==================== block 1
<file path="config.mk">
export PLATFORM = sky130hd
export DESIGN_NAME = intr_ctrl
export DESIGN_NICKNAME = d
export VERILOG_FILES = /design/src/rtl/intr_ctrl_pkg.sv /design/src/rtl/intr_ctrl_prio_enc.sv /design/src/rtl/intr_ctrl.sv
export SDC_FILE = /design/constraint.sdc
export NUM_CORES = 1
export LEC_CHECK = 0
export CAP_MARGIN = 20
export CORE_ASPECT_RATIO = 1.5
export CORE_MARGIN = 10
export CORE_UTILIZATION = 38
export DETAILED_ROUTE_END_ITERATION = 8
export PLACE_DENSITY = 0.78
export SETUP_SLACK_MARGIN = 0.1
export SKIP_CTS_REPAIR_TIMING = 1
export SLEW_MARGIN = 20
export SYNTH_ARGS = -nofsm -noshare
export SYNTH_HDL_FRONTEND = slang
export SYNTH_SLANG_ARGS = --single-unit
</file>
<file path="constraint.sdc">
create_clock -name clk -period 1.65 [get_ports clk]
set_input_delay 0.165 -clock clk [delete_from_list [all_inputs] [get_ports clk]]
set_output_delay 0.165 -clock clk [all_outputs]
set_load 0.02 [all_outputs]
</file>
<file path="src/rtl/intr_ctrl_pkg.sv">
// Shared definitions for the priority interrupt controller: FSM state
// encodings and the default handler base address.
package intr_ctrl_pkg;

  typedef enum logic [1:0] {
    ST_IDLE    = 2'd0,
    ST_REQ     = 2'd1,
    ST_SERVICE = 2'd2
  } state_e;

  localparam logic [31:0] DEFAULT_BASE_VEC = 32'h0000_0180;

endpackage

</file>
<file path="src/rtl/intr_ctrl_prio_enc.sv">
// Combinational lowest-index-first priority encoder: id is the index of the
// lowest set bit of req, valid flags that any bit is set.
module intr_ctrl_prio_enc #(
  parameter int N_SRC = 4,
  parameter int ID_W  = 2
) (
  input  logic [N_SRC-1:0] req,
  output logic [ID_W-1:0]  id,
  output logic             valid
);

  // Scan from the top down so the lowest set index is the last one written.
  always_comb begin
    // NOTE: every output gets a default first so no path leaves it unassigned
    // (that would infer a latch).
    id    = '0;
    valid = 1'b0;
    for (int i = N_SRC - 1; i >= 0; i--) begin
      if (req[i]) begin
        id    = ID_W'(i);
        valid = 1'b1;
      end
    end
  end

endmodule

</file>
<file path="src/rtl/intr_ctrl.sv">
// Priority interrupt controller: rising-edge detection on the device lines,
// pending/mask registers, and an irq/ack/eoi handshake FSM that presents one
// unmasked request at a time together with its handler vector.
module intr_ctrl
  import intr_ctrl_pkg::*;
#(
  parameter int          N_SRC    = 4,
  parameter int          ID_W     = 2,
  parameter logic [31:0] BASE_VEC = DEFAULT_BASE_VEC
) (
  input  logic             clk,
  input  logic             reset,
  input  logic [N_SRC-1:0] src_in,
  input  logic             mask_we,
  input  logic [N_SRC-1:0] mask_wd,
  input  logic             ack,
  input  logic             eoi,
  output logic             irq,
  output logic [ID_W-1:0]  irq_id,
  output logic [31:0]      irq_vec,
  output logic             busy,
  output logic [N_SRC-1:0] pending
);

  state_e             state_q;
  logic [N_SRC-1:0]   prev_q;
  logic [N_SRC-1:0]   pending_q, pending_d;
  logic [N_SRC-1:0]   mask_q, mask_d;
  logic               irq_q;
  logic               busy_q;
  logic [ID_W-1:0]    irq_id_q;

  logic [N_SRC-1:0]   rise;
  logic [N_SRC-1:0]   clr;
  logic               accept;
  logic [ID_W-1:0]    enc_id;
  logic               enc_valid;

  // Only an ack while a request is outstanding consumes the pending bit.
  assign accept = (state_q == ST_REQ) && ack;
  assign rise   = src_in & ~prev_q;
  assign mask_d = mask_we ? mask_wd : mask_q;

  // Pending next state: a coincident rise re-arms the bit being cleared.
  always_comb begin
    clr = '0;
    if (accept) begin
      clr[irq_id_q] = 1'b1;
    end
    pending_d = (pending_q & ~clr) | rise;
  end

  intr_ctrl_prio_enc #(
    .N_SRC (N_SRC),
    .ID_W  (ID_W)
  ) u_prio_enc (
    .req   (pending_q & ~mask_q),
    .id    (enc_id),
    .valid (enc_valid)
  );

  // Edge-detect history, pending and mask registers.
  always_ff @(posedge clk or negedge reset) begin
    if (!reset) begin
      prev_q    <= '0;
      pending_q <= '0;
      mask_q    <= '0;
    end else begin
      // NOTE: sequential state uses non-blocking assignments so every register
      // samples pre-edge values regardless of statement order.
      prev_q    <= src_in;
      pending_q <= pending_d;
      mask_q    <= mask_d;
    end
  end

  // Handshake FSM with registered irq/busy/irq_id outputs.
  always_ff @(posedge clk or negedge reset) begin
    if (!reset) begin
      state_q  <= ST_IDLE;
      irq_q    <= 1'b0;
      busy_q   <= 1'b0;
      irq_id_q <= '0;
    end else begin
      case (state_q)
        ST_IDLE: begin
          if (enc_valid) begin
            irq_id_q <= enc_id;
            irq_q    <= 1'b1;
            state_q  <= ST_REQ;
          end
        end
        ST_REQ: begin
          // ack takes precedence over a same-edge mask write on this source.
          if (ack) begin
            irq_q   <= 1'b0;
            busy_q  <= 1'b1;
            state_q <= ST_SERVICE;
          end else if (mask_d[irq_id_q]) begin
            irq_q   <= 1'b0;
            state_q <= ST_IDLE;
          end
        end
        ST_SERVICE: begin
          if (eoi) begin
            busy_q  <= 1'b0;
            state_q <= ST_IDLE;
          end
        end
        default: begin
          irq_q   <= 1'b0;
          busy_q  <= 1'b0;
          state_q <= ST_IDLE;
        end
      endcase
    end
  end

  assign irq     = irq_q;
  assign busy    = busy_q;
  assign irq_id  = irq_id_q;
  assign pending = pending_q;
  assign irq_vec = BASE_VEC + 32'({irq_id_q, 3'b000});

endmodule

</file>
==================== block 2
$ cat config.mk
export PLATFORM = sky130hd
export DESIGN_NAME = instr_fetch_unit
export DESIGN_NICKNAME = d
export VERILOG_FILES = /design/src/rtl/instr_fetch_unit.sv
export SDC_FILE = /design/constraint.sdc
export NUM_CORES = 1
export LEC_CHECK = 0
export CORE_MARGIN = 3
export CORE_UTILIZATION = 40
export DETAILED_ROUTE_END_ITERATION = 12
export PLACE_DENSITY = 0.69
export SETUP_SLACK_MARGIN = 0.02
export SYNTH_ARGS = -nofsm -noshare
export SYNTH_HDL_FRONTEND = slang
export SYNTH_SLANG_ARGS = --single-unit
$ cat constraint.sdc
create_clock -name clock -period 2.8 [get_ports clock]
set_input_delay 0.56 -clock clock [delete_from_list [all_inputs] [get_ports clock]]
set_output_delay 0.56 -clock clock [all_outputs]
set_load 0.01 [all_outputs]
$ cat src/rtl/instr_fetch_unit.sv
`default_nettype none
// ============================================================================
// Module      : instr_fetch_unit
// Description : Instruction sequencer for the 16-bit core. Holds the PC,
//               addresses the synchronous instruction ROM, latches the
//               returned word onto the core's DIN, pulses run, and waits for
//               done before fetching the next word.
// Revision    : 1.0 - initial release
// ============================================================================
module instr_fetch_unit #(
  parameter int ADDR_W     = 5,
  parameter int DATA_W     = 16,
  parameter int MEM_LAT    = 1,
  parameter int START_ADDR = 0,
  parameter int LAST_ADDR  = 31,
  parameter int WRAP       = 0
) (
  input  logic              clock,
  input  logic              resetN,
  input  logic              enable,
  input  logic              done,
  input  logic              pc_load,
  input  logic [ADDR_W-1:0] pc_load_value,
  input  logic [DATA_W-1:0] mem_q,
  output logic [ADDR_W-1:0] mem_addr,
  output logic [DATA_W-1:0] instr,
  output logic              run,
  output logic              busy,
  output logic              halted,
  output logic [15:0]       retired
);

  localparam logic [ADDR_W-1:0] c_START    = ADDR_W'(START_ADDR);
  localparam logic [ADDR_W-1:0] c_LAST     = ADDR_W'(LAST_ADDR);
  localparam logic [ADDR_W-1:0] c_PC_STEP  = ADDR_W'(1);
  // Latency counter only needs to reach MEM_LAT-1 (at most 2).
  localparam logic [1:0]        c_LAT_LAST = 2'(MEM_LAT - 1);

  typedef enum logic [2:0] {
    S_IDLE   = 3'd0,
    S_FETCH  = 3'd1,
    S_ISSUE  = 3'd2,
    S_EXEC   = 3'd3,
    S_HALTED = 3'd4
  } state_t;

  state_t            r_state;
  logic [ADDR_W-1:0] r_pc;
  logic [1:0]        r_lat_cnt;
  logic [DATA_W-1:0] r_instr;
  logic              r_run;
  logic              r_busy;
  logic              r_halted;
  logic [15:0]       r_retired;

  logic [ADDR_W-1:0] w_next_pc;
  logic              w_halt;

  // Next PC on instruction completion: jump, wrap to start, or sequential step.
  always_comb begin
    w_next_pc = r_pc + c_PC_STEP;
    w_halt    = 1'b0;
    if (pc_load) begin
      w_next_pc = pc_load_value;
    end else if (r_pc == c_LAST) begin
      if (WRAP != 0) begin
        w_next_pc = c_START;
      end else begin
        w_halt    = 1'b1;
      end
    end
  end

  // Sequencer FSM; all outputs are registered alongside the state.
  always_ff @(posedge clock or negedge resetN) begin
    if (!resetN) begin
      r_state   <= S_IDLE;
      r_pc      <= c_START;
      r_lat_cnt <= 2'd0;
      r_instr   <= '0;
      r_run     <= 1'b0;
      r_busy    <= 1'b0;
      r_halted  <= 1'b0;
      r_retired <= 16'd0;
    end else begin
      case (r_state)
        S_IDLE: begin
          if (enable) begin
            r_state   <= S_FETCH;
            r_lat_cnt <= 2'd0;
            r_busy    <= 1'b1;
          end
        end
        S_FETCH: begin
          // PC is frozen here, so the ROM address is stable for the whole wait.
          r_lat_cnt <= r_lat_cnt + 2'd1;
          if (r_lat_cnt == c_LAT_LAST) begin
            r_instr <= mem_q;
            r_run   <= 1'b1;
            r_state <= S_ISSUE;
          end
        end
        S_ISSUE: begin
          // done is deliberately not looked at: it may still be high from the
          // previous instruction.
          r_run   <= 1'b0;
          r_state <= S_EXEC;
        end
        S_EXEC: begin
          if (done) begin
            r_retired <= r_retired + 16'd1;
            if (w_halt) begin
              r_state  <= S_HALTED;
              r_busy   <= 1'b0;
              r_halted <= 1'b1;
            end else begin
              r_pc <= w_next_pc;
              if (enable) begin
                r_state   <= S_FETCH;
                r_lat_cnt <= 2'd0;
              end else begin
                r_state <= S_IDLE;
                r_busy  <= 1'b0;
              end
            end
          end
        end
        S_HALTED: begin
          r_run    <= 1'b0;
          r_busy   <= 1'b0;
          r_halted <= 1'b1;
        end
        default: begin
          r_state  <= S_IDLE;
          r_run    <= 1'b0;
          r_busy   <= 1'b0;
          r_halted <= 1'b0;
        end
      endcase
    end
  end

  assign mem_addr = r_pc;
  assign instr    = r_instr;
  assign run      = r_run;
  assign busy     = r_busy;
  assign halted   = r_halted;
  assign retired  = r_retired;

endmodule
`default_nettype wire

Fig. 1: block 2, placed cells, one colour a class
Bar = 20 um.
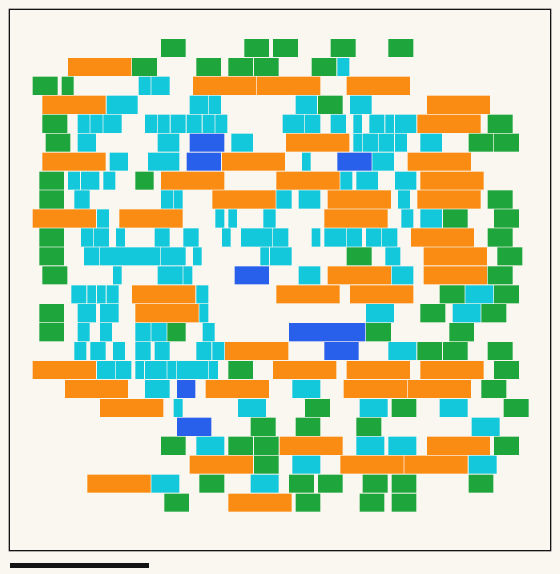
[green] remaining buffers and delay cells | cells: 67 | share of their area: 24%
[cyan] remaining logic cells | cells: 124 | share of their area: 32%
[orange] sequential cells | cells: 45 | share of their area: 40%
[blue] clock drivers and dummy loads | cells: 8 | share of their area: 4.3%

==> results.cfg, block 2 <==
; physical design summary
[detailed_routing]
viasPerCell = 4.939
first_pass_iters = 4
wirelength_um = 4043
via_count = 1536

[power_and_ir_drop]
seq_cell_power_w = 0.00108
p_per_area_nw_per_um2 = 941.2
p_comb_share_pct = 41.3
maxPowerGroup = combinational logic
p_int_w = 0.001860
p_switching_w = 0.0008390
p_comb_w = 0.00112
p_sw_share_pct = 31.08
finalPower_w = 0.002699
sequentialPowerShare_pct = 40.0
leakage_nw = 1.225
powerClk_w = 0.000504

[yosys]
syn_inst = 177
topCombFamilyByArea = simple AND/OR/NAND/NOR gates
yosysTopAreaCell = dfrtp_1
ys_seq_share_pct = 55.01
topCellsByArea = dfrtp_1, mux2_2, xnor2_1
async_flop_share_pct = 100.0
top_cell = dfrtp_1
syn_avg_cell_area_sq_um = 11.56
compound_area_share_pct = 8.374
floorplan.nets = 207

[die]
pin_count = 66
dieWidth_um = 77.54
rows = 25
core_sq_um = 4848
dieArea_sq_um = 6012

[critical_path]
crit_end = r_lat_cnt[1]
timing.reg2reg.setup_slack_ns = 0.76
critPathMaxFanout = 9
cp_data_arrival_time_ns = 2.23
r2r_start = mem_addr[0]
worst_path_most_repeated_cell = ha_1
r2r_cells = 7
cp_num_buf_inv = 0
end_kind = flip-flop
critPathLaunch = mem_addr[0]

[cts]
worstSkewPairLatency_ns = 0.30

[layout]
layout_top_cell = clkdlybuf4s50_1
regArea_sq_um = 1126
nets = 273
utilization_pct = 59.15

[global_route]
grt_antenna_before_repair = 0
grtUsageTotal_pct = 14.58
grt_pass1_wl_um = 7031
grt_max_degree = 34

[timing]
slew_headroom_pct = 72.15
finClkSkew_ns = 0.007002
slew_violations = 0
hold_ws_ns = 0.1280
rsz0062_at_grt = no
max_freq_ghz = 0.4893
setup_ws_ns = 0.7563
fin_crit_ns = 2.044

[flow_run]
warnings = 26
maxCapViolations = 0

[place]
numPlacedInstances = 303
hpwl_um = 2981
gp_congestion = 0.7187
placed_area_sq_um = 2748

[run_status]
status = completed
==> block 2: final cells by class <==
type | count | share of cell area, %
clock buffers | 6 | 2.880
clock inverters | 2 | 1.309
inverters | 3 | 0.3927
multi-input cells | 121 | 30.19
flip-flops and latches | 45 | 39.27
well taps | 67 | 2.923
repair buffers | 67 | 23.04
==> block 2: metal layers <==
layer,global-route usage [%],vias to the layer above
li1,-,753
met1,19.23,732
met2,22.97,44
met3,4.060,7
met4,5.338,0
met5,0,-
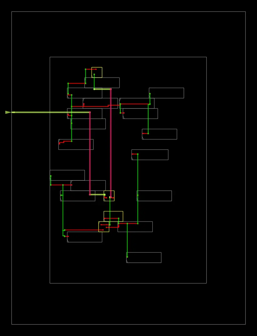
Fig. 2. Clock wiring as the flow saved it (block 1).
clk latency late pin: 0.30 ns
sequential cell count: 18
Clock group: 0.000275 W

==> results.cfg, block 1 <==
; physical design summary
[yosys]
async_flop_share_pct = 100.0

[critical_path]
crit_chain = clkdlybuf4s50_1
required_ns = 1.48
critical_path.top_delay_family = buffers and inverters
r2r_start = pending[2]
cp_data_arrival_time_ns = 1.32

[die]
dieWidth_um = 61.83

[place]
port_buffers = 22
gp_congestion = 0.9289

[timing]
rsz0062_at_grt = no
setup_violations = 0

[detailed_routing]
route.detailed.drc = 0
wl_per_cell_um = 14.37

[power_and_ir_drop]
clkPwrFrac_pct = 15.3
p_switching_w = 0.0007189

[layout]
nMultiInputCombCells = 72
regArea_sq_um = 451.7
nonClkBufAreaFrac_pct = 20.60

[global_route]
grt_pass1_vias = 688

[run_status]
status = completed
block 1: cells by family after synthesis:
group	count (synthesis)	share of synthesized area [%]
buffers and inverters	40	27.10
AND-OR/OR-AND	18	11.42
AND/OR/NAND/NOR	19	9.661
flip-flops	18	45.17
other	2	0.7531
multiplexers	5	5.896
block 1: layer usage:
layer	vias up	global-route usage [%]	part of all wire (%)
li1	316	-	-
met1	306	7.284	31
met2	35	15.96	53
met3	4	2.595	13
met4	0	6.726	2.3
met5	-	0	0

==> layout pictures side by side <==
PDN straps and rails.
Pins as bars on the die edge.
(a)
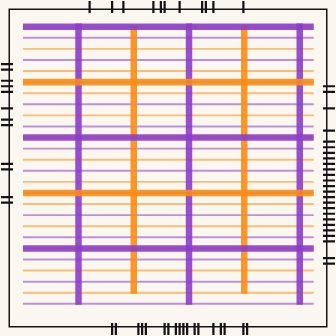
(b)
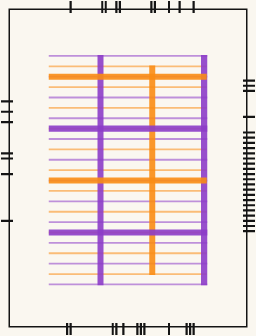
(b) is block 1.
(a) is block 2.
Of these, largest die: (a)
Of these, most pins: (a)

Key to (b):
[purple] VSS
[orange] VDD
met5 straps: 4
met1 rails: 23
signal pins: 53
rows: 22
met4 straps: 3


==================== block 3
Fig. 3: block 3, metal layers overlaid
Only two layers are drawn.
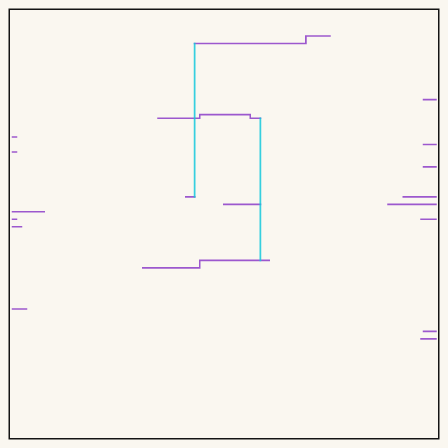

**src/rtl/cnu_sched_pkg.sv**
```systemverilog
// Shared decoder scheduling definitions: scheduler state encoding and the
// default code geometry used by both the CNU and VNU row schedulers.
package cnu_sched_pkg;

   typedef enum logic [1:0] {
      ST_IDLE  = 2'd0,
      ST_RUN   = 2'd1,
      ST_DRAIN = 2'd2,
      ST_CHECK = 2'd3
   } sched_state_t;

   localparam int ROWS_DEF    = 64;
   localparam int ROW_W_DEF   = 6;
   localparam int ITER_W_DEF  = 5;
   localparam int CNU_LAT_DEF = 2;

endpackage

```
**src/rtl/cnu_sched_tag_pipe.sv**
```systemverilog
// CNU tag pipeline: a LAT-deep {valid, addr} shift register that follows each
// row through the CNU so its write-back address emerges with its result.
module cnu_tag_pipe #(
   parameter int LAT = 2,
   parameter int AW  = 6
) (
   input  logic          clk,
   input  logic          rst,
   input  logic          adv,
   input  logic          in_valid,
   input  logic [AW-1:0] in_addr,
   output logic          tail_valid,
   output logic [AW-1:0] tail_addr,
   output logic          body_valid
);

   logic [LAT-1:0] valid_q;
   logic [AW-1:0]  addr_q [LAT];

   // Shift all stages together whenever the pipeline is allowed to advance.
   always_ff @(posedge clk or posedge rst) begin
      if (rst) begin
         valid_q <= '0;
         // NOTE: the address stages are reset too (not just the valids) because
         // the tail address is a visible output whose reset value is defined.
         for (int i = 0; i < LAT; i++) addr_q[i] <= '0;
      end else if (adv) begin
         valid_q[0] <= in_valid;
         addr_q[0]  <= in_addr;
         for (int i = 1; i < LAT; i++) begin
            valid_q[i] <= valid_q[i-1];
            addr_q[i]  <= addr_q[i-1];
         end
      end
   end

   assign tail_valid = valid_q[LAT-1];
   assign tail_addr  = addr_q[LAT-1];

   // Rows still queued behind the tail; when none are left, the current tail
   // write is the last one and the pipeline is empty after the next advance.
   generate
      if (LAT > 1) begin : g_body
         assign body_valid = |valid_q[LAT-2:0];
      end else begin : g_nobody
         assign body_valid = 1'b0;
      end
   endgenerate

endmodule

```
**src/rtl/cnu_sched.sv**
```systemverilog
// CNU row scheduler: issues message-memory reads row by row, tracks each row
// through the CNU latency for write-back, and repeats iterations until the
// parity checker reports convergence or the iteration limit is reached.
module cnu_sched
   import cnu_sched_pkg::*;
#(
   parameter int ROWS    = ROWS_DEF,
   parameter int ROW_W   = ROW_W_DEF,
   parameter int ITER_W  = ITER_W_DEF,
   parameter int CNU_LAT = CNU_LAT_DEF
) (
   input  logic              clk,
   input  logic              rst,
   input  logic              start,
   input  logic [ITER_W-1:0] max_iter,
   input  logic              stall,
   input  logic              parity_ok,
   output logic              busy,
   output logic              done,
   output logic              converged,
   output logic [ITER_W-1:0] iter_cnt,
   output logic              rd_en,
   output logic [ROW_W-1:0]  rd_addr,
   output logic              cnu_en,
   output logic              wr_en,
   output logic [ROW_W-1:0]  wr_addr
);

   localparam logic [ROW_W-1:0] LAST_ROW = ROW_W'(ROWS - 1);

   sched_state_t      state, state_nxt;
   logic [ROW_W-1:0]  row;
   logic [ITER_W-1:0] max_q;
   logic [ITER_W-1:0] iter_next;
   logic              load, row_inc, row_clr, iter_inc, finish;
   logic              tail_valid, body_valid;
   logic [ROW_W-1:0]  tail_addr;

   assign iter_next = iter_cnt + 1'b1;

   // State register.
   always_ff @(posedge clk or posedge rst) begin
      // NOTE: sequential state uses non-blocking assignments so every register
      // samples pre-edge values regardless of block evaluation order.
      if (rst) state <= ST_IDLE;
      else     state <= state_nxt;
   end

   // Next-state decode and per-cycle control strobes.
   always_comb begin
      // NOTE: every output of this block is defaulted first so no path through
      // the case statement leaves a signal unassigned and infers a latch.
      state_nxt = state;
      load      = 1'b0;
      row_inc   = 1'b0;
      row_clr   = 1'b0;
      iter_inc  = 1'b0;
      finish    = 1'b0;
      rd_en     = 1'b0;
      case (state)
         ST_IDLE: begin
            if (start) begin
               load      = 1'b1;
               state_nxt = ST_RUN;
            end
         end
         ST_RUN: begin
            if (!stall) begin
               rd_en = 1'b1;
               // The row counter parks on the last row; it restarts only from CHECK.
               if (row == LAST_ROW) state_nxt = ST_DRAIN;
               else                 row_inc   = 1'b1;
            end
         end
         ST_DRAIN: begin
            if (!stall && !body_valid) state_nxt = ST_CHECK;
         end
         ST_CHECK: begin
            // Stall is deliberately ignored here: nothing is in flight.
            iter_inc = 1'b1;
            if (parity_ok || (iter_next == max_q)) begin
               finish    = 1'b1;
               state_nxt = ST_IDLE;
            end else begin
               row_clr   = 1'b1;
               state_nxt = ST_RUN;
            end
         end
         default: state_nxt = ST_IDLE;
      endcase
   end

   // Row counter: cleared at the start of every iteration.
   always_ff @(posedge clk or posedge rst) begin
      if (rst)                  row <= '0;
      else if (load || row_clr) row <= '0;
      else if (row_inc)         row <= row + 1'b1;
   end

   // Iteration bookkeeping and the completion flags reported with done.
   always_ff @(posedge clk or posedge rst) begin
      if (rst) begin
         max_q     <= '0;
         iter_cnt  <= '0;
         converged <= 1'b0;
         done      <= 1'b0;
      end else begin
         done <= finish;
         if (load) begin
            // A limit of zero still runs one full iteration.
            max_q     <= (max_iter == '0) ? ITER_W'(1) : max_iter;
            iter_cnt  <= '0;
            converged <= 1'b0;
         end else if (iter_inc) begin
            iter_cnt <= iter_next;
         end
         if (finish) converged <= parity_ok;
      end
   end

   cnu_tag_pipe #(
      .LAT (CNU_LAT),
      .AW  (ROW_W)
   ) u_tag_pipe (
      .clk        (clk),
      .rst        (rst),
      .adv        (~stall),
      .in_valid   (rd_en),
      .in_addr    (rd_addr),
      .tail_valid (tail_valid),
      .tail_addr  (tail_addr),
      .body_valid (body_valid)
   );

   assign busy    = (state != ST_IDLE);
   assign cnu_en  = busy & ~stall;
   assign rd_addr = row;
   assign wr_en   = tail_valid & ~stall;
   assign wr_addr = tail_addr;

endmodule

```
**config.mk**
```make
export PLATFORM = sky130hd
export DESIGN_NAME = cnu_sched
export DESIGN_NICKNAME = d
export VERILOG_FILES = /design/src/rtl/cnu_sched_pkg.sv /design/src/rtl/cnu_sched_tag_pipe.sv /design/src/rtl/cnu_sched.sv
export SDC_FILE = /design/constraint.sdc
export NUM_CORES = 1
export LEC_CHECK = 0
export ABC_AREA = 1
export CELL_PAD_IN_SITES_DETAIL_PLACEMENT = 1
export CELL_PAD_IN_SITES_GLOBAL_PLACEMENT = 1
export CORE_UTILIZATION = 30
export DETAILED_ROUTE_END_ITERATION = 10
export GPL_TIMING_DRIVEN = 0
export HOLD_SLACK_MARGIN = 0.15
export MAX_ROUTING_LAYER = met4
export PLACE_DENSITY = 0.63
export SYNTH_ARGS = -nofsm -noshare
export SYNTH_HDL_FRONTEND = slang
export SYNTH_SLANG_ARGS = --single-unit
```
**constraint.sdc**
```tcl
create_clock -name clk -period 4.45 [get_ports clk]
set_input_delay 0.89 -clock clk [delete_from_list [all_inputs] [get_ports clk]]
set_output_delay 0.89 -clock clk [all_outputs]
set_load 0.01 [all_outputs]
```
==================== block 4
File: src/rtl/hazard_controller_if.sv
// Pipeline hazard control bundle between the datapath and the hazard controller.
// Latency: none (plain wires); the controller's outputs respond in the same cycle.
// Backpressure: expressed by pc_en/ifid_en going low; there is no valid/ready pair here.
interface hazard_controller_if #(
  parameter int CNT_W = 16
);
  // ID / EX observations from the datapath
  logic [4:0]       Registro1;
  logic [4:0]       Registro2;
  logic             id_uses_rs1;
  logic             id_uses_rs2;
  logic [4:0]       Rd_execute;
  logic             ex_memread;
  logic             ex_muldiv;
  logic             branch_taken;
  logic             md_done;
  logic             halt_req;

  // Controls back to the datapath
  logic             pc_en;
  logic             ifid_en;
  logic             ifid_flush;
  logic             idex_flush;
  logic             exmem_bubble;
  logic             md_start;
  logic             md_error;
  logic             halted;
  logic [CNT_W-1:0] stall_count;
  logic [CNT_W-1:0] flush_count;

  // Datapath side: reports pipeline status, obeys the controls
  modport master (
    output Registro1, Registro2, id_uses_rs1, id_uses_rs2, Rd_execute,
           ex_memread, ex_muldiv, branch_taken, md_done, halt_req,
    input  pc_en, ifid_en, ifid_flush, idex_flush, exmem_bubble,
           md_start, md_error, halted, stall_count, flush_count
  );

  // Controller side
  modport slave (
    input  Registro1, Registro2, id_uses_rs1, id_uses_rs2, Rd_execute,
           ex_memread, ex_muldiv, branch_taken, md_done, halt_req,
    output pc_en, ifid_en, ifid_flush, idex_flush, exmem_bubble,
           md_start, md_error, halted, stall_count, flush_count
  );
endinterface

File: src/rtl/hazard_controller.sv
// Central 5-stage pipeline sequencer: load-use bubble, branch flush, MUL/DIV freeze, halt.
// Latency: control outputs are combinational from state and inputs (act in the same cycle).
// Backpressure: stalls the front end by dropping pc_en/ifid_en; MUL/DIV wait bounded by MD_TIMEOUT.
module hazard_controller #(
  parameter int CNT_W      = 16,
  parameter int MD_TIMEOUT = 64
) (
  input  logic                clk,
  input  logic                rst_n,
  hazard_controller_if.slave  bus
);

  typedef enum logic [1:0] {
    RUN     = 2'd0,
    MD_WAIT = 2'd1,
    HALT    = 2'd2
  } state_t;

  // Last wait-counter value before giving up on the MUL/DIV unit
  localparam logic [7:0]       WAIT_LAST = 8'(MD_TIMEOUT - 1);
  localparam logic [7:0]       WAIT_ONE  = 8'd1;
  localparam logic [CNT_W-1:0] CNT_MAX   = '1;
  localparam logic [CNT_W-1:0] CNT_ONE   = CNT_W'(1);

  state_t           state;
  logic [7:0]       wait_cnt;
  logic             md_error_q;
  logic [CNT_W-1:0] stall_q;
  logic [CNT_W-1:0] flush_q;

  logic load_use;
  logic pc_en;
  logic ifid_en;
  logic ifid_flush;
  logic idex_flush;
  logic exmem_bubble;
  logic md_start;
  logic flush_evt;

  // A load in EX whose destination is a live source of the ID instruction
  // cannot be covered by forwarding; x0 never creates a dependency.
  assign load_use = bus.ex_memread && (bus.Rd_execute != 5'd0) &&
                    ((bus.id_uses_rs1 && (bus.Registro1 == bus.Rd_execute)) ||
                     (bus.id_uses_rs2 && (bus.Registro2 == bus.Rd_execute)));

  // Decode pipeline controls from the current state and this cycle's hazards;
  // during reset the pipeline is left free-running with no flushes.
  always_comb begin
    pc_en        = 1'b1;
    ifid_en      = 1'b1;
    ifid_flush   = 1'b0;
    idex_flush   = 1'b0;
    exmem_bubble = 1'b0;
    md_start     = 1'b0;
    flush_evt    = 1'b0;
    if (rst_n) begin
      case (state)
        RUN: begin
          if (bus.branch_taken) begin
            // Wrong-path instructions in IF/ID and ID/EX are squashed; fetch redirects.
            ifid_flush = 1'b1;
            idex_flush = 1'b1;
            flush_evt  = 1'b1;
          end else if (bus.ex_muldiv) begin
            md_start     = 1'b1;
            pc_en        = 1'b0;
            ifid_en      = 1'b0;
            exmem_bubble = 1'b1;
          end else if (bus.halt_req || load_use) begin
            pc_en      = 1'b0;
            ifid_en    = 1'b0;
            idex_flush = 1'b1;
          end
        end
        MD_WAIT: begin
          // The md_done cycle lets the held MUL/DIV result advance into MEM.
          if (!bus.md_done) begin
            pc_en        = 1'b0;
            ifid_en      = 1'b0;
            exmem_bubble = 1'b1;
          end
        end
        HALT: begin
          pc_en      = 1'b0;
          ifid_en    = 1'b0;
          idex_flush = 1'b1;
        end
        default: begin
          pc_en = 1'b1;
        end
      endcase
    end
  end

  // Sequencer state, MUL/DIV wait timer, sticky timeout flag and saturating counters
  always_ff @(posedge clk or negedge rst_n) begin
    if (!rst_n) begin
      state      <= RUN;
      wait_cnt   <= '0;
      md_error_q <= 1'b0;
      stall_q    <= '0;
      flush_q    <= '0;
    end else begin
      if (!pc_en && (stall_q != CNT_MAX)) begin
        stall_q <= stall_q + CNT_ONE;
      end
      if (flush_evt && (flush_q != CNT_MAX)) begin
        flush_q <= flush_q + CNT_ONE;
      end
      case (state)
        RUN: begin
          if (!bus.branch_taken) begin
            if (bus.ex_muldiv) begin
              state    <= MD_WAIT;
              wait_cnt <= '0;
            end else if (bus.halt_req) begin
              state <= HALT;
            end
          end
        end
        MD_WAIT: begin
          // halt_req is not looked at here: it is serviced once back in RUN.
          if (bus.md_done) begin
            state <= RUN;
          end else if (wait_cnt == WAIT_LAST) begin
            md_error_q <= 1'b1;
            state      <= RUN;
          end else begin
            wait_cnt <= wait_cnt + WAIT_ONE;
          end
        end
        HALT: begin
          if (!bus.halt_req) begin
            state <= RUN;
          end
        end
        default: begin
          state <= RUN;
        end
      endcase
    end
  end

  assign bus.pc_en        = pc_en;
  assign bus.ifid_en      = ifid_en;
  assign bus.ifid_flush   = ifid_flush;
  assign bus.idex_flush   = idex_flush;
  assign bus.exmem_bubble = exmem_bubble;
  assign bus.md_start     = md_start;
  assign bus.md_error     = md_error_q;
  assign bus.halted       = (state == HALT);
  assign bus.stall_count  = stall_q;
  assign bus.flush_count  = flush_q;

endmodule

File: src/flat_wrapper.sv
// flat-port wrapper written by rule: the top's interface ports become plain ports
module hazard_controller_flat 
#(
  parameter int CNT_W      = 16,
  parameter int MD_TIMEOUT = 64
)
  (clk, rst_n, bus_Registro1, bus_Registro2, bus_id_uses_rs1, bus_id_uses_rs2, bus_Rd_execute, bus_ex_memread, bus_ex_muldiv, bus_branch_taken, bus_md_done, bus_halt_req, bus_pc_en, bus_ifid_en, bus_ifid_flush, bus_idex_flush, bus_exmem_bubble, bus_md_start, bus_md_error, bus_halted, bus_stall_count, bus_flush_count);
  hazard_controller_if #(.CNT_W(CNT_W)) bus_i ();
  input  logic clk;
  input  logic rst_n;
  input wire logic [$bits(bus_i.Registro1)-1:0] bus_Registro1;
  input wire logic [$bits(bus_i.Registro2)-1:0] bus_Registro2;
  input wire logic [$bits(bus_i.id_uses_rs1)-1:0] bus_id_uses_rs1;
  input wire logic [$bits(bus_i.id_uses_rs2)-1:0] bus_id_uses_rs2;
  input wire logic [$bits(bus_i.Rd_execute)-1:0] bus_Rd_execute;
  input wire logic [$bits(bus_i.ex_memread)-1:0] bus_ex_memread;
  input wire logic [$bits(bus_i.ex_muldiv)-1:0] bus_ex_muldiv;
  input wire logic [$bits(bus_i.branch_taken)-1:0] bus_branch_taken;
  input wire logic [$bits(bus_i.md_done)-1:0] bus_md_done;
  input wire logic [$bits(bus_i.halt_req)-1:0] bus_halt_req;
  output wire logic [$bits(bus_i.pc_en)-1:0] bus_pc_en;
  output wire logic [$bits(bus_i.ifid_en)-1:0] bus_ifid_en;
  output wire logic [$bits(bus_i.ifid_flush)-1:0] bus_ifid_flush;
  output wire logic [$bits(bus_i.idex_flush)-1:0] bus_idex_flush;
  output wire logic [$bits(bus_i.exmem_bubble)-1:0] bus_exmem_bubble;
  output wire logic [$bits(bus_i.md_start)-1:0] bus_md_start;
  output wire logic [$bits(bus_i.md_error)-1:0] bus_md_error;
  output wire logic [$bits(bus_i.halted)-1:0] bus_halted;
  output wire logic [$bits(bus_i.stall_count)-1:0] bus_stall_count;
  output wire logic [$bits(bus_i.flush_count)-1:0] bus_flush_count;
  assign bus_i.Registro1 = bus_Registro1;
  assign bus_i.Registro2 = bus_Registro2;
  assign bus_i.id_uses_rs1 = bus_id_uses_rs1;
  assign bus_i.id_uses_rs2 = bus_id_uses_rs2;
  assign bus_i.Rd_execute = bus_Rd_execute;
  assign bus_i.ex_memread = bus_ex_memread;
  assign bus_i.ex_muldiv = bus_ex_muldiv;
  assign bus_i.branch_taken = bus_branch_taken;
  assign bus_i.md_done = bus_md_done;
  assign bus_i.halt_req = bus_halt_req;
  assign bus_pc_en = bus_i.pc_en;
  assign bus_ifid_en = bus_i.ifid_en;
  assign bus_ifid_flush = bus_i.ifid_flush;
  assign bus_idex_flush = bus_i.idex_flush;
  assign bus_exmem_bubble = bus_i.exmem_bubble;
  assign bus_md_start = bus_i.md_start;
  assign bus_md_error = bus_i.md_error;
  assign bus_halted = bus_i.halted;
  assign bus_stall_count = bus_i.stall_count;
  assign bus_flush_count = bus_i.flush_count;
  hazard_controller #(.CNT_W(CNT_W), .MD_TIMEOUT(MD_TIMEOUT)) u_core (.clk(clk), .rst_n(rst_n), .bus(bus_i));
endmodule
File: config.mk
export PLATFORM = sky130hd
export DESIGN_NAME = hazard_controller_flat
export DESIGN_NICKNAME = d
export VERILOG_FILES = /design/src/rtl/hazard_controller_if.sv /design/src/rtl/hazard_controller.sv /design/src/flat_wrapper.sv
export SDC_FILE = /design/constraint.sdc
export NUM_CORES = 1
export LEC_CHECK = 0
export CAP_MARGIN = 10
export CORE_MARGIN = 5
export CORE_UTILIZATION = 25
export CTS_CLUSTER_SIZE = 25
export DETAILED_ROUTE_END_ITERATION = 16
export RECOVER_POWER = 50
export SLEW_MARGIN = 0
export SYNTH_ARGS = -nofsm -noshare
export SYNTH_HDL_FRONTEND = slang
export SYNTH_SLANG_ARGS = --single-unit
File: constraint.sdc
create_clock -name clk -period 4.3 [get_ports clk]
set_input_delay 0.86 -clock clk [delete_from_list [all_inputs] [get_ports clk]]
set_output_delay 0.86 -clock clk [all_outputs]
set_load 0.005 [all_outputs]
==================== block 5
### src/rtl/phase_calib_pkg.sv
// Shared types and defaults for the phase calibration loader.
package phase_calib_pkg;

  typedef logic [7:0] phase_t;

  typedef enum logic [1:0] {
    IDLE,
    LOAD,
    COMMIT,
    SETTLE
  } calib_state_e;

  localparam int unsigned SETTLE_CYCLES_DEF  = 2;
  localparam int unsigned TIMEOUT_CYCLES_DEF = 1024;

  // Bits needed to hold the value max_val itself (never less than 1).
  function automatic int unsigned cnt_width(input int unsigned max_val);
    return (max_val < 2) ? 1 : $clog2(max_val + 1);
  endfunction

endpackage

### src/rtl/phase_calib_timer.sv
// Loadable down-counter with a zero flag and an "expires on this decrement" flag.
module phase_calib_timer #(
  parameter int unsigned WIDTH = 4
) (
  input  logic             clk,
  input  logic             rst_n,
  input  logic             load,
  input  logic [WIDTH-1:0] load_val,
  input  logic             dec,
  output logic             zero,
  output logic             expire
);

  logic [WIDTH-1:0] count;

  // NOTE: sequential state uses non-blocking assignments so every flop samples pre-edge values.
  always_ff @(posedge clk or negedge rst_n) begin
    if (!rst_n) begin
      count <= '0;
    end else if (load) begin
      count <= load_val;
    end else if (dec) begin
      count <= count - WIDTH'(1);
    end
  end

  assign zero   = (count == '0);
  // Callers never decrement at zero, so 1 -> 0 is the expiry step.
  assign expire = dec && (count == WIDTH'(1));

endmodule

### src/rtl/phase_calib_loader.sv
// Collects one phase byte per channel into a shadow array and commits the full set atomically.
// Optional inter-byte timeout in LOAD is enabled by defining PHASE_CALIB_TIMEOUT_EN.
module phase_calib_loader
  import phase_calib_pkg::*;
#(
  parameter int unsigned NUM_CHANNELS   = 4,
  parameter int unsigned SETTLE_CYCLES  = SETTLE_CYCLES_DEF,
  parameter int unsigned TIMEOUT_CYCLES = TIMEOUT_CYCLES_DEF
) (
  input  logic                      clk,
  input  logic                      rst_n,
  input  logic                      start,
  input  logic                      abort,
  input  logic [7:0]                cal_data,
  input  logic                      cal_valid,
  output logic                      cal_ready,
  output logic [8*NUM_CHANNELS-1:0] phases_calib,
  output logic                      phase_calib_en,
  output logic                      busy,
  output logic                      done,
  output logic                      err
);

  localparam int unsigned      IDX_W    = (NUM_CHANNELS > 1) ? $clog2(NUM_CHANNELS) : 1;
  localparam logic [IDX_W-1:0] LAST_IDX = IDX_W'(NUM_CHANNELS - 1);
  localparam int unsigned      ST_W     = cnt_width(SETTLE_CYCLES);

  calib_state_e     state, state_next;
  logic [IDX_W-1:0] idx;
  phase_t           shadow [NUM_CHANNELS];

  logic handshake, accept, last_byte, kill, timeout;
  logic settle_zero, settle_expire;

  // Handshake outputs come straight from the state register.
  assign cal_ready      = (state == LOAD);
  assign busy           = (state != IDLE);
  assign phase_calib_en = (state == COMMIT);

  assign handshake = cal_ready && cal_valid;
  assign kill      = (state == LOAD) && (abort || timeout);
  assign accept    = handshake && !kill;
  assign last_byte = accept && (idx == LAST_IDX);

  // NOTE: every always_comb output gets a default first so no path can infer a latch.
  always_comb begin
    state_next = state;
    case (state)
      IDLE:   if (start) state_next = LOAD;
      LOAD: begin
        if (kill)           state_next = IDLE;
        else if (last_byte) state_next = COMMIT;
      end
      COMMIT: state_next = SETTLE;
      SETTLE: if (settle_expire) state_next = IDLE;
      default: state_next = IDLE;
    endcase
  end

  always_ff @(posedge clk or negedge rst_n) begin
    if (!rst_n) begin
      state <= IDLE;
      done  <= 1'b0;
      err   <= 1'b0;
    end else begin
      state <= state_next;
      done  <= (state == SETTLE) && settle_expire;
      err   <= kill;
    end
  end

  // Index stops at the last channel; COMMIT is taken instead of wrapping.
  always_ff @(posedge clk or negedge rst_n) begin
    if (!rst_n) begin
      idx <= '0;
    end else if ((state == IDLE) && start) begin
      idx <= '0;
    end else if (accept && !last_byte) begin
      idx <= idx + IDX_W'(1);
    end
  end

  // NOTE: the shadow array is small and must read as zero after reset, so it is reset like any register.
  always_ff @(posedge clk or negedge rst_n) begin
    if (!rst_n) begin
      for (int k = 0; k < NUM_CHANNELS; k++) shadow[k] <= '0;
    end else if (accept) begin
      for (int k = 0; k < NUM_CHANNELS; k++)
        if (idx == IDX_W'(k)) shadow[k] <= cal_data;
    end
  end

  // Committed set is registered on the edge entering COMMIT so it is valid alongside phase_calib_en.
  always_ff @(posedge clk or negedge rst_n) begin
    if (!rst_n) begin
      phases_calib <= '0;
    end else if (last_byte) begin
      for (int k = 0; k < NUM_CHANNELS; k++)
        phases_calib[8*k +: 8] <= (k == NUM_CHANNELS - 1) ? cal_data : shadow[k];
    end
  end

  phase_calib_timer #(.WIDTH(ST_W)) u_settle (
    .clk      (clk),
    .rst_n    (rst_n),
    .load     (state == COMMIT),
    .load_val (ST_W'(SETTLE_CYCLES)),
    .dec      ((state == SETTLE) && !settle_zero),
    .zero     (settle_zero),
    .expire   (settle_expire)
  );

`ifdef PHASE_CALIB_TIMEOUT_EN
  localparam int unsigned TO_W = cnt_width(TIMEOUT_CYCLES);
  logic gap_zero;

  // Gap counter restarts on entry to LOAD and on every offered byte.
  phase_calib_timer #(.WIDTH(TO_W)) u_gap (
    .clk      (clk),
    .rst_n    (rst_n),
    .load     (((state == IDLE) && start) || handshake),
    .load_val (TO_W'(TIMEOUT_CYCLES)),
    .dec      ((state == LOAD) && !handshake && !gap_zero),
    .zero     (gap_zero),
    .expire   (timeout)
  );
`else
  assign timeout = 1'b0;
`endif

endmodule

### config.mk
export PLATFORM = sky130hd
export DESIGN_NAME = phase_calib_loader
export DESIGN_NICKNAME = d
export VERILOG_FILES = /design/src/rtl/phase_calib_pkg.sv /design/src/rtl/phase_calib_timer.sv /design/src/rtl/phase_calib_loader.sv
export SDC_FILE = /design/constraint.sdc
export NUM_CORES = 1
export LEC_CHECK = 0
export CORE_AREA = 2 2 73 75
export DETAILED_ROUTE_END_ITERATION = 10
export DIE_AREA = 0 0 75 77
export GPL_ROUTABILITY_DRIVEN = 0
export GPL_TIMING_DRIVEN = 0
export PLACE_DENSITY = 0.83
export REMOVE_ABC_BUFFERS = 1
export SYNTH_ARGS = -nofsm -noshare
export SYNTH_HDL_FRONTEND = slang
export SYNTH_SLANG_ARGS = --single-unit
### constraint.sdc
create_clock -name clk -period 2.59 [get_ports clk]
set_input_delay 0.518 -clock clk [delete_from_list [all_inputs] [get_ports clk]]
set_output_delay 0.518 -clock clk [all_outputs]
set_load 0.02 [all_outputs]
==================== block 6
File: src/rtl/microwave_pkg.sv
// Shared state encoding and state-only output decode for the microwave timer controller.
package microwave_pkg;

  typedef enum logic [2:0] {
    CLOSED = 3'd0,
    COOK   = 3'd1,
    PAUSE  = 3'd2,
    BELL   = 3'd3,
    OPEN   = 3'd4
  } state_t;

  function automatic logic lamp_on(input state_t s);
    return (s == COOK) || (s == PAUSE) || (s == OPEN);
  endfunction

  function automatic logic bell_on(input state_t s);
    return (s == BELL);
  endfunction

endpackage

File: src/rtl/tick_prescaler.sv
// Divides clk down to a one-cycle tick every TICK_DIV enabled cycles; holds while disabled.
module tick_prescaler #(
  parameter int unsigned TICK_DIV = 1000
) (
  input  logic clk,
  input  logic rst,
  input  logic clr,
  input  logic en,
  output logic tick
);

  localparam int unsigned CW = (TICK_DIV > 2) ? $clog2(TICK_DIV) : 1;

  logic [CW-1:0] cnt_q;

  assign tick = en && (cnt_q == CW'(TICK_DIV - 1));

  always_ff @(posedge clk) begin
    if (rst) begin
      cnt_q <= '0;
    end else if (clr) begin
      cnt_q <= '0;
    end else if (en) begin
      cnt_q <= tick ? '0 : cnt_q + CW'(1);
    end
  end

endmodule

File: src/rtl/microwave_timer_ctrl.sv
// Microwave oven controller: door/start/stop/add FSM with cook-time countdown, power duty cycle and timed bell.
module microwave_timer_ctrl
  import microwave_pkg::*;
#(
  parameter int unsigned TIME_W     = 8,
  parameter int unsigned TICK_DIV   = 1000,
  parameter int unsigned PWR_LEVELS = 4,
  parameter int unsigned BELL_SEC   = 3,
  parameter int unsigned ADD_SEC    = 30
) (
  input  logic                              clk,
  input  logic                              rst,
  input  logic                              door,
  input  logic                              start,
  input  logic                              stop,
  input  logic                              add,
  input  logic [TIME_W-1:0]                 time_in,
  input  logic [$clog2(PWR_LEVELS+1)-1:0]   power,
  output logic                              heat,
  output logic                              light,
  output logic                              bell,
  output logic [TIME_W-1:0]                 remaining
);

  localparam int unsigned PW = $clog2(PWR_LEVELS + 1);
  localparam int unsigned BW = $clog2(BELL_SEC + 1);
  localparam logic [TIME_W:0]   ADD_EXT = (TIME_W + 1)'(ADD_SEC);
  localparam logic [PW-1:0]     PMAX    = PW'(PWR_LEVELS);

  state_t            state_q, state_d;
  logic [TIME_W-1:0] rem_q, rem_d;
  logic [PW-1:0]     pwr_q, pwr_d;
  logic [PW-1:0]     slot_q, slot_d;
  logic [BW-1:0]     bcnt_q, bcnt_d;
  logic [TIME_W:0]   sum;
  logic              pre_clr, pre_en, tick;

  tick_prescaler #(
    .TICK_DIV(TICK_DIV)
  ) u_prescaler (
    .clk  (clk),
    .rst  (rst),
    .clr  (pre_clr),
    .en   (pre_en),
    .tick (tick)
  );

  always_ff @(posedge clk) begin
    if (rst) begin
      state_q <= CLOSED;
      rem_q   <= '0;
      pwr_q   <= '0;
      slot_q  <= '0;
      bcnt_q  <= '0;
    end else begin
      state_q <= state_d;
      rem_q   <= rem_d;
      pwr_q   <= pwr_d;
      slot_q  <= slot_d;
      bcnt_q  <= bcnt_d;
    end
  end

  always_comb begin
    state_d = state_q;
    rem_d   = rem_q;
    pwr_d   = pwr_q;
    slot_d  = slot_q;
    bcnt_d  = '0;
    pre_clr = 1'b0;
    pre_en  = 1'b0;
    sum     = '0;
    unique case (state_q)
      CLOSED: begin
        if (door) begin
          state_d = OPEN;
        end else if (!stop) begin
          if (start && (time_in != '0)) begin
            state_d = COOK;
            rem_d   = time_in;
            pwr_d   = (power > PMAX) ? PMAX : power;
            slot_d  = '0;
            pre_clr = 1'b1;
          end else if (add) begin
            state_d = COOK;
            rem_d   = ADD_EXT[TIME_W-1:0];
            pwr_d   = PMAX;
            slot_d  = '0;
            pre_clr = 1'b1;
          end
        end
      end
      COOK: begin
        if (door) begin
          state_d = PAUSE;
        end else if (stop) begin
          state_d = CLOSED;
          rem_d   = '0;
        end else begin
          pre_en = 1'b1;
          if (tick) begin
            slot_d = (slot_q == PW'(PWR_LEVELS - 1)) ? '0 : slot_q + PW'(1);
          end
          // Add and tick fold into one saturating update, so add beats the final tick.
          sum   = {1'b0, rem_q} + (add ? ADD_EXT : '0) - {{TIME_W{1'b0}}, tick};
          rem_d = sum[TIME_W] ? '1 : sum[TIME_W-1:0];
          if (sum == '0) begin
            state_d = BELL;
          end
        end
      end
      PAUSE: begin
        if (!door) begin
          state_d = COOK;
        end else if (stop) begin
          state_d = OPEN;
          rem_d   = '0;
        end
      end
      BELL: begin
        if (door) begin
          state_d = OPEN;
        end else if (stop) begin
          state_d = CLOSED;
        end else begin
          // Prescaler wrapped to 0 on the final cook tick, so the bell starts on a clean second.
          pre_en = 1'b1;
          bcnt_d = bcnt_q;
          if (tick) begin
            if (bcnt_q == BW'(BELL_SEC - 1)) begin
              state_d = CLOSED;
            end else begin
              bcnt_d = bcnt_q + BW'(1);
            end
          end
        end
      end
      OPEN: begin
        if (!door) begin
          state_d = CLOSED;
        end
      end
      default: state_d = CLOSED;
    endcase
  end

  assign heat      = (state_q == COOK) && (slot_q < pwr_q);
  assign light     = lamp_on(state_q);
  assign bell      = bell_on(state_q);
  assign remaining = rem_q;

endmodule

File: config.mk
export PLATFORM = sky130hd
export DESIGN_NAME = microwave_timer_ctrl
export DESIGN_NICKNAME = d
export VERILOG_FILES = /design/src/rtl/microwave_pkg.sv /design/src/rtl/tick_prescaler.sv /design/src/rtl/microwave_timer_ctrl.sv
export SDC_FILE = /design/constraint.sdc
export NUM_CORES = 1
export LEC_CHECK = 0
export CAP_MARGIN = 10
export CELL_PAD_IN_SITES_DETAIL_PLACEMENT = 1
export CELL_PAD_IN_SITES_GLOBAL_PLACEMENT = 1
export CORE_MARGIN = 2
export CORE_UTILIZATION = 47
export CTS_BUF_LIST = sky130_fd_sc_hd__clkbuf_4 sky130_fd_sc_hd__clkbuf_8
export DETAILED_ROUTE_END_ITERATION = 8
export GPL_TIMING_DRIVEN = 0
export HOLD_SLACK_MARGIN = 0.05
export PLACE_DENSITY = 0.89
export REMOVE_ABC_BUFFERS = 1
export SETUP_SLACK_MARGIN = 0.3
export SLEW_MARGIN = 0
export SYNTH_ARGS = -nofsm -noshare
export SYNTH_HDL_FRONTEND = slang
export SYNTH_SLANG_ARGS = --single-unit
File: constraint.sdc
create_clock -name clk -period 7.4 [get_ports clk]
set_input_delay 1.11 -clock clk [delete_from_list [all_inputs] [get_ports clk]]
set_output_delay 1.11 -clock clk [all_outputs]
set_load 0.1 [all_outputs]

==> gallery <==
PDN straps and rails.
Pins as bars on the die edge.
panel A
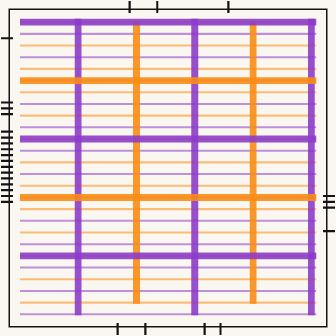
panel B
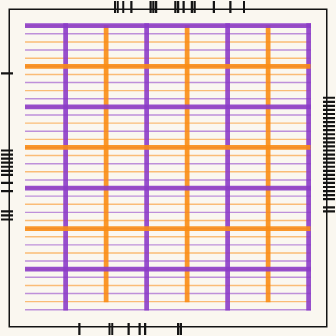
panel C
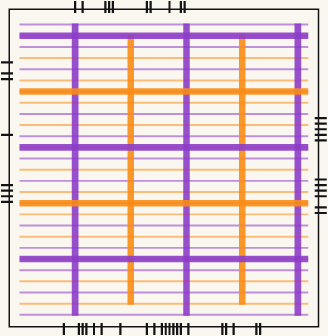
panel D
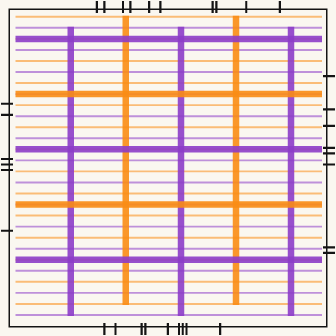
panel C -> block 5
panel A -> block 6
panel B -> block 4
panel D -> block 3
The one with the largest die is panel B.
The one with the most pins is panel B.

Key to panel D:
[orange] VDD
[purple] VSS
met5 straps: 5
signal pins: 33
met4 straps: 5
rows: 27
met1 rails: 28

Fig. 4: block 5, clock wiring as the flow saved it
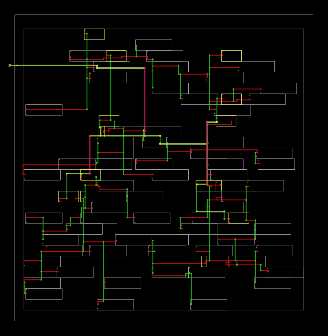
clk latency late pin: 0.32 ns
Worst Skew: 0.005070 ns

==> results.cfg, block 5 <==
; physical design summary
[yosys]
topCombFamilyByArea = multiplexers
syn_avg_cell_area_sq_um = 16.56
ys_warn_count = 0
synth-edff-count = 0
top_cell = dfrtp_1
netlist_area_sq_um = 2716
xor_area_share_pct = 0
topCellsByArea = dfrtp_1, mux2_4, mux2_2
ys_sh_simple_pct = 4.836
ys_chip_area_sq_um = 2716
ys_ff = 64
synth_stat.cells = 164

[timing]
slew_headroom_pct = 74.71
setup_ws_ns = 0.4397
finalHoldViolations = 0
setup_violations = 0
hold_ws_ns = 0.4950
worst_pin_slew_ns = 0.3793
max_freq_ghz = 0.4650

[global_route]
grt_pass1_wl_um = 8004
grt_busiest_layer = met2
grt_use_met1_pct = 25.77
grt_use_met2_pct = 28.51
grt_pass1_vias = 1592

[layout]
sh_comb_area_pct = 29.40
nFillCells = 351
comb_area_sq_um = 1010
seq_area_share_pct = 46.63
lay_top_cells = dfrtp_1, clkdlybuf4s50_1, mux2_4, mux2_2, clkbuf_8
buffers = 52
layout_top_cell = dfrtp_1
largest_reg_flops = 32
inverters_excl_clock = 7

[cts]
cts_tree = done
htreeDepth = 3
cts.repair.resized = 0
clk_pin_slew_ns = 0.06

[place]
numPlacedInstances = 280
hpwl_um = 3075
dp_slack_ns = 0.3067

[worst_hold_path]
holdCritPathClass = flip-flop to flip-flop
holdCritStartpoint = shadow[14]

[detailed_routing]
viasPerCell = 4.976
routed-wl-met3_um = 162
wirelength_um = 4607
wl_per_cell_um = 15.56
first_pass_iters = 3
via_count = 1473

[power_and_ir_drop]
sequentialPowerShare_pct = 55.9
finalPower_w = 0.001787
p_comb_share_pct = 3.0
p_switching_w = 0.0003662
maxPowerGroup = sequential cells

[die]
taps = 70
fp-utilization_pct = 54.58

[critical_path]
end_kind = output pin
critPathMaxFanout = 9

[run_status]
status = completed
block 5: final timing paths:
| kind | end | slack, ns | depth (start not counted) |
|---|---|---|---|
| setup reg to reg | phases_calib[19] | 0.79 | 3 |
| min in group asynchronous | phases_calib[30] | 0.55 | 2 |
| hold / removal | phases_calib[22] | 0.49 | 1 |
| setup / recovery | busy | 0.44 | 2 |
| max in group asynchronous | phases_calib[27] | 1.46 | 4 |
| hold reg to reg | phases_calib[22] | 0.49 | 1 |
block 5: worst max-delay path: stages, from the launching register on:
cell             delay, ns
dfrtp_1               0.46
or2_2                 0.32
clkdlybuf4s50_1       0.54
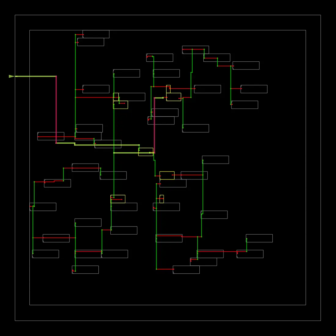
Fig. 5. Clock wiring as the flow saved it (block 4).
Clock group: 0.000249 W
Worst Skew: 0.008586 ns
clk latency late pin: 0.29 ns

==> results.cfg, block 4 <==
; physical design summary
[run_status]
status = finished, violations left
failed_checks = max-capacitance violations, max-slew violations

[timing]
setup_tns_ns = 0
slew_violations = 33

[yosys]
compound_area_share_pct = 5.658
synth_stat.cells = 218
topCombFamilyByArea = simple AND/OR/NAND/NOR gates

[detailed_routing]
first_pass_iters = 4

[layout]
comb_area_sq_um = 1134
nMultiInputCombCells = 160

[power_and_ir_drop]
maxPowerGroup = sequential cells
p_int_w = 0.0007278
clkPwrFrac_pct = 24.3

[critical_path]
crit_cells = 8
worst_path_most_repeated_cell = clkdlybuf4s50_1

[die]
dieWidth_um = 105.9

[flow_run]
maxCapViolations = 1

[global_route]
grt_max_degree = 33
## block 4: per-stage QoR
stage	instance area, sq um	power [W]
final	3107	0.001026
after global routing	3107	0.001101
after CTS	3131	0.001058
after detailed placement	3049	0.0008016
after global placement	3049	0.0007966
after floorplan	2300	0.0006370
## block 4: registers in the layout, indices dropped and copies added, names as in the netlist
signal,count
u_core.bus.md_error,1
u_core.state,2
u_core.wait_cnt,8
u_core.bus.stall_count,16
u_core.bus.flush_count,16
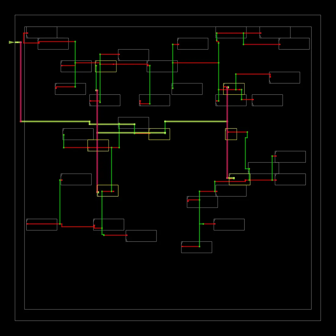
Fig. 6. Clock wiring as the flow saved it (block 6).
sequential cell count: 29
clk latency late pin: 0.28 ns
Worst Skew: 0.005373 ns
Num CTS Buffers: 5
clock buffers: 7

==> results.cfg, block 6 <==
; physical design summary
[run_status]
status = completed

[detailed_routing]
ant_nets = 0
m1WireLength_um = 2674
via_count = 2047
first_pass_iters = 5

[global_route]
grt_max_degree = 23
grtUsageTotal_pct = 23.42
grt_use_met3_pct = 4.390
grt_busiest_layer = met2
grt_pass1_wl_um = 9860
overflow = 0

[timing]
rsz0062_at_grt = no
max_freq_ghz = 0.2021
hold_ws_ns = 0.4573
setup_ws_ns = 2.453

[layout]
utilization_pct = 56.03
nFillCells = 576
drive_gt1_share_pct = 9.428
dominant_cells = logic gates
buffers = 27
diodes = 0
regArea_sq_um = 580.6
seq_area_share_pct = 22.08
nMultiInputCombCells = 202
area_share_clock_buf_inv_pct = 3.427
sh_comb_area_pct = 57.07

[place]
gp_congestion = 0.7954
port_buffers = 27
numPlacedInstances = 344

[cts]
hold_buffers = 0
cts-root-buf = clkbuf_8
cts.sinks = 29
cts_tree = done
clk_pin_slew_ns = 0.06

[yosys]
ys_ff = 29
ys_types = 62
adder_share_pct = 10.24
synth-edff-count = 0
top_cell = inv_1
syn_inst = 274
common_cells = inv_1, nor2_1, dfxtp_1, ha_1
syn_avg_cell_area_sq_um = 8.297
xor_area_share_pct = 5.779
synth-main-ff-cell = dfxtp_1
ys_warn_count = 0
synth_stat.cells = 274

[worst_hold_path]
holdCritPathClass = flip-flop to flip-flop
hold_end = pwr_q[0]

[power_and_ir_drop]
leakage_nw = 0.9981
sequentialPowerShare_pct = 31.8
finalPower_w = 0.0005489
p_comb_w = 0.000235
clkPwrFrac_pct = 25.3
p_switching_w = 0.0002249

[critical_path]
end_kind = flip-flop
timing.reg2reg.setup_slack_ns = 3.41
crit_type = input port to flip-flop
critPathMaxFanout = 12
cp_data_arrival_time_ns = 5.13
critPathLaunch = stop
crit_chain = clkdlybuf4s50_1, nor4b_4, nand4_1, inv_1, ha_1, inv_1, ha_1, a211oi_2, o21ai_1, a311oi_1, o21ai_0, a221oi_2

[die]
taps = 54
dieWidth_um = 73.55
die_h_um = 73.55

[flow_run]
maxCapViolations = 0
==> block 6: sequential cells by signal, summed over array words and instances (netlist names) <==
register           count
state_q                3
slot_q                 3
remaining              8
pwr_q                  3
u_prescaler.cnt_q     10
bcnt_q                 2
==> block 6: critical path: cells and delay by family <==
family | cells | cell delay (ns)
and+or+nand+nor | 2 | 0.87
buffers and inverters | 3 | 0.91
adders and majority gates | 2 | 0.37
AOI/OAI and AO/OA | 5 | 1.87
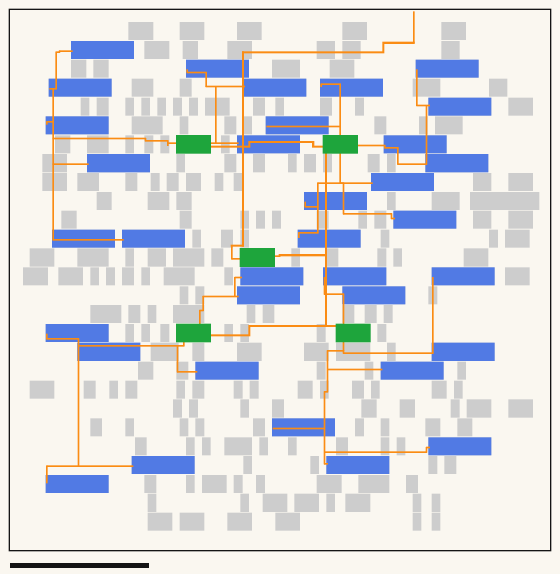
Fig. 7. Routed clock nets over the placement (block 3).
Bar = 20 um.
[green] clock-net drivers | count: 5
[blue] flip-flops | count: 34
[orange] clock wires | length: 501 um
routed clock nets: 6

Notes on Fig. 3 above:
[cyan] M4 | wire length: 53.7 um
[purple] M3 | wire length: 119 um

==> results.cfg, block 3 <==
; physical design summary
[run_status]
status = completed

[detailed_routing]
wirelength_um = 4000
wl_met2_um = 1743
ant_nets = 0
drtIter0Drc = 53
wl_per_cell_um = 12.74
via_count = 1406
viasPerCell = 4.478

[cts]
cts_made_buffers = 5
cts-root-buf = clkbuf_8
cts_tree = done
cts.sinks = 34
hold_buffers = 0

[layout]
layout_top_cell = nand2_1
comb_area_sq_um = 700.7
utilization_pct = 40.70
drive_gt1_share_pct = 16.12
nFillCells = 679
final_area_sq_um = 2255
lay_top_cells = nand2_1, dfrtp_1, clkdlybuf4s50_1, inv_1, nor2_1

[power_and_ir_drop]
leakage_nw = 1.071
p_comb_w = 0.000504
finalPower_w = 0.001205
p_comb_share_pct = 41.9
p_sw_share_pct = 38.32
peakVddDrop_mv = 0.2299
maxPowerGroup = combinational logic

[yosys]
topCellsByArea = dfrtp_1, nand2_1, inv_1
netlist_area_sq_um = 1725
ys_ff = 34
syn_avg_cell_area_sq_um = 8.584
synth-edff-count = 0
ys_seq_share_pct = 49.31
ys_chip_area_sq_um = 1725
common_cells = nand2_1, dfrtp_1, inv_1, nor2_1, nand3_1
top_cell = nand2_1
async_flop_share_pct = 100.0
yosysTopAreaCell = dfrtp_1
top_area_share_pct = 49.31

[global_route]
grtUsageTotal_pct = 15.70
grt_antenna_before_repair = 0
grt_pass1_wl_um = 7113
grt_busiest_layer = met2
overflow = 0
grt_use_met3_pct = 4.000
grt_max_degree = 21
grt_use_met2_pct = 22.83

[timing]
min_period_over_period_pct = 79.68
setup_violations = 0
slew_headroom_pct = 53.98
finClkSkew_ns = 0.004079

[critical_path]
crit_cells = 5
worst_setup_path_start_kind = input port
cp_num_buf_inv = 4
timing.reg2reg.setup_slack_ns = 2.71
crit_end = cnu_en
cp_data_arrival_time_ns = 2.66
required_ns = 3.56

[place]
gp_congestion = 0.7252
port_buffers = 32
dp_slack_ns = 0.9172

[worst_hold_path]
whs_path_depth = 2
holdCritPathClass = flip-flop to flip-flop
hold_end = u_tag_pipe.addr_q[8]

[die]
rows = 27
die_h_um = 77.84
fp-utilization_pct = 31.14
## block 3: stage by stage
step,instances,hold WS [ns]
2_1_floorplan,201,0.4492
3_3_place_gp,305,0.4679
3_5_place_dp,306,0.4735
4_1_cts,314,0.4916
5_1_grt,314,0.5219
6_report,314,0.4881
## block 3: area by class of cell
type,instances,share of cell area [%]
well taps,72,3.996
clock buffers,7,3.829
clock inverters,1,0.2220
flip-flops and latches,34,37.74
multi-input cells,127,31.08
plain buffers,10,2.719
repair buffers,33,15.43
inverters,30,4.994

==================== block 7
Fig. 8: block 7, PDN straps and rails
Pins as bars on the die edge.
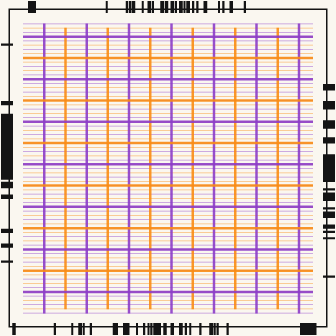

**config.mk**
```make
export PLATFORM = sky130hd
export DESIGN_NAME = inst_fetch
export DESIGN_NICKNAME = d
export VERILOG_FILES = /design/src/rtl/inst_fetch_pkg.sv /design/src/rtl/fetch_fifo.sv /design/src/rtl/inst_fetch.sv
export SDC_FILE = /design/constraint.sdc
export NUM_CORES = 1
export LEC_CHECK = 0
export CAP_MARGIN = 20
export CORE_MARGIN = 8
export CORE_UTILIZATION = 45
export CTS_CLUSTER_DIAMETER = 150
export DETAILED_ROUTE_END_ITERATION = 6
export GPL_ROUTABILITY_DRIVEN = 0
export PLACE_DENSITY = 0.66
export SYNTH_ARGS = -nofsm -noshare
export SYNTH_HDL_FRONTEND = slang
export SYNTH_SLANG_ARGS = --single-unit
```
**constraint.sdc**
```tcl
create_clock -name clk -period 9 [get_ports clk]
set_input_delay 0.9 -clock clk [delete_from_list [all_inputs] [get_ports clk]]
set_output_delay 0.9 -clock clk [all_outputs]
set_load 0.005 [all_outputs]
```
**src/rtl/inst_fetch_pkg.sv**
```systemverilog
// Shared definitions for the instruction fetch unit: FSM states and PC step.
`ifndef CFG_INST_ADDR_WIDTH
`define CFG_INST_ADDR_WIDTH 32
`endif
`ifndef CFG_INST_DATA_WIDTH
`define CFG_INST_DATA_WIDTH 32
`endif

package inst_fetch_pkg;
    typedef enum logic [1:0] {
        IDLE  = 2'd0,
        FETCH = 2'd1,
        HALT  = 2'd2
    } fetch_state_t;

    localparam int unsigned PC_INC = 4;
endpackage

```
**src/rtl/fetch_fifo.sv**
```systemverilog
// Synchronous FIFO holding fetched {instruction, pc} entries; flush wins over push/pop.
module fetch_fifo #(
    parameter int WIDTH = 64,
    parameter int DEPTH = 4
) (
    input  logic                     clk,
    input  logic                     reset_n,
    input  logic                     push_i,
    input  logic [WIDTH-1:0]         push_data_i,
    input  logic                     pop_i,
    input  logic                     flush_i,
    output logic [$clog2(DEPTH):0]   count_o,
    output logic [WIDTH-1:0]         head_o
);
    localparam int AW = $clog2(DEPTH);

    logic [WIDTH-1:0] mem_q [DEPTH];
    logic [AW-1:0]    wr_ptr_q, wr_ptr_d;
    logic [AW-1:0]    rd_ptr_q, rd_ptr_d;
    logic [AW:0]      count_q, count_d;

    always_comb begin
        wr_ptr_d = wr_ptr_q;
        rd_ptr_d = rd_ptr_q;
        count_d  = count_q;
        if (flush_i) begin
            wr_ptr_d = '0;
            rd_ptr_d = '0;
            count_d  = '0;
        end else begin
            if (push_i) wr_ptr_d = wr_ptr_q + AW'(1);
            if (pop_i)  rd_ptr_d = rd_ptr_q + AW'(1);
            case ({push_i, pop_i})
                2'b10:   count_d = count_q + (AW+1)'(1);
                2'b01:   count_d = count_q - (AW+1)'(1);
                default: count_d = count_q;
            endcase
        end
    end

    always_ff @(posedge clk or negedge reset_n) begin
        if (!reset_n) begin
            wr_ptr_q <= '0;
            rd_ptr_q <= '0;
            count_q  <= '0;
        end else begin
            wr_ptr_q <= wr_ptr_d;
            rd_ptr_q <= rd_ptr_d;
            count_q  <= count_d;
        end
    end

    // Storage carries no reset; the count alone decides what is valid.
    always_ff @(posedge clk) begin
        if (push_i && !flush_i) mem_q[wr_ptr_q] <= push_data_i;
    end

    assign count_o = count_q;
    assign head_o  = mem_q[rd_ptr_q];
endmodule

```
**src/rtl/inst_fetch.sv**
```systemverilog
// Instruction fetch unit: single-outstanding memory requests feeding a small
// instruction buffer, with redirect, restart-on-enable and halt on a missing ack.
module inst_fetch
    import inst_fetch_pkg::*;
#(
    parameter int                         INST_ADDR_WIDTH = `CFG_INST_ADDR_WIDTH,
    parameter int                         INST_DATA_WIDTH = `CFG_INST_DATA_WIDTH,
    parameter logic [INST_ADDR_WIDTH-1:0] RESET_PC        = '0,
    parameter int                         FIFO_DEPTH      = 4
) (
    input  logic                       clk,
    input  logic                       reset_n,
    input  logic                       fetch_en,
    input  logic                       redirect_valid,
    input  logic [INST_ADDR_WIDTH-1:0] redirect_pc,
    output logic                       imem_req,
    output logic [INST_ADDR_WIDTH-1:0] imem_address,
    input  logic                       imem_ack,
    input  logic [INST_DATA_WIDTH-1:0] imem_data_in,
    output logic                       inst_valid,
    output logic [INST_DATA_WIDTH-1:0] inst_data,
    output logic [INST_ADDR_WIDTH-1:0] inst_pc,
    input  logic                       inst_ready,
    output logic                       fetch_done
);
    localparam int AW = INST_ADDR_WIDTH;
    localparam int CW = $clog2(FIFO_DEPTH) + 1;
    localparam int EW = INST_DATA_WIDTH + INST_ADDR_WIDTH;

    fetch_state_t   state_q, state_d;
    logic           fetch_en_q;
    logic [AW-1:0]  pc_q, pc_d;
    logic           inflight_q, inflight_d;
    logic [AW-1:0]  inflight_addr_q;
    logic [EW-1:0]  hold_q, head;
    logic [CW-1:0]  count;
    logic [CW:0]    occupancy;
    logic           rise, redir, flush, resp_ok, push, pop, fail;

    assign rise      = fetch_en & ~fetch_en_q;
    assign redir     = redirect_valid & (state_q != IDLE);
    assign flush     = rise | redir;
    assign resp_ok   = inflight_q & ~flush;
    assign push      = resp_ok & imem_ack;
    assign fail      = resp_ok & ~imem_ack;
    assign pop       = inst_valid & inst_ready;
    assign occupancy = {1'b0, count} + {{CW{1'b0}}, inflight_q};

    always_ff @(posedge clk or negedge reset_n) begin
        if (!reset_n) state_q <= IDLE;
        else          state_q <= state_d;
    end

    always_comb begin
        state_d = state_q;
        case (state_q)
            IDLE:    if (rise) state_d = FETCH;
            FETCH:   if (flush) state_d = FETCH; else if (fail) state_d = HALT;
            HALT:    if (flush) state_d = FETCH;
            default: state_d = IDLE;
        endcase
    end

    always_comb begin
        imem_req   = (state_q == FETCH) && fetch_en && !redirect_valid && !rise
                     && (occupancy < (CW+1)'(FIFO_DEPTH));
        fetch_done = (state_q == HALT);
    end

    // A failed response rewinds the pc and cancels the request issued alongside it.
    always_comb begin
        pc_d = pc_q;
        if (rise)          pc_d = RESET_PC;
        else if (redir)    pc_d = {redirect_pc[AW-1:2], 2'b00};
        else if (fail)     pc_d = inflight_addr_q;
        else if (imem_req) pc_d = pc_q + AW'(PC_INC);
        inflight_d = imem_req & ~fail;
    end

    always_ff @(posedge clk or negedge reset_n) begin
        if (!reset_n) begin
            fetch_en_q <= 1'b0;
            pc_q       <= RESET_PC;
            inflight_q <= 1'b0;
            hold_q     <= '0;
        end else begin
            fetch_en_q <= fetch_en;
            pc_q       <= pc_d;
            inflight_q <= inflight_d;
            if (inst_valid) hold_q <= head;
        end
    end

    always_ff @(posedge clk) begin
        if (imem_req) inflight_addr_q <= pc_q;
    end

    fetch_fifo #(
        .WIDTH (EW),
        .DEPTH (FIFO_DEPTH)
    ) u_fifo (
        .clk         (clk),
        .reset_n     (reset_n),
        .push_i      (push),
        .push_data_i ({imem_data_in, inflight_addr_q}),
        .pop_i       (pop),
        .flush_i     (flush),
        .count_o     (count),
        .head_o      (head)
    );

    assign imem_address         = pc_q;
    assign inst_valid           = (count != '0);
    assign {inst_data, inst_pc} = inst_valid ? head : hold_q;
endmodule

```
==================== block 8
[src/rtl/race_start_judge.sv]
// Race start judge: watches the start lights and the racer's launch input,
// classifies each start as a foul, a timeout or a valid reaction, and keeps
// the best reaction time seen since reset.

package race_start_judge_pkg;

  localparam int unsigned TIME_W = 8;

  // Judge phases; encoding 3'd7 is unused and recovers to ST_IDLE.
  typedef enum logic [2:0] {
    ST_IDLE    = 3'd0,
    ST_ARMED   = 3'd1,
    ST_STAGE   = 3'd2,
    ST_RACE    = 3'd3,
    ST_RESULT  = 3'd4,
    ST_FOUL    = 3'd5,
    ST_TIMEOUT = 3'd6
  } state_e;

  // Verdict flags presented to the lights controller.
  typedef struct packed {
    logic done;
    logic foul;
    logic timeout;
    logic valid;
  } flags_t;

  // Terminal states hold a verdict until the track is released.
  function automatic logic is_terminal(state_e s);
    return (s == ST_RESULT) || (s == ST_FOUL) || (s == ST_TIMEOUT);
  endfunction

endpackage

module race_start_judge
  import race_start_judge_pkg::*;
#(
  parameter logic [7:0] MAX_WAIT = 8'd200
) (
  input  logic       CLOCK,
  input  logic       nReset,
  input  logic       RED,
  input  logic       YELLOW,
  input  logic       GREEN,
  input  logic       GO,
  output logic       DONE,
  output logic       FOUL,
  output logic       TIMEOUT,
  output logic       VALID,
  output logic [7:0] REACTION,
  output logic [7:0] BEST
);

  // Counter value sampled on the last RACE edge before a timeout is declared.
  localparam logic [TIME_W-1:0] LAST_CNT = TIME_W'(MAX_WAIT - 8'd1);
  localparam logic [TIME_W-1:0] BEST_RST = '1;

  state_e            state_q, state_d;
  logic [TIME_W-1:0] cnt_q, cnt_d;
  logic [TIME_W-1:0] reaction_q, reaction_d;
  logic [TIME_W-1:0] best_q, best_d;
  flags_t            flags_q, flags_d;

  logic track_clear_c;
  logic race_expired_c;
  logic enter_race_c;
  logic enter_term_c;
  logic launch_c;

  // Track is released only when every light and the launch input are low.
  assign track_clear_c  = ~(RED | YELLOW | GREEN | GO);
  assign race_expired_c = (cnt_q == LAST_CNT);

  // State register.
  always_ff @(posedge CLOCK or negedge nReset) begin
    if (!nReset) begin
      state_q <= ST_IDLE;
    end else begin
      state_q <= state_d;
    end
  end

  // Next-state decode; GO always outranks the lights once armed.
  always_comb begin
    state_d = state_q;
    case (state_q)
      ST_IDLE: begin
        if (RED) state_d = ST_ARMED;
      end
      ST_ARMED: begin
        if (GO)          state_d = ST_FOUL;
        else if (GREEN)  state_d = ST_RACE;
        else if (YELLOW) state_d = ST_STAGE;
      end
      ST_STAGE: begin
        if (GO)         state_d = ST_FOUL;
        else if (GREEN) state_d = ST_RACE;
      end
      ST_RACE: begin
        if (GO)                  state_d = ST_RESULT;
        else if (race_expired_c) state_d = ST_TIMEOUT;
      end
      ST_RESULT, ST_FOUL, ST_TIMEOUT: begin
        if (track_clear_c) state_d = ST_IDLE;
      end
      default: state_d = ST_IDLE;
    endcase
  end

  // Next values for the counter, the timing registers and the verdict flags.
  always_comb begin
    cnt_d      = cnt_q;
    reaction_d = reaction_q;
    best_d     = best_q;
    flags_d    = '0;

    enter_race_c = (state_d == ST_RACE) && (state_q != ST_RACE);
    enter_term_c = is_terminal(state_d) && !is_terminal(state_q);
    launch_c     = (state_q == ST_RACE) && GO;

    if (enter_race_c) begin
      cnt_d = '0;
    end else if ((state_q == ST_RACE) && (state_d == ST_RACE)) begin
      cnt_d = cnt_q + TIME_W'(1);
    end

    // Reaction is captured only on a launch; BEST only ever shrinks.
    if (launch_c) begin
      reaction_d = cnt_q;
      if (cnt_q < best_q) best_d = cnt_q;
    end

    flags_d.done    = enter_term_c;
    flags_d.foul    = (state_d == ST_FOUL);
    flags_d.timeout = (state_d == ST_TIMEOUT);
    flags_d.valid   = (state_d == ST_RESULT);
  end

  // Output and datapath registers; reset aborts any judgement in progress.
  always_ff @(posedge CLOCK or negedge nReset) begin
    if (!nReset) begin
      cnt_q      <= '0;
      reaction_q <= '0;
      best_q     <= BEST_RST;
      flags_q    <= '0;
    end else begin
      cnt_q      <= cnt_d;
      reaction_q <= reaction_d;
      best_q     <= best_d;
      flags_q    <= flags_d;
    end
  end

  assign DONE     = flags_q.done;
  assign FOUL     = flags_q.foul;
  assign TIMEOUT  = flags_q.timeout;
  assign VALID    = flags_q.valid;
  assign REACTION = reaction_q;
  assign BEST     = best_q;

endmodule

[config.mk]
export PLATFORM = sky130hd
export DESIGN_NAME = race_start_judge
export DESIGN_NICKNAME = d
export VERILOG_FILES = /design/src/rtl/race_start_judge.sv
export SDC_FILE = /design/constraint.sdc
export NUM_CORES = 1
export LEC_CHECK = 0
export CORE_ASPECT_RATIO = 1.25
export CORE_MARGIN = 3
export CORE_UTILIZATION = 45
export CTS_CLUSTER_DIAMETER = 40
export CTS_CLUSTER_SIZE = 14
export DETAILED_ROUTE_END_ITERATION = 12
export GPL_TIMING_DRIVEN = 0
export PLACE_DENSITY = 0.69
export SLEW_MARGIN = 20
export SYNTH_ARGS = -nofsm -noshare
export SYNTH_HDL_FRONTEND = slang
export SYNTH_SLANG_ARGS = --single-unit
[constraint.sdc]
create_clock -name CLOCK -period 2.6 [get_ports CLOCK]
set_input_delay 0.39 -clock CLOCK [delete_from_list [all_inputs] [get_ports CLOCK]]
set_output_delay 0.39 -clock CLOCK [all_outputs]
set_load 0.005 [all_outputs]
==================== block 9
==> src/rtl/seq_mul.sv <==
// Iterative shift-add multiplier: one N-bit adder reused over N cycles, valid/ready on both sides.
// Define SEQ_MUL_SIGNED_EN to add the tc input selecting two's-complement multiplication.
module seq_mul #(
  parameter int unsigned N  = 8,
  parameter int unsigned CW = $clog2(N)
) (
  input  logic           clk,
  input  logic           rst_n,
  input  logic           in_valid,
  output logic           in_ready,
  input  logic [N-1:0]   a,
  input  logic [N-1:0]   b,
`ifdef SEQ_MUL_SIGNED_EN
  input  logic           tc,
`endif
  output logic           out_valid,
  input  logic           out_ready,
  output logic [2*N-1:0] p,
  output logic           busy
);

  typedef enum logic [1:0] {
    StIdle = 2'd0,
    StBusy = 2'd1,
    StDone = 2'd2
  } state_e;

  state_e         state_q, state_d;
  logic [N-1:0]   mcand_q, mcand_d;
  logic [N:0]     acc_q, acc_d;
  logic [N-1:0]   mq_q, mq_d;
  logic [CW-1:0]  cnt_q, cnt_d;
  logic [2*N-1:0] p_q, p_d;
  logic           sgn;

`ifdef SEQ_MUL_SIGNED_EN
  logic tc_q, tc_d;

  always_ff @(posedge clk or negedge rst_n) begin
    if (!rst_n) begin
      tc_q <= 1'b0;
    end else begin
      tc_q <= tc_d;
    end
  end

  assign sgn = tc_q;
`else
  assign sgn = 1'b0;
`endif

  // Datapath: one N+1-bit add (or subtract on the signed final step) per iteration.
  logic           last;
  logic [N:0]     mcand_ext;
  logic [N:0]     addend;
  logic [N:0]     sum;
  logic           fill;
  logic [N:0]     acc_shift;
  logic [N-1:0]   mq_shift;
  logic [2*N-1:0] product;

  assign last      = (cnt_q == CW'(N - 1));
  assign mcand_ext = {sgn & mcand_q[N-1], mcand_q};

  always_comb begin
    addend = '0;
    if (mq_q[0]) begin
      // The multiplier MSB carries weight -2^(N-1) in two's complement.
      if (sgn && last) begin
        addend = ~mcand_ext + (N + 1)'(1);
      end else begin
        addend = mcand_ext;
      end
    end
  end

  assign sum                   = acc_q + addend;
  assign fill                  = sgn & sum[N];
  assign {acc_shift, mq_shift} = {fill, sum, mq_q[N-1:1]};
  assign product               = {sum, mq_q[N-1:1]};

  // Control: IDLE accepts, BUSY iterates N times, DONE holds until the consumer takes p.
  always_comb begin
    state_d = state_q;
    mcand_d = mcand_q;
    acc_d   = acc_q;
    mq_d    = mq_q;
    cnt_d   = cnt_q;
    p_d     = p_q;
`ifdef SEQ_MUL_SIGNED_EN
    tc_d    = tc_q;
`endif

    unique case (state_q)
      StIdle: begin
        if (in_valid) begin
          mcand_d = a;
          mq_d    = b;
          acc_d   = '0;
          cnt_d   = '0;
`ifdef SEQ_MUL_SIGNED_EN
          tc_d    = tc;
`endif
          state_d = StBusy;
        end
      end
      StBusy: begin
        acc_d = acc_shift;
        mq_d  = mq_shift;
        cnt_d = cnt_q + CW'(1);
        if (last) begin
          p_d     = product;
          state_d = StDone;
        end
      end
      StDone: begin
        if (out_ready) begin
          state_d = StIdle;
        end
      end
      default: begin
        state_d = StIdle;
      end
    endcase
  end

  always_ff @(posedge clk or negedge rst_n) begin
    if (!rst_n) begin
      state_q <= StIdle;
      mcand_q <= '0;
      acc_q   <= '0;
      mq_q    <= '0;
      cnt_q   <= '0;
      p_q     <= '0;
    end else begin
      state_q <= state_d;
      mcand_q <= mcand_d;
      acc_q   <= acc_d;
      mq_q    <= mq_d;
      cnt_q   <= cnt_d;
      p_q     <= p_d;
    end
  end

  assign in_ready  = (state_q == StIdle);
  assign out_valid = (state_q == StDone);
  assign busy      = (state_q != StIdle);
  assign p         = p_q;

`ifndef SYNTHESIS
  a_hold_stalled : assert property (@(posedge clk) disable iff (!rst_n)
    (out_valid && !out_ready) |=> (out_valid && $stable(p)));

  a_ready_not_busy : assert property (@(posedge clk) disable iff (!rst_n)
    in_ready |-> !busy);
`endif

endmodule

==> config.mk <==
export PLATFORM = sky130hd
export DESIGN_NAME = seq_mul
export DESIGN_NICKNAME = d
export VERILOG_FILES = /design/src/rtl/seq_mul.sv
export SDC_FILE = /design/constraint.sdc
export NUM_CORES = 1
export LEC_CHECK = 0
export ABC_CLOCK_PERIOD_IN_PS = 2700
export CAP_MARGIN = 20
export CORE_UTILIZATION = 40
export CTS_BUF_LIST = sky130_fd_sc_hd__clkbuf_16
export CTS_CLUSTER_SIZE = 28
export DETAILED_ROUTE_END_ITERATION = 7
export PLACE_DENSITY = 0.62
export SETUP_SLACK_MARGIN = 0.2
export SYNTH_ARGS = -nofsm -noshare
export SYNTH_HDL_FRONTEND = slang
export SYNTH_SLANG_ARGS = --single-unit
==> constraint.sdc <==
create_clock -name clk -period 2.7 [get_ports clk]
set_input_delay 0.27 -clock clk [delete_from_list [all_inputs] [get_ports clk]]
set_output_delay 0.27 -clock clk [all_outputs]
set_load 0.1 [all_outputs]
==================== block 10
**src/rtl/alu_pkg.sv**
```systemverilog
// ---------------------------------------------------------------------------
// alu_pkg
// Shared definitions for the execute-stage ALU: the operation select
// encoding and the default datapath width.
// ---------------------------------------------------------------------------
package alu_pkg;

  // Default datapath width in bits.
  localparam int ALU_WIDTH = 64;

  // Operation select codes. Codes 3'b001 and 3'b111 are unused and
  // produce a zero result.
  typedef enum logic [2:0] {
    ALU_PASS_B   = 3'b000,
    ALU_ADD      = 3'b010,
    ALU_SUBTRACT = 3'b011,
    ALU_AND      = 3'b100,
    ALU_OR       = 3'b101,
    ALU_XOR      = 3'b110
  } alu_cntrl_e;

endpackage

```
**src/rtl/alu_adder.sv**
```systemverilog
// ---------------------------------------------------------------------------
// alu_adder
// WIDTH-bit ripple-carry adder with a carry-in.
// Ports:
//   i_a, i_b         : addends
//   i_carryIn        : carry into bit 0
//   o_sum            : WIDTH-bit sum, wraps modulo 2^WIDTH
//   o_carryIntoMsb   : carry into bit WIDTH-1
//   o_carryOut       : carry out of bit WIDTH-1
// ---------------------------------------------------------------------------
module alu_adder #(
  parameter int WIDTH = 64
) (
  input  logic [WIDTH-1:0] i_a,
  input  logic [WIDTH-1:0] i_b,
  input  logic             i_carryIn,
  output logic [WIDTH-1:0] o_sum,
  output logic             o_carryIntoMsb,
  output logic             o_carryOut
);

  // w_carry[i] is the carry into bit i; w_carry[WIDTH] leaves the MSB.
  logic [WIDTH:0] w_carry;

  assign w_carry[0] = i_carryIn;

  // One full-adder cell per bit, chained through w_carry.
  for (genvar i = 0; i < WIDTH; i++) begin : g_fullAdder
    assign o_sum[i]       = i_a[i] ^ i_b[i] ^ w_carry[i];
    assign w_carry[i + 1] = (i_a[i] & i_b[i]) | (w_carry[i] & (i_a[i] ^ i_b[i]));
  end

  assign o_carryIntoMsb = w_carry[WIDTH-1];
  assign o_carryOut     = w_carry[WIDTH];

endmodule

```
**src/rtl/alu.sv**
```systemverilog
// ---------------------------------------------------------------------------
// alu
// Execute-stage integer ALU: pass-B, add, subtract, AND, OR, XOR.
// Result and status flags are registered (1-cycle latency); reset is
// synchronous and active-high.
// Ports:
//   clk       : clock, rising edge
//   reset     : synchronous active-high reset
//   A, B      : operands
//   cntrl     : operation select (see alu_pkg::alu_cntrl_e)
//   result    : registered result
//   negative  : registered result MSB
//   zero      : registered, result is all zeros
//   overflow  : registered signed overflow (add/subtract only)
//   carry_out : registered carry out of MSB (add/subtract only;
//               for subtract, 1 means no borrow)
// ---------------------------------------------------------------------------
module alu
  import alu_pkg::*;
#(
  parameter int WIDTH = ALU_WIDTH
) (
  input  logic             clk,
  input  logic             reset,
  input  logic [WIDTH-1:0] A,
  input  logic [WIDTH-1:0] B,
  input  logic [2:0]       cntrl,
  output logic [WIDTH-1:0] result,
  output logic             negative,
  output logic             zero,
  output logic             overflow,
  output logic             carry_out
);

  logic             w_sub;
  logic             w_isArith;
  logic [WIDTH-1:0] w_bOperand;
  logic [WIDTH-1:0] w_sum;
  logic             w_carryIntoMsb;
  logic             w_carryOut;
  logic [WIDTH-1:0] w_result;
  logic             w_overflow;
  logic             w_carryFlag;

  logic [WIDTH-1:0] r_result;
  logic             r_negative;
  logic             r_zero;
  logic             r_overflow;
  logic             r_carryOut;

  // Subtract reuses the adder as A + ~B + 1.
  assign w_sub      = (cntrl == ALU_SUBTRACT);
  assign w_isArith  = (cntrl == ALU_ADD) || w_sub;
  assign w_bOperand = B ^ {WIDTH{w_sub}};

  alu_adder #(
    .WIDTH(WIDTH)
  ) u_adder (
    .i_a            (A),
    .i_b            (w_bOperand),
    .i_carryIn      (w_sub),
    .o_sum          (w_sum),
    .o_carryIntoMsb (w_carryIntoMsb),
    .o_carryOut     (w_carryOut)
  );

  // Result select; unused codes fall through to zero.
  always_comb begin
    w_result = '0;
    case (alu_cntrl_e'(cntrl))
      ALU_PASS_B:   w_result = B;
      ALU_ADD:      w_result = w_sum;
      ALU_SUBTRACT: w_result = w_sum;
      ALU_AND:      w_result = A & B;
      ALU_OR:       w_result = A | B;
      ALU_XOR:      w_result = A ^ B;
      default:      w_result = '0;
    endcase
  end

  // Signed overflow is the carry into the MSB disagreeing with the carry out.
  assign w_overflow  = w_isArith & (w_carryIntoMsb ^ w_carryOut);
  assign w_carryFlag = w_isArith & w_carryOut;

  // Output registers; reset discards whatever operation is on the inputs.
  always_ff @(posedge clk) begin
    if (reset) begin
      r_result   <= '0;
      r_negative <= 1'b0;
      r_zero     <= 1'b1;
      r_overflow <= 1'b0;
      r_carryOut <= 1'b0;
    end else begin
      r_result   <= w_result;
      r_negative <= w_result[WIDTH-1];
      r_zero     <= (w_result == '0);
      r_overflow <= w_overflow;
      r_carryOut <= w_carryFlag;
    end
  end

  assign result    = r_result;
  assign negative  = r_negative;
  assign zero      = r_zero;
  assign overflow  = r_overflow;
  assign carry_out = r_carryOut;

endmodule

```
**config.mk**
```make
export PLATFORM = sky130hd
export DESIGN_NAME = alu
export DESIGN_NICKNAME = d
export VERILOG_FILES = /design/src/rtl/alu_pkg.sv /design/src/rtl/alu_adder.sv /design/src/rtl/alu.sv
export SDC_FILE = /design/constraint.sdc
export NUM_CORES = 1
export LEC_CHECK = 0
export CAP_MARGIN = 25
export CORE_ASPECT_RATIO = 0.6
export CORE_UTILIZATION = 45
export CTS_CLUSTER_SIZE = 8
export DETAILED_ROUTE_END_ITERATION = 12
export GPL_TIMING_DRIVEN = 0
export HOLD_SLACK_MARGIN = 0.08
export PLACE_DENSITY = 0.76
export SYNTH_ARGS = -nofsm -noshare
export SYNTH_HDL_FRONTEND = slang
export SYNTH_SLANG_ARGS = --single-unit
```
**constraint.sdc**
```tcl
create_clock -name clk -period 33.6 [get_ports clk]
set_clock_uncertainty 0.2 [all_clocks]
set_input_delay 6.72 -clock clk [delete_from_list [all_inputs] [get_ports clk]]
set_output_delay 6.72 -clock clk [all_outputs]
set_load 0.005 [all_outputs]
```
Fig. 9: block 9, placed cells, one colour a class
Bar = 20 um.
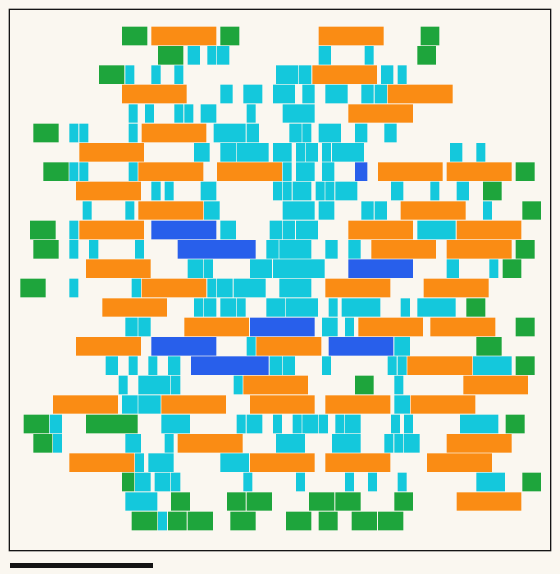
[cyan] remaining logic cells | cells: 166 | share of their area: 37%
[orange] sequential cells | cells: 45 | share of their area: 42%
[green] remaining buffers and delay cells | cells: 41 | share of their area: 14%
[blue] clock drivers and dummy loads | cells: 8 | share of their area: 7.1%

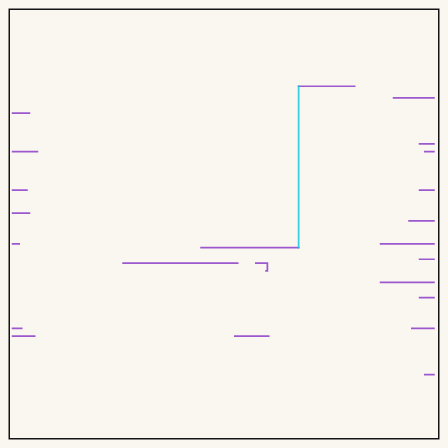
Fig. 10. Metal layers overlaid (block 9).
Only two layers are drawn.
[purple] M3 | wire length: 124 um
[cyan] M4 | wire length: 28.6 um

==> results.cfg, block 9 <==
; physical design summary
[run_status]
status = completed

[critical_path]
critical_path.top_delay_family = AND-OR/OR-AND gates
worst_setup_path_start_kind = flip-flop
crit_type = flip-flop to flip-flop
reg2reg_to = acc_q[5]
r2r_cells = 8
critPathMaxFanout = 9
cp_num_buf_inv = 0
crit_slowest_cell = dfrtp_1

[detailed_routing]
viasPerCell = 4.685
routed-wl-met3_um = 124
wirelength_um = 4025
m1WireLength_um = 2035
ant_nets = 0
top_layer = met4
wl_met2_um = 1837
via_count = 1546

[die]
core_sq_um = 5172
dieArea_sq_um = 5732
dieWidth_um = 75.71
rows = 26

[cts]
cts.sinks = 45
cts.repair.resized = 0
cts-root-buf = clkbuf_16
hold_buffers = 0
worstSkewPairLatency_ns = 0.28

[timing]
finalHoldViolations = 0
slew_headroom_pct = 35.99
rsz0062_at_grt = no
slew_violations = 0
setup_tns_ns = 0

[global_route]
grtUsageTotal_pct = 15.99
grt_use_met3_pct = 3.175
overflow = 0
grt_antenna_before_repair = 0
grt_use_met1_pct = 21.61

[yosys]
ys_seq_share_pct = 51.81
netlist_area_sq_um = 2173
yosysTopAreaCell = dfrtp_1
common_cells = nand2_1, dfrtp_1, nor2_1, o21ai_1, ha_1
ys_types = 32
topCellsByArea = dfrtp_1, nand2_1, ha_1
async_flop_share_pct = 100.0
adder_share_pct = 6.678
top_cell = nand2_1
ys_chip_area_sq_um = 2173

[place]
port_buffers = 38
numPlacedInstances = 320
gp_congestion = 0.7831
hpwl_um = 2830

[layout]
seq_area_share_pct = 40.82
final_cells = 330
lay_top_cells = nand2_1, dfrtp_1, buf_4, clkdlybuf4s50_1
nMultiInputCombCells = 162
comb_area_sq_um = 974.7
drive_gt1_share_pct = 15.38
sh_comb_area_pct = 35.33
area_share_clock_buf_inv_pct = 6.893
layout_top_cell = nand2_1
largest_reg_flops = 16

[worst_hold_path]
holdCritPathClass = input port to async pin
-- block 9: worst min path at each step --
| stage | startpoint | endpoint | depth (start not counted) |
|---|---|---|---|
| 6_report | rst_n | state_q[0] | 2 |
| 5_1_grt | rst_n | state_q[0] | 2 |
| 4_1_cts | rst_n | state_q[0] | 1 |
| 3_5_place_dp | mcand_q[4] | mcand_q[4] | 2 |
| 3_3_place_gp | mcand_q[3] | mcand_q[3] | 2 |
| 2_1_floorplan | rst_n | acc_q[0] | 0 |
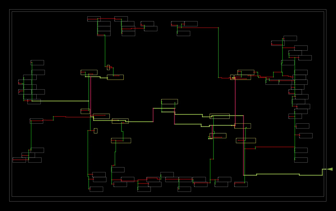
Fig. 11. Clock wiring as the flow saved it (block 10).
CTS Sinks: 67
sequential cell count: 67
clock buffers: 11

==> results.cfg, block 10 <==
; physical design summary
[die]
rows = 38
die_h_um = 107.3
taps = 240

[yosys]
async_flop_share_pct = 0
mux_share_pct = 7.705
xor_area_share_pct = 6.742
ys_warn_count = 0
topCellsByArea = ha_1, dfxtp_1, fa_1
synth-main-ff-cell = dfxtp_1
ys_chip_area_sq_um = 8314
compound_area_share_pct = 10.79

[layout]
buffers = 265
areaGrowthSynthToFinish_pct = 34.46
dominant_cells = logic gates
comb_area_sq_um = 6238
utilization_pct = 61.88
sh_comb_area_pct = 55.80
nMultiInputCombCells = 661
final_cells = 1413
nonClkBufAreaFrac_pct = 20.96
regArea_sq_um = 1341
final_area_sq_um = 11180
inverters_excl_clock = 162
area_share_clock_buf_inv_pct = 3.067
nFillCells = 1571
layout_top_cell = clkdlybuf4s50_1

[detailed_routing]
m1WireLength_um = 13080
wirelength_um = 31480
via_count = 8254
viasPerCell = 5.841
drtIter0Drc = 1162
routed-wl-met3_um = 5096

[critical_path]
crit_slowest_cell = fa_2
slowest_delay_ns = 0.45
crit_cells = 76
critPathLaunch = cntrl[2]
required_ns = 33.67
critPathMaxFanout = 10
worst_path_most_repeated_cell = fa_2
critical_path.top_delay_family = adder cells

[flow_run]
maxCapViolations = 0

[cts]
cts-root-buf = clkbuf_16
clk_pin_slew_ns = 0.06
post_cts_buffers = 4
htreeDepth = 3
hold_buffers = 0

[global_route]
grt_pass1_vias = 7816
grt_max_degree = 20
grt_antenna_before_repair = 3
grt_pass1_wl_um = 46580

[worst_hold_path]
hold_end = result[13]

[place]
gp_congestion = 1.003

[run_status]
status = completed

[timing]
fin_crit_ns = 33.02
finalHoldViolations = 0
setup_violations = 0
block 10: routing by layer:
| metal | up-vias | GRT usage (%) |
|---|---|---|
| met5 | - | 0 |
| met2 | 602 | 46.93 |
| met4 | 2 | 11.48 |
| met1 | 3935 | 47.90 |
| li1 | 3612 | - |
| met3 | 103 | 10.77 |
block 10: state kept, by name (all words and copies together), names as in the netlist:
signal and count:
carry_out 1, overflow 1, result 64, zero 1
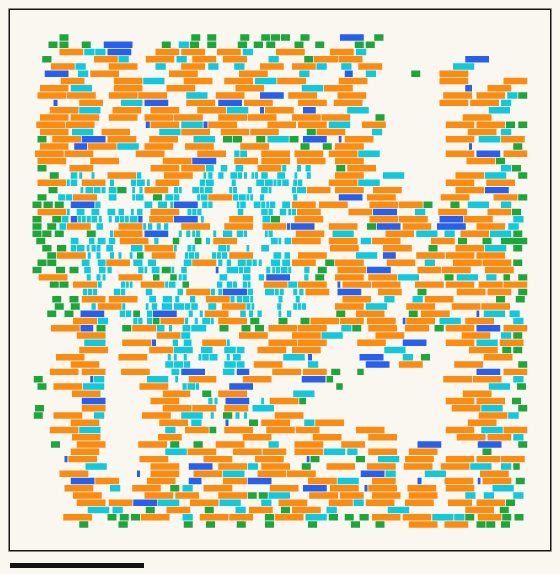
Fig. 12. Placed cells, one colour a class (block 7).
Bar = 50 um.
[orange] sequential cells | cells: 395 | share of their area: 61%
[green] remaining buffers and delay cells | cells: 181 | share of their area: 9.6%
[blue] clock drivers and dummy loads | cells: 78 | share of their area: 7.4%
[cyan] remaining logic cells | cells: 442 | share of their area: 22%

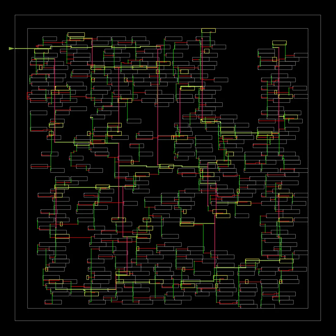
Fig. 13. Clock wiring as the flow saved it (block 7).
Num CTS Buffers: 42
clock buffers: 61
Worst Skew: 0.01996 ns

## Picture notes: Fig. 8
[purple] VSS
[orange] VDD
rows: 68
met1 rails: 69
signal pins: 169
met5 straps: 13
met4 straps: 13

==> results.cfg, block 7 <==
; physical design summary
[run_status]
status = completed

[yosys]
topCombFamilyByArea = multiplexers
syn_avg_cell_area_sq_um = 17.64
adder_share_pct = 0.5303
syn_inst = 883
ys_ff = 395
ys_warn_count = 0
floorplan.nets = 959
top_area_share_pct = 55.54
synth-main-ff-cell = edfxtp_1
compound_area_share_pct = 5.198
async_flop_share_pct = 27.09
ys_types = 61
netlist_area_sq_um = 15570

[critical_path]
slowest_delay_ns = 0.86
cp_data_arrival_time_ns = 3.55
required_ns = 8.10
crit_type = flip-flop to output pin
critPathMaxFanout = 46

[layout]
layout_top_cell = edfxtp_1
reg.largest.list = u_fifo.mem_q: 256 flops, hold_q: 64 flops
largest_reg_flops = 256
design.seq.count = 395
area_share_clock_buf_inv_pct = 7.228
final_area_sq_um = 19160
final_cells = 1551
nMultiInputCombCells = 434
nets = 1138
comb_area_sq_um = 4054
areaGrowthSynthToFinish_pct = 23.06
regArea_sq_um = 11330

[detailed_routing]
ant_nets = 0
drtIter0Drc = 546
top_layer = met4

[global_route]
grt_use_met1_pct = 23.85
grt_antenna_before_repair = 0
overflow = 0
grtUsageTotal_pct = 17.73
grt_pass1_vias = 8999
grt_use_met3_pct = 4.483

[flow_run]
maxCapViolations = 0

[timing]
setup_tns_ns = 0
slew_headroom_pct = 28.51
setup_ws_ns = 4.553
rsz0062_at_grt = no
fin_crit_ns = 4.447
worst_pin_slew_ns = 1.072

[place]
numPlacedInstances = 1472
placed_area_sq_um = 17750
hpwl_um = 22520
dp_slack_ns = 4.927

[die]
fp-utilization_pct = 45.42
die_h_um = 202.0
core_sq_um = 34290
dieArea_sq_um = 40810
rows = 68
dieWidth_um = 202.0

[worst_hold_path]
holdCritPathClass = input port to async pin

[cts]
post_cts_buffers = 0
clk_path_buf_depth = 3
cts-root-buf = clkbuf_16
cts.sinks = 395

[power_and_ir_drop]
block 7: path summary, 6_finish.rpt:
check | from | endpoint | slack (ns) | cells after the start
setup / recovery | u_fifo.rd_ptr_q[0] | inst_pc[24] | 4.55 | 4
hold / removal | reset_n | hold_q[49] | 0.38 | 1
setup reg to reg | state_q[1] | u_fifo.mem_q[2][46] | 5.93 | 5
hold reg to reg | imem_address[1] | inflight_addr_q[1] | 0.48 | 0
max in group asynchronous | reset_n | hold_q[20] | 7.56 | 3
min in group clk | imem_address[1] | inflight_addr_q[1] | 0.48 | 0
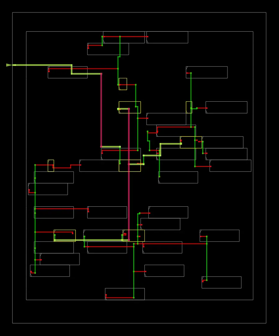
Fig. 14. Clock wiring as the flow saved it (block 8).
sequential cell count: 31
clock buffers: 7
CTS Sinks: 31
Worst Skew: 0.002008 ns

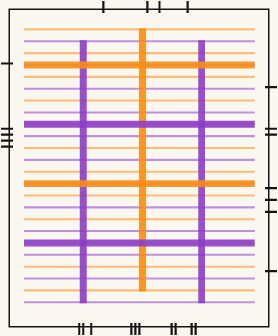
Fig. 15. PDN straps and rails (block 8).
Pins as bars on the die edge.
[purple] VSS
[orange] VDD
met4 straps: 3
rows: 23
signal pins: 26

==> results.cfg, block 8 <==
; physical design summary
[run_status]
status = completed

[yosys]
floorplan.nets = 163
async_flop_share_pct = 100.0
topCellsByArea = dfrtp_1, dfstp_2, mux2_2
ys_ff = 31
synth-main-ff-cell = dfrtp_1
ys_seq_share_pct = 49.45

[detailed_routing]
via_count = 1224

[die]
dieWidth_um = 59.15

[global_route]
grt_use_met2_pct = 29.73

[place]
hpwl_um = 2381
dp_slack_ns = 0.2297

[cts]
hold_buffers = 0

[flow_run]
warnings = 26

[layout]
lay_top_cells = clkdlybuf4s50_1, dfrtp_1, inv_1, mux2_2
drive_gt1_share_pct = 18.68

[timing]
rsz0062_at_grt = no

[critical_path]
crit_end = BEST[0]
crit_cells = 7
-- block 8: final cells by class --
class / instances / area [sq um] / area share [%]
Timing Repair Buffer: 25 / 245.2 / 12.50
Inverter: 11 / 41.29 / 2.105
Multi-Input combinational cell: 98 / 713.2 / 36.35
Sequential cell: 31 / 785.8 / 40.05
Tap cell: 37 / 46.29 / 2.360
Clock buffer: 7 / 76.32 / 3.890
Buffer: 9 / 48.80 / 2.487
Clock inverter: 1 / 5.005 / 0.2551

==================== block 11
`src/rtl/rx_frame_pkg.sv`:
```
// Shared types for the UART frame controller: FSM states,
// drop reason codes and the default start-of-frame marker.
package rx_frame_pkg;

    typedef enum logic [1:0] {
        ST_IDLE    = 2'd0,
        ST_LEN     = 2'd1,
        ST_PAYLOAD = 2'd2,
        ST_CHK     = 2'd3
    } state_t;

    typedef enum logic [1:0] {
        ERR_TIMEOUT = 2'd0,
        ERR_LEN     = 2'd1,
        ERR_SPACE   = 2'd2,
        ERR_CHK     = 2'd3
    } err_t;

    localparam logic [7:0] SOF_DEFAULT = 8'hA5;

endpackage

```
`src/rtl/rx_frame_fifo.sv`:
```
// Payload FIFO with a speculative write pointer that is either
// committed or rewound per frame; the read side only sees commits.
module rx_frame_fifo #(
    parameter  int W     = 9,
    parameter  int DEPTH = 16,
    localparam int AW    = $clog2(DEPTH)
) (
    input  logic          clk,
    input  logic          rst_n,
    input  logic          wr_en,
    input  logic [W-1:0]  wr_data,
    input  logic          commit,
    input  logic          rewind,
    input  logic          rd_en,
    output logic [W-1:0]  rd_data,
    output logic          rd_valid,
    output logic [AW:0]   free
);

    localparam logic [AW:0] DEPTH_P = (AW+1)'(DEPTH);

    logic [W-1:0] mem_q [DEPTH];
    logic [AW:0]  wr_q, wr_d;
    logic [AW:0]  cm_q, cm_d;
    logic [AW:0]  rd_q, rd_d;
    logic         pop;

    assign rd_valid = (cm_q != rd_q);
    assign pop      = rd_en && rd_valid;
    assign rd_data  = rd_valid ? mem_q[rd_q[AW-1:0]] : '0;

    // A same-cycle pop already frees its slot for the LEN check.
    assign free = DEPTH_P - (wr_q - rd_q)
                + {{AW{1'b0}}, pop};

    always_comb begin
        wr_d = wr_q + {{AW{1'b0}}, wr_en};
        cm_d = cm_q;
        rd_d = rd_q + {{AW{1'b0}}, pop};
        if (rewind) begin
            wr_d = cm_q;
        end
        if (commit) begin
            cm_d = wr_q;
        end
    end

    always_ff @(posedge clk) begin
        if (wr_en) begin
            mem_q[wr_q[AW-1:0]] <= wr_data;
        end
    end

    always_ff @(posedge clk or negedge rst_n) begin
        if (!rst_n) begin
            wr_q <= '0;
            cm_q <= '0;
            rd_q <= '0;
        end else begin
            wr_q <= wr_d;
            cm_q <= cm_d;
            rd_q <= rd_d;
        end
    end

endmodule

```
`src/rtl/rx_frame_ctrl.sv`:
```
// Parses SOF/LEN/payload/CHK frames from the UART receiver and
// releases payload downstream only once the checksum matches.
module rx_frame_ctrl
    import rx_frame_pkg::*;
#(
    parameter int              SIZE    = 8,
    parameter int              DEPTH   = 16,
    parameter logic [SIZE-1:0] SOF     = SIZE'(SOF_DEFAULT),
    parameter int              TIMEOUT = 20000
) (
    input  logic            clk,
    input  logic            rst_n,
    input  logic            rx_done,
    input  logic [SIZE-1:0] data_in,
    output logic [SIZE-1:0] pkt_data,
    output logic            pkt_last,
    output logic            pkt_valid,
    input  logic            pkt_ready,
    output logic            frame_ok,
    output logic            frame_err,
    output logic [1:0]      err_code
);

    localparam int AW = $clog2(DEPTH);
    localparam int TW = $clog2(TIMEOUT);

    state_t          state_q, state_d;
    logic [SIZE-1:0] len_q, len_d;
    logic [SIZE-1:0] cnt_q, cnt_d;
    logic [SIZE-1:0] chk_q, chk_d;
    logic [TW-1:0]   tmo_q, tmo_d;
    logic            ok_q, ok_d;
    logic            err_q, err_d;
    err_t            code_q, code_d;

    logic            wr_en;
    logic            wr_last;
    logic            commit;
    logic            rewind;
    logic [SIZE:0]   rd_word;
    logic [AW:0]     free;
    logic            tmo_hit;

    assign tmo_hit = (state_q != ST_IDLE) && !rx_done
                  && (tmo_q == TW'(TIMEOUT - 1));

    always_comb begin
        state_d = state_q;
        len_d   = len_q;
        cnt_d   = cnt_q;
        chk_d   = chk_q;
        ok_d    = 1'b0;
        err_d   = 1'b0;
        code_d  = code_q;
        wr_en   = 1'b0;
        wr_last = 1'b0;
        commit  = 1'b0;
        rewind  = 1'b0;
        if (rx_done) begin
            unique case (state_q)
                ST_IDLE: begin
                    if (data_in == SOF) begin
                        state_d = ST_LEN;
                    end
                end
                ST_LEN: begin
                    len_d = data_in;
                    chk_d = data_in;
                    cnt_d = '0;
                    if (data_in == '0) begin
                        err_d   = 1'b1;
                        code_d  = ERR_LEN;
                        state_d = ST_IDLE;
                    end else if (32'(data_in) > 32'(free)) begin
                        err_d   = 1'b1;
                        code_d  = ERR_SPACE;
                        state_d = ST_IDLE;
                    end else begin
                        state_d = ST_PAYLOAD;
                    end
                end
                ST_PAYLOAD: begin
                    wr_en   = 1'b1;
                    wr_last = (cnt_q == len_q - SIZE'(1));
                    chk_d   = chk_q ^ data_in;
                    cnt_d   = cnt_q + SIZE'(1);
                    if (wr_last) begin
                        state_d = ST_CHK;
                    end
                end
                ST_CHK: begin
                    state_d = ST_IDLE;
                    if (data_in == chk_q) begin
                        commit = 1'b1;
                        ok_d   = 1'b1;
                    end else begin
                        rewind = 1'b1;
                        err_d  = 1'b1;
                        code_d = ERR_CHK;
                    end
                end
                default: state_d = ST_IDLE;
            endcase
        end else if (tmo_hit) begin
            rewind  = 1'b1;
            err_d   = 1'b1;
            code_d  = ERR_TIMEOUT;
            state_d = ST_IDLE;
        end
    end

    always_comb begin
        tmo_d = tmo_q + TW'(1);
        if ((state_q == ST_IDLE) || rx_done || tmo_hit) begin
            tmo_d = '0;
        end
    end

    always_ff @(posedge clk or negedge rst_n) begin
        if (!rst_n) begin
            state_q <= ST_IDLE;
            len_q   <= '0;
            cnt_q   <= '0;
            chk_q   <= '0;
            tmo_q   <= '0;
            ok_q    <= 1'b0;
            err_q   <= 1'b0;
            code_q  <= ERR_TIMEOUT;
        end else begin
            state_q <= state_d;
            len_q   <= len_d;
            cnt_q   <= cnt_d;
            chk_q   <= chk_d;
            tmo_q   <= tmo_d;
            ok_q    <= ok_d;
            err_q   <= err_d;
            code_q  <= code_d;
        end
    end

    rx_frame_fifo #(
        .W     (SIZE + 1),
        .DEPTH (DEPTH)
    ) u_fifo (
        .clk      (clk),
        .rst_n    (rst_n),
        .wr_en    (wr_en),
        .wr_data  ({wr_last, data_in}),
        .commit   (commit),
        .rewind   (rewind),
        .rd_en    (pkt_ready),
        .rd_data  (rd_word),
        .rd_valid (pkt_valid),
        .free     (free)
    );

    assign pkt_data  = rd_word[SIZE-1:0];
    assign pkt_last  = rd_word[SIZE];
    assign frame_ok  = ok_q;
    assign frame_err = err_q;
    assign err_code  = code_q;

endmodule

```
`config.mk`:
```
export PLATFORM = sky130hd
export DESIGN_NAME = rx_frame_ctrl
export DESIGN_NICKNAME = d
export VERILOG_FILES = /design/src/rtl/rx_frame_pkg.sv /design/src/rtl/rx_frame_fifo.sv /design/src/rtl/rx_frame_ctrl.sv
export SDC_FILE = /design/constraint.sdc
export NUM_CORES = 1
export LEC_CHECK = 0
export CORE_MARGIN = 5
export CORE_UTILIZATION = 60
export DETAILED_ROUTE_END_ITERATION = 8
export HOLD_SLACK_MARGIN = 0.15
export PLACE_DENSITY_LB_ADDON = 0.12
export SYNTH_ARGS = -nofsm -noshare
export SYNTH_HDL_FRONTEND = slang
export SYNTH_SLANG_ARGS = --single-unit
```
`constraint.sdc`:
```
create_clock -name clk -period 4.8 [get_ports clk]
set_clock_uncertainty 0.05 [all_clocks]
set_input_delay 0.96 -clock clk [delete_from_list [all_inputs] [get_ports clk]]
set_output_delay 0.96 -clock clk [all_outputs]
set_load 0.05 [all_outputs]
```
==================== block 12
==> src/rtl/cpu_sequencer_if.sv <==
// Memory read handshake between the sequencer (master) and instruction memory (slave).
interface cpu_sequencer_if #(
  parameter int DATA_W = 16
);
  logic              mem_req;
  logic              mem_ack;
  logic [DATA_W-1:0] bus;

  modport master (output mem_req, input mem_ack, input bus);
  modport slave  (input mem_req, output mem_ack, output bus);
endinterface

==> src/rtl/cpu_sequencer.sv <==
// Multi-cycle control unit: fetches over a req/ack handshake, decodes the IR and
// drives PC, register-file and ALU strobes. Strobes are decoded from registered state.
module cpu_sequencer #(
  parameter int WAIT_LIMIT = 15
) (
  input  logic                   clk,
  input  logic                   rst,
  input  logic                   run,
  input  logic                   zero_flag,
  cpu_sequencer_if.master        mem,
  output logic                   pc_enable,
  output logic                   pc_select,
  output logic                   reg_we,
  output logic                   imm_sel,
  output logic [2:0]             rd_sel,
  output logic [2:0]             rs_sel,
  output logic [1:0]             alu_op,
  output logic                   halted,
  output logic                   illegal,
  output logic                   bus_err,
  output logic [2:0]             state
);
  typedef enum logic [2:0] {
    S_IDLE    = 3'd0,
    S_FETCH   = 3'd1,
    S_DECODE  = 3'd2,
    S_EXEC    = 3'd3,
    S_OPERAND = 3'd4,
    S_HALT    = 3'd5
  } state_t;

  localparam logic [3:0] OP_NOP  = 4'd0;
  localparam logic [3:0] OP_LDI  = 4'd1;
  localparam logic [3:0] OP_ADD  = 4'd2;
  localparam logic [3:0] OP_SUB  = 4'd3;
  localparam logic [3:0] OP_JMP  = 4'd4;
  localparam logic [3:0] OP_JZ   = 4'd5;
  localparam logic [3:0] OP_HALT = 4'd6;
  localparam logic [7:0] LIMIT   = 8'(WAIT_LIMIT);

  state_t      st;
  logic [15:0] ir;
  logic [7:0]  wait_cnt;
  logic [3:0]  opcode;
  logic        limit_hit;
  logic        op_ack;

  // Saturating increment: the wait counter parks at the limit instead of wrapping.
  function automatic logic [7:0] sat_inc(input logic [7:0] v);
    return (v >= LIMIT) ? v : v + 8'd1;
  endfunction

  assign opcode    = ir[15:12];
  assign limit_hit = (sat_inc(wait_cnt) >= LIMIT);
  assign op_ack    = (st == S_OPERAND) && mem.mem_ack;

  always_ff @(posedge clk or posedge rst) begin
    if (rst) begin
      st       <= S_IDLE;
      ir       <= '0;
      wait_cnt <= '0;
      illegal  <= 1'b0;
      bus_err  <= 1'b0;
    end else begin
      case (st)
        S_IDLE: begin
          wait_cnt <= '0;
          if (run) st <= S_FETCH;
        end
        S_FETCH, S_OPERAND: begin
          if (mem.mem_ack) begin
            wait_cnt <= '0;
            if (st == S_FETCH) begin
              ir <= mem.bus;
              st <= S_DECODE;
            end else begin
              st <= S_FETCH;
            end
          end else begin
            wait_cnt <= sat_inc(wait_cnt);
            if (limit_hit) begin
              bus_err <= 1'b1;
              st      <= S_HALT;
            end
          end
        end
        S_DECODE: begin
          wait_cnt <= '0;
          case (opcode)
            OP_NOP:                st <= S_FETCH;
            OP_ADD, OP_SUB:        st <= S_EXEC;
            OP_LDI, OP_JMP, OP_JZ: st <= S_OPERAND;
            OP_HALT:               st <= S_HALT;
            default: begin
              illegal <= 1'b1;
              st      <= S_HALT;
            end
          endcase
        end
        S_EXEC: begin
          wait_cnt <= '0;
          st       <= S_FETCH;
        end
        S_HALT:  st <= S_HALT;
        default: st <= S_IDLE;
      endcase
    end
  end

  // Strobe decode from registered state, IR and the live ack.
  assign mem.mem_req = (st == S_FETCH) || (st == S_OPERAND);
  assign pc_enable   = ((st == S_FETCH) && mem.mem_ack) || op_ack;
  assign pc_select   = op_ack && ((opcode == OP_JMP) || ((opcode == OP_JZ) && zero_flag));
  assign reg_we      = (st == S_EXEC) || (op_ack && (opcode == OP_LDI));
  assign imm_sel     = op_ack && (opcode == OP_LDI);
  assign alu_op      = (st != S_EXEC) ? 2'b00 : (opcode == OP_ADD) ? 2'b01 : 2'b10;
  assign rd_sel      = ir[11:9];
  assign rs_sel      = ir[8:6];
  assign halted      = (st == S_HALT);
  assign state       = st;
endmodule
==> src/flat_wrapper.sv <==
// flat-port wrapper written by rule: the top's interface ports become plain ports
module cpu_sequencer_flat 
#(
  parameter int WAIT_LIMIT = 15
)
  (clk, rst, run, zero_flag, pc_enable, pc_select, reg_we, imm_sel, rd_sel, rs_sel, alu_op, halted, illegal, bus_err, state, mem_mem_req, mem_mem_ack, mem_bus);
  cpu_sequencer_if mem_i ();
  input  logic clk;
  input  logic rst;
  input  logic run;
  input  logic zero_flag;
  output logic pc_enable;
  output logic pc_select;
  output logic reg_we;
  output logic imm_sel;
  output logic [2:0] rd_sel;
  output logic [2:0] rs_sel;
  output logic [1:0] alu_op;
  output logic halted;
  output logic illegal;
  output logic bus_err;
  output logic [2:0] state;
  output wire logic [$bits(mem_i.mem_req)-1:0] mem_mem_req;
  input wire logic [$bits(mem_i.mem_ack)-1:0] mem_mem_ack;
  input wire logic [$bits(mem_i.bus)-1:0] mem_bus;
  assign mem_mem_req = mem_i.mem_req;
  assign mem_i.mem_ack = mem_mem_ack;
  assign mem_i.bus = mem_bus;
  cpu_sequencer #(.WAIT_LIMIT(WAIT_LIMIT)) u_core (.clk(clk), .rst(rst), .run(run), .zero_flag(zero_flag), .mem(mem_i), .pc_enable(pc_enable), .pc_select(pc_select), .reg_we(reg_we), .imm_sel(imm_sel), .rd_sel(rd_sel), .rs_sel(rs_sel), .alu_op(alu_op), .halted(halted), .illegal(illegal), .bus_err(bus_err), .state(state));
endmodule
==> config.mk <==
export PLATFORM = sky130hd
export DESIGN_NAME = cpu_sequencer_flat
export DESIGN_NICKNAME = d
export VERILOG_FILES = /design/src/rtl/cpu_sequencer_if.sv /design/src/rtl/cpu_sequencer.sv /design/src/flat_wrapper.sv
export SDC_FILE = /design/constraint.sdc
export NUM_CORES = 1
export LEC_CHECK = 0
export ABC_AREA = 1
export CAP_MARGIN = 5
export CORE_ASPECT_RATIO = 0.8
export CORE_MARGIN = 2
export CORE_UTILIZATION = 35
export DETAILED_ROUTE_END_ITERATION = 7
export PLACE_DENSITY = 0.71
export SKIP_CTS_REPAIR_TIMING = 1
export SLEW_MARGIN = 30
export SYNTH_ARGS = -nofsm -noshare
export SYNTH_HDL_FRONTEND = slang
export SYNTH_SLANG_ARGS = --single-unit
==> constraint.sdc <==
create_clock -name clk -period 3.84 [get_ports clk]
set_input_delay 0.384 -clock clk [delete_from_list [all_inputs] [get_ports clk]]
set_output_delay 0.384 -clock clk [all_outputs]
set_load 0.01 [all_outputs]
Fig. 16: block 12, PDN straps and rails
Pins as bars on the die edge.
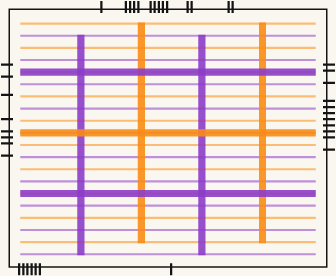
[orange] VDD
[purple] VSS
met1 rails: 20
rows: 19
met5 straps: 3
met4 straps: 4
signal pins: 40

==> results.cfg, block 12 <==
; physical design summary
[run_status]
status = completed

[critical_path]
worst_setup_path_start_kind = input port
crit_chain = clkdlybuf4s50_1, nand4_1, nor3_1, clkdlybuf4s50_1
cp_num_buf_inv = 2
critPathMaxFanout = 4
r2r_start = u_core.wait_cnt[0]
r2r_cells = 12
crit_slowest_cell = clkdlybuf4s50_1
crit_end = pc_select
end_kind = output pin
required_ns = 3.46

[layout]
inverters_excl_clock = 18
clock_buffers = 3
sh_comb_area_pct = 33.92
largest_reg_flops = 10
seq_area_share_pct = 35.47
nets = 195
dominant_cells = sequential cells
buffers = 33
layout_top_cell = clkdlybuf4s50_1
areaGrowthSynthToFinish_pct = 29.83

[cts]
clk_pin_slew_ns = 0.08
htreeDepth = 1
cts-root-buf = clkbuf_8

[power_and_ir_drop]
powerClk_w = 0.000148
maxPowerGroup = combinational logic
p_int_w = 0.0006821
clkPwrFrac_pct = 13.2
p_per_area_nw_per_um2 = 693.4
p_comb_share_pct = 50.7
peakVddDrop_mv = 0.4791
leakage_nw = 0.7334

[global_route]
grt_use_met2_pct = 20.69
grt_use_met1_pct = 16.82
grtUsageTotal_pct = 12.71

[die]
fp-utilization_pct = 36.51
rows = 19
die_h_um = 57.45

[yosys]
top_cell = nand2_1
ys_ff = 23
async_flop_share_pct = 100.0
ys_types = 31
syn_avg_cell_area_sq_um = 8.802
ys_chip_area_sq_um = 1250
ys_seq_share_pct = 46.05
common_cells = nand2_1, dfrtp_1, inv_1, nor2_1, nand3_1
top_area_share_pct = 46.05

[timing]
setup_violations = 0
hold_ws_ns = 0.4789
setup_ws_ns = 1.527
slew_violations = 0
min_period_over_period_pct = 60.22

[place]
port_buffers = 33

[detailed_routing]
ant_nets = 0
top_layer = met4
routed-wl-met3_um = 199
==> block 12: cells by family after synthesis <==
kind of cell / count (synthesis) / synth area share (%)
AOI/OAI and AO/OA: 20 / 10.11
muxes: 7 / 6.606
and+or+nand+nor: 66 / 26.33
adders and majority gates: 1 / 1.001
buffers and inverters: 25 / 9.909
DFF: 23 / 46.05
==> block 12: per-stage QoR <==
stage,std cells,instance area (sq um),util [%],total power [W]
after floorplan,142,1250,-,0.0007936
after detailed placement,210,1577,46.05,0.0009824
after CTS,214,1623,47.41,0.001135
after global placement,210,1577,46.05,0.0009654
after global routing,214,1623,47.41,0.001208
final,214,1623,47.41,0.001125
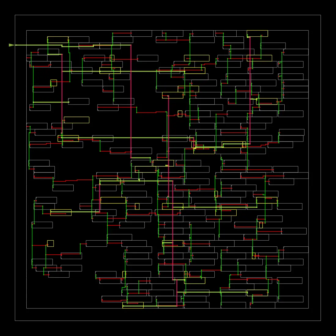
Fig. 17. Clock wiring as the flow saved it (block 11).
sequential cell count: 204
Num CTS Buffers: 21
clock buffers: 23
CTS Sinks: 204

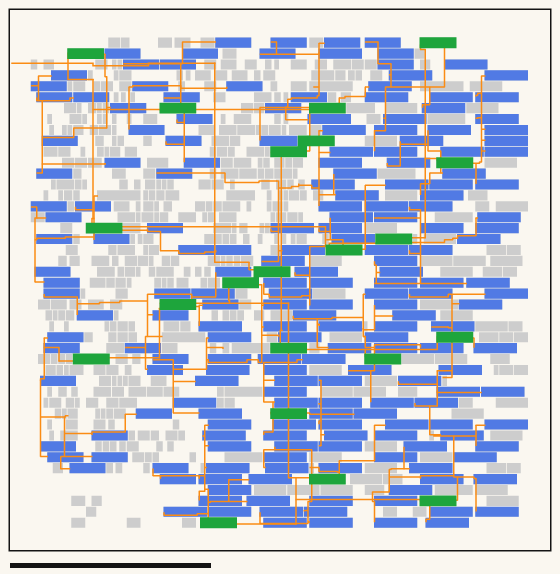
Fig. 18. Routed clock nets over the placement (block 11).
Bar = 50 um.
[green] clock-net drivers | count: 21
[orange] clock wires | length: 2330 um
[blue] flip-flops | count: 204
flops lie: widely spread

==> results.cfg, block 11 <==
; physical design summary
[worst_hold_path]
holdCritPathClass = flip-flop to flip-flop

[global_route]
grt_busiest_layer = met2
grt_use_met3_pct = 2.720
grtUsageTotal_pct = 22.29
grt_use_met2_pct = 40.80

[timing]
slew_violations = 0

[detailed_routing]
wl_met2_um = 10390
routed-wl-met3_um = 1003
route.detailed.drc = 0

[critical_path]
end_kind = output pin
crit_slowest_cell = clkdlybuf4s50_1
required_ns = 3.79

[yosys]
netlist_area_sq_um = 9319
ys_types = 55
yosysTopAreaCell = edfxtp_1
floorplan.nets = 646
topCombFamilyByArea = multiplexers

[run_status]
status = completed

[layout]
sh_comb_area_pct = 31.18
nFillCells = 1010
area_share_clock_buf_inv_pct = 6.645

[power_and_ir_drop]
finalPower_w = 0.006211
clkPwrFrac_pct = 26.8

[die]
dieWidth_um = 134.6

[cts]
cts_tree = done
clk_pin_slew_ns = 0.06
worstSkewPairLatency_ns = 0.49
cts.repair.resized = 0

[flow_run]
maxCapViolations = 0
-- block 11: path summary, 6_finish.rpt --
path / start / to / slack, ns / cells after the start
setup / recovery: u_fifo.rd_q[0] / pkt_data[7] / 0.46 / 5
hold / removal: tmo_q[0] / tmo_q[0] / 0.43 / 1
setup reg to reg: u_fifo.rd_q[0] / err_code[1] / 1.01 / 14
hold reg to reg: tmo_q[0] / tmo_q[0] / 0.43 / 1
max in group asynchronous: rst_n / u_fifo.rd_q[0] / 3.57 / 2
min in group asynchronous: rst_n / tmo_q[13] / 0.59 / 2


## Gallery

PDN straps and rails.
Pins as bars on the die edge.
picture 1
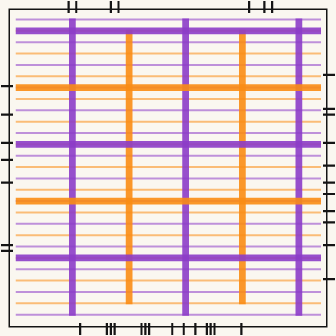
picture 2
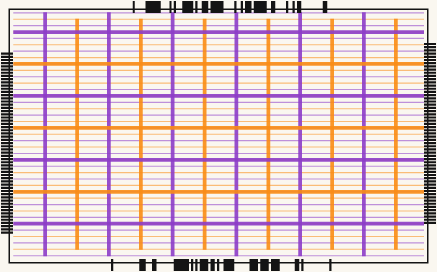
picture 3
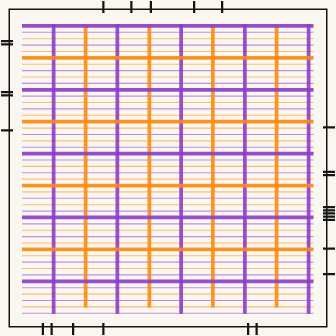
For block 11, see picture 3.
For block 9, see picture 1.
For block 10, see picture 2.


==> gallery <==
Placed cells, one colour a class.
Plate I
Bar = 20 um.
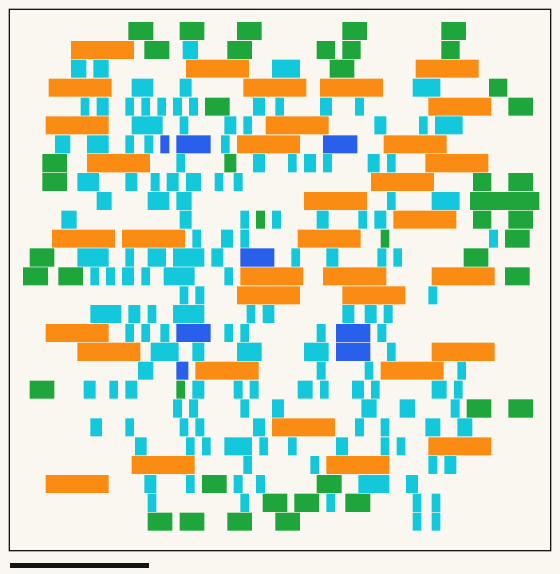
Plate II
Bar = 50 um.
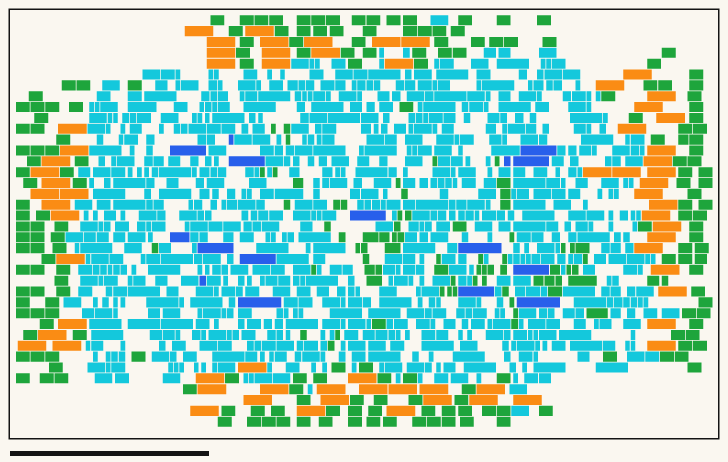
Plate III
Bar = 20 um.
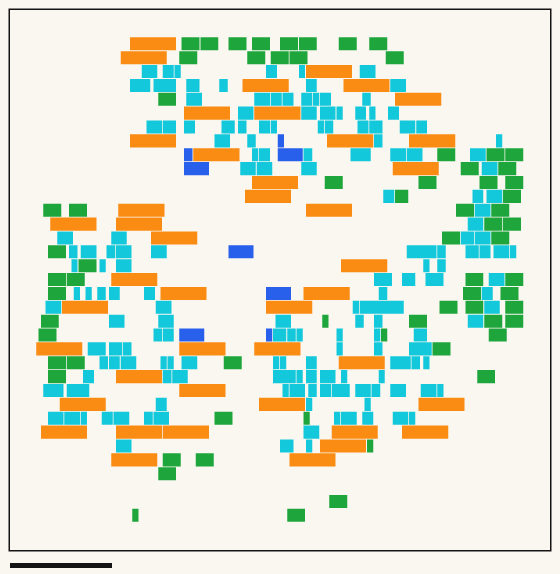
Plate IV
Bar = 20 um.
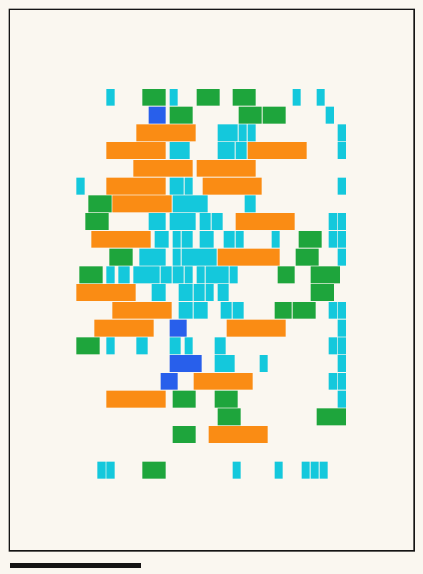
Plate V
Bar = 20 um.
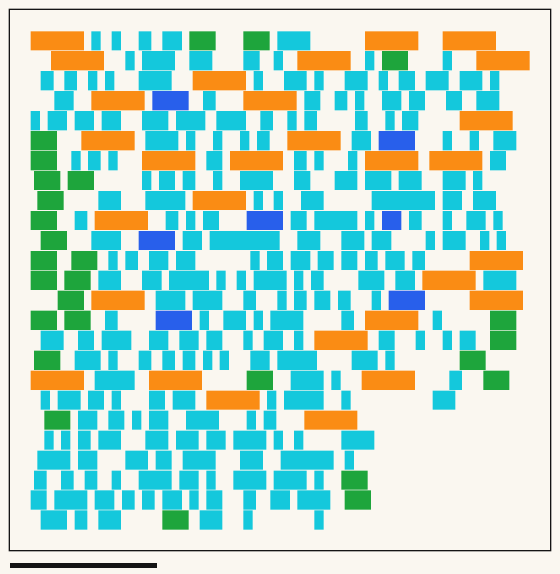
Plate VI
Bar = 20 um.
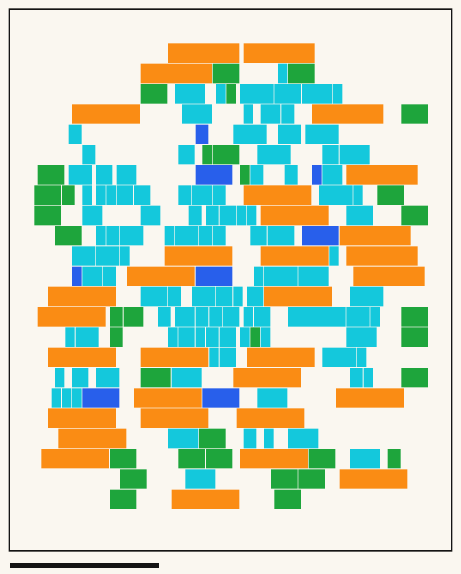
- fewest cells: Plate IV
- lowest utilization: Plate III
Plate IV -> block 1
Plate VI -> block 8
Plate I -> block 3
Plate V -> block 6
Plate III -> block 4
Plate II -> block 10

Key to Plate IV:
[orange] sequential cells | cells: 18 | share of their area: 40%
[cyan] remaining logic cells | cells: 79 | share of their area: 36%
[green] remaining buffers and delay cells | cells: 24 | share of their area: 21%
[blue] clock drivers and dummy loads | cells: 4 | share of their area: 3.2%

Power and IR drop assume default switching activity.
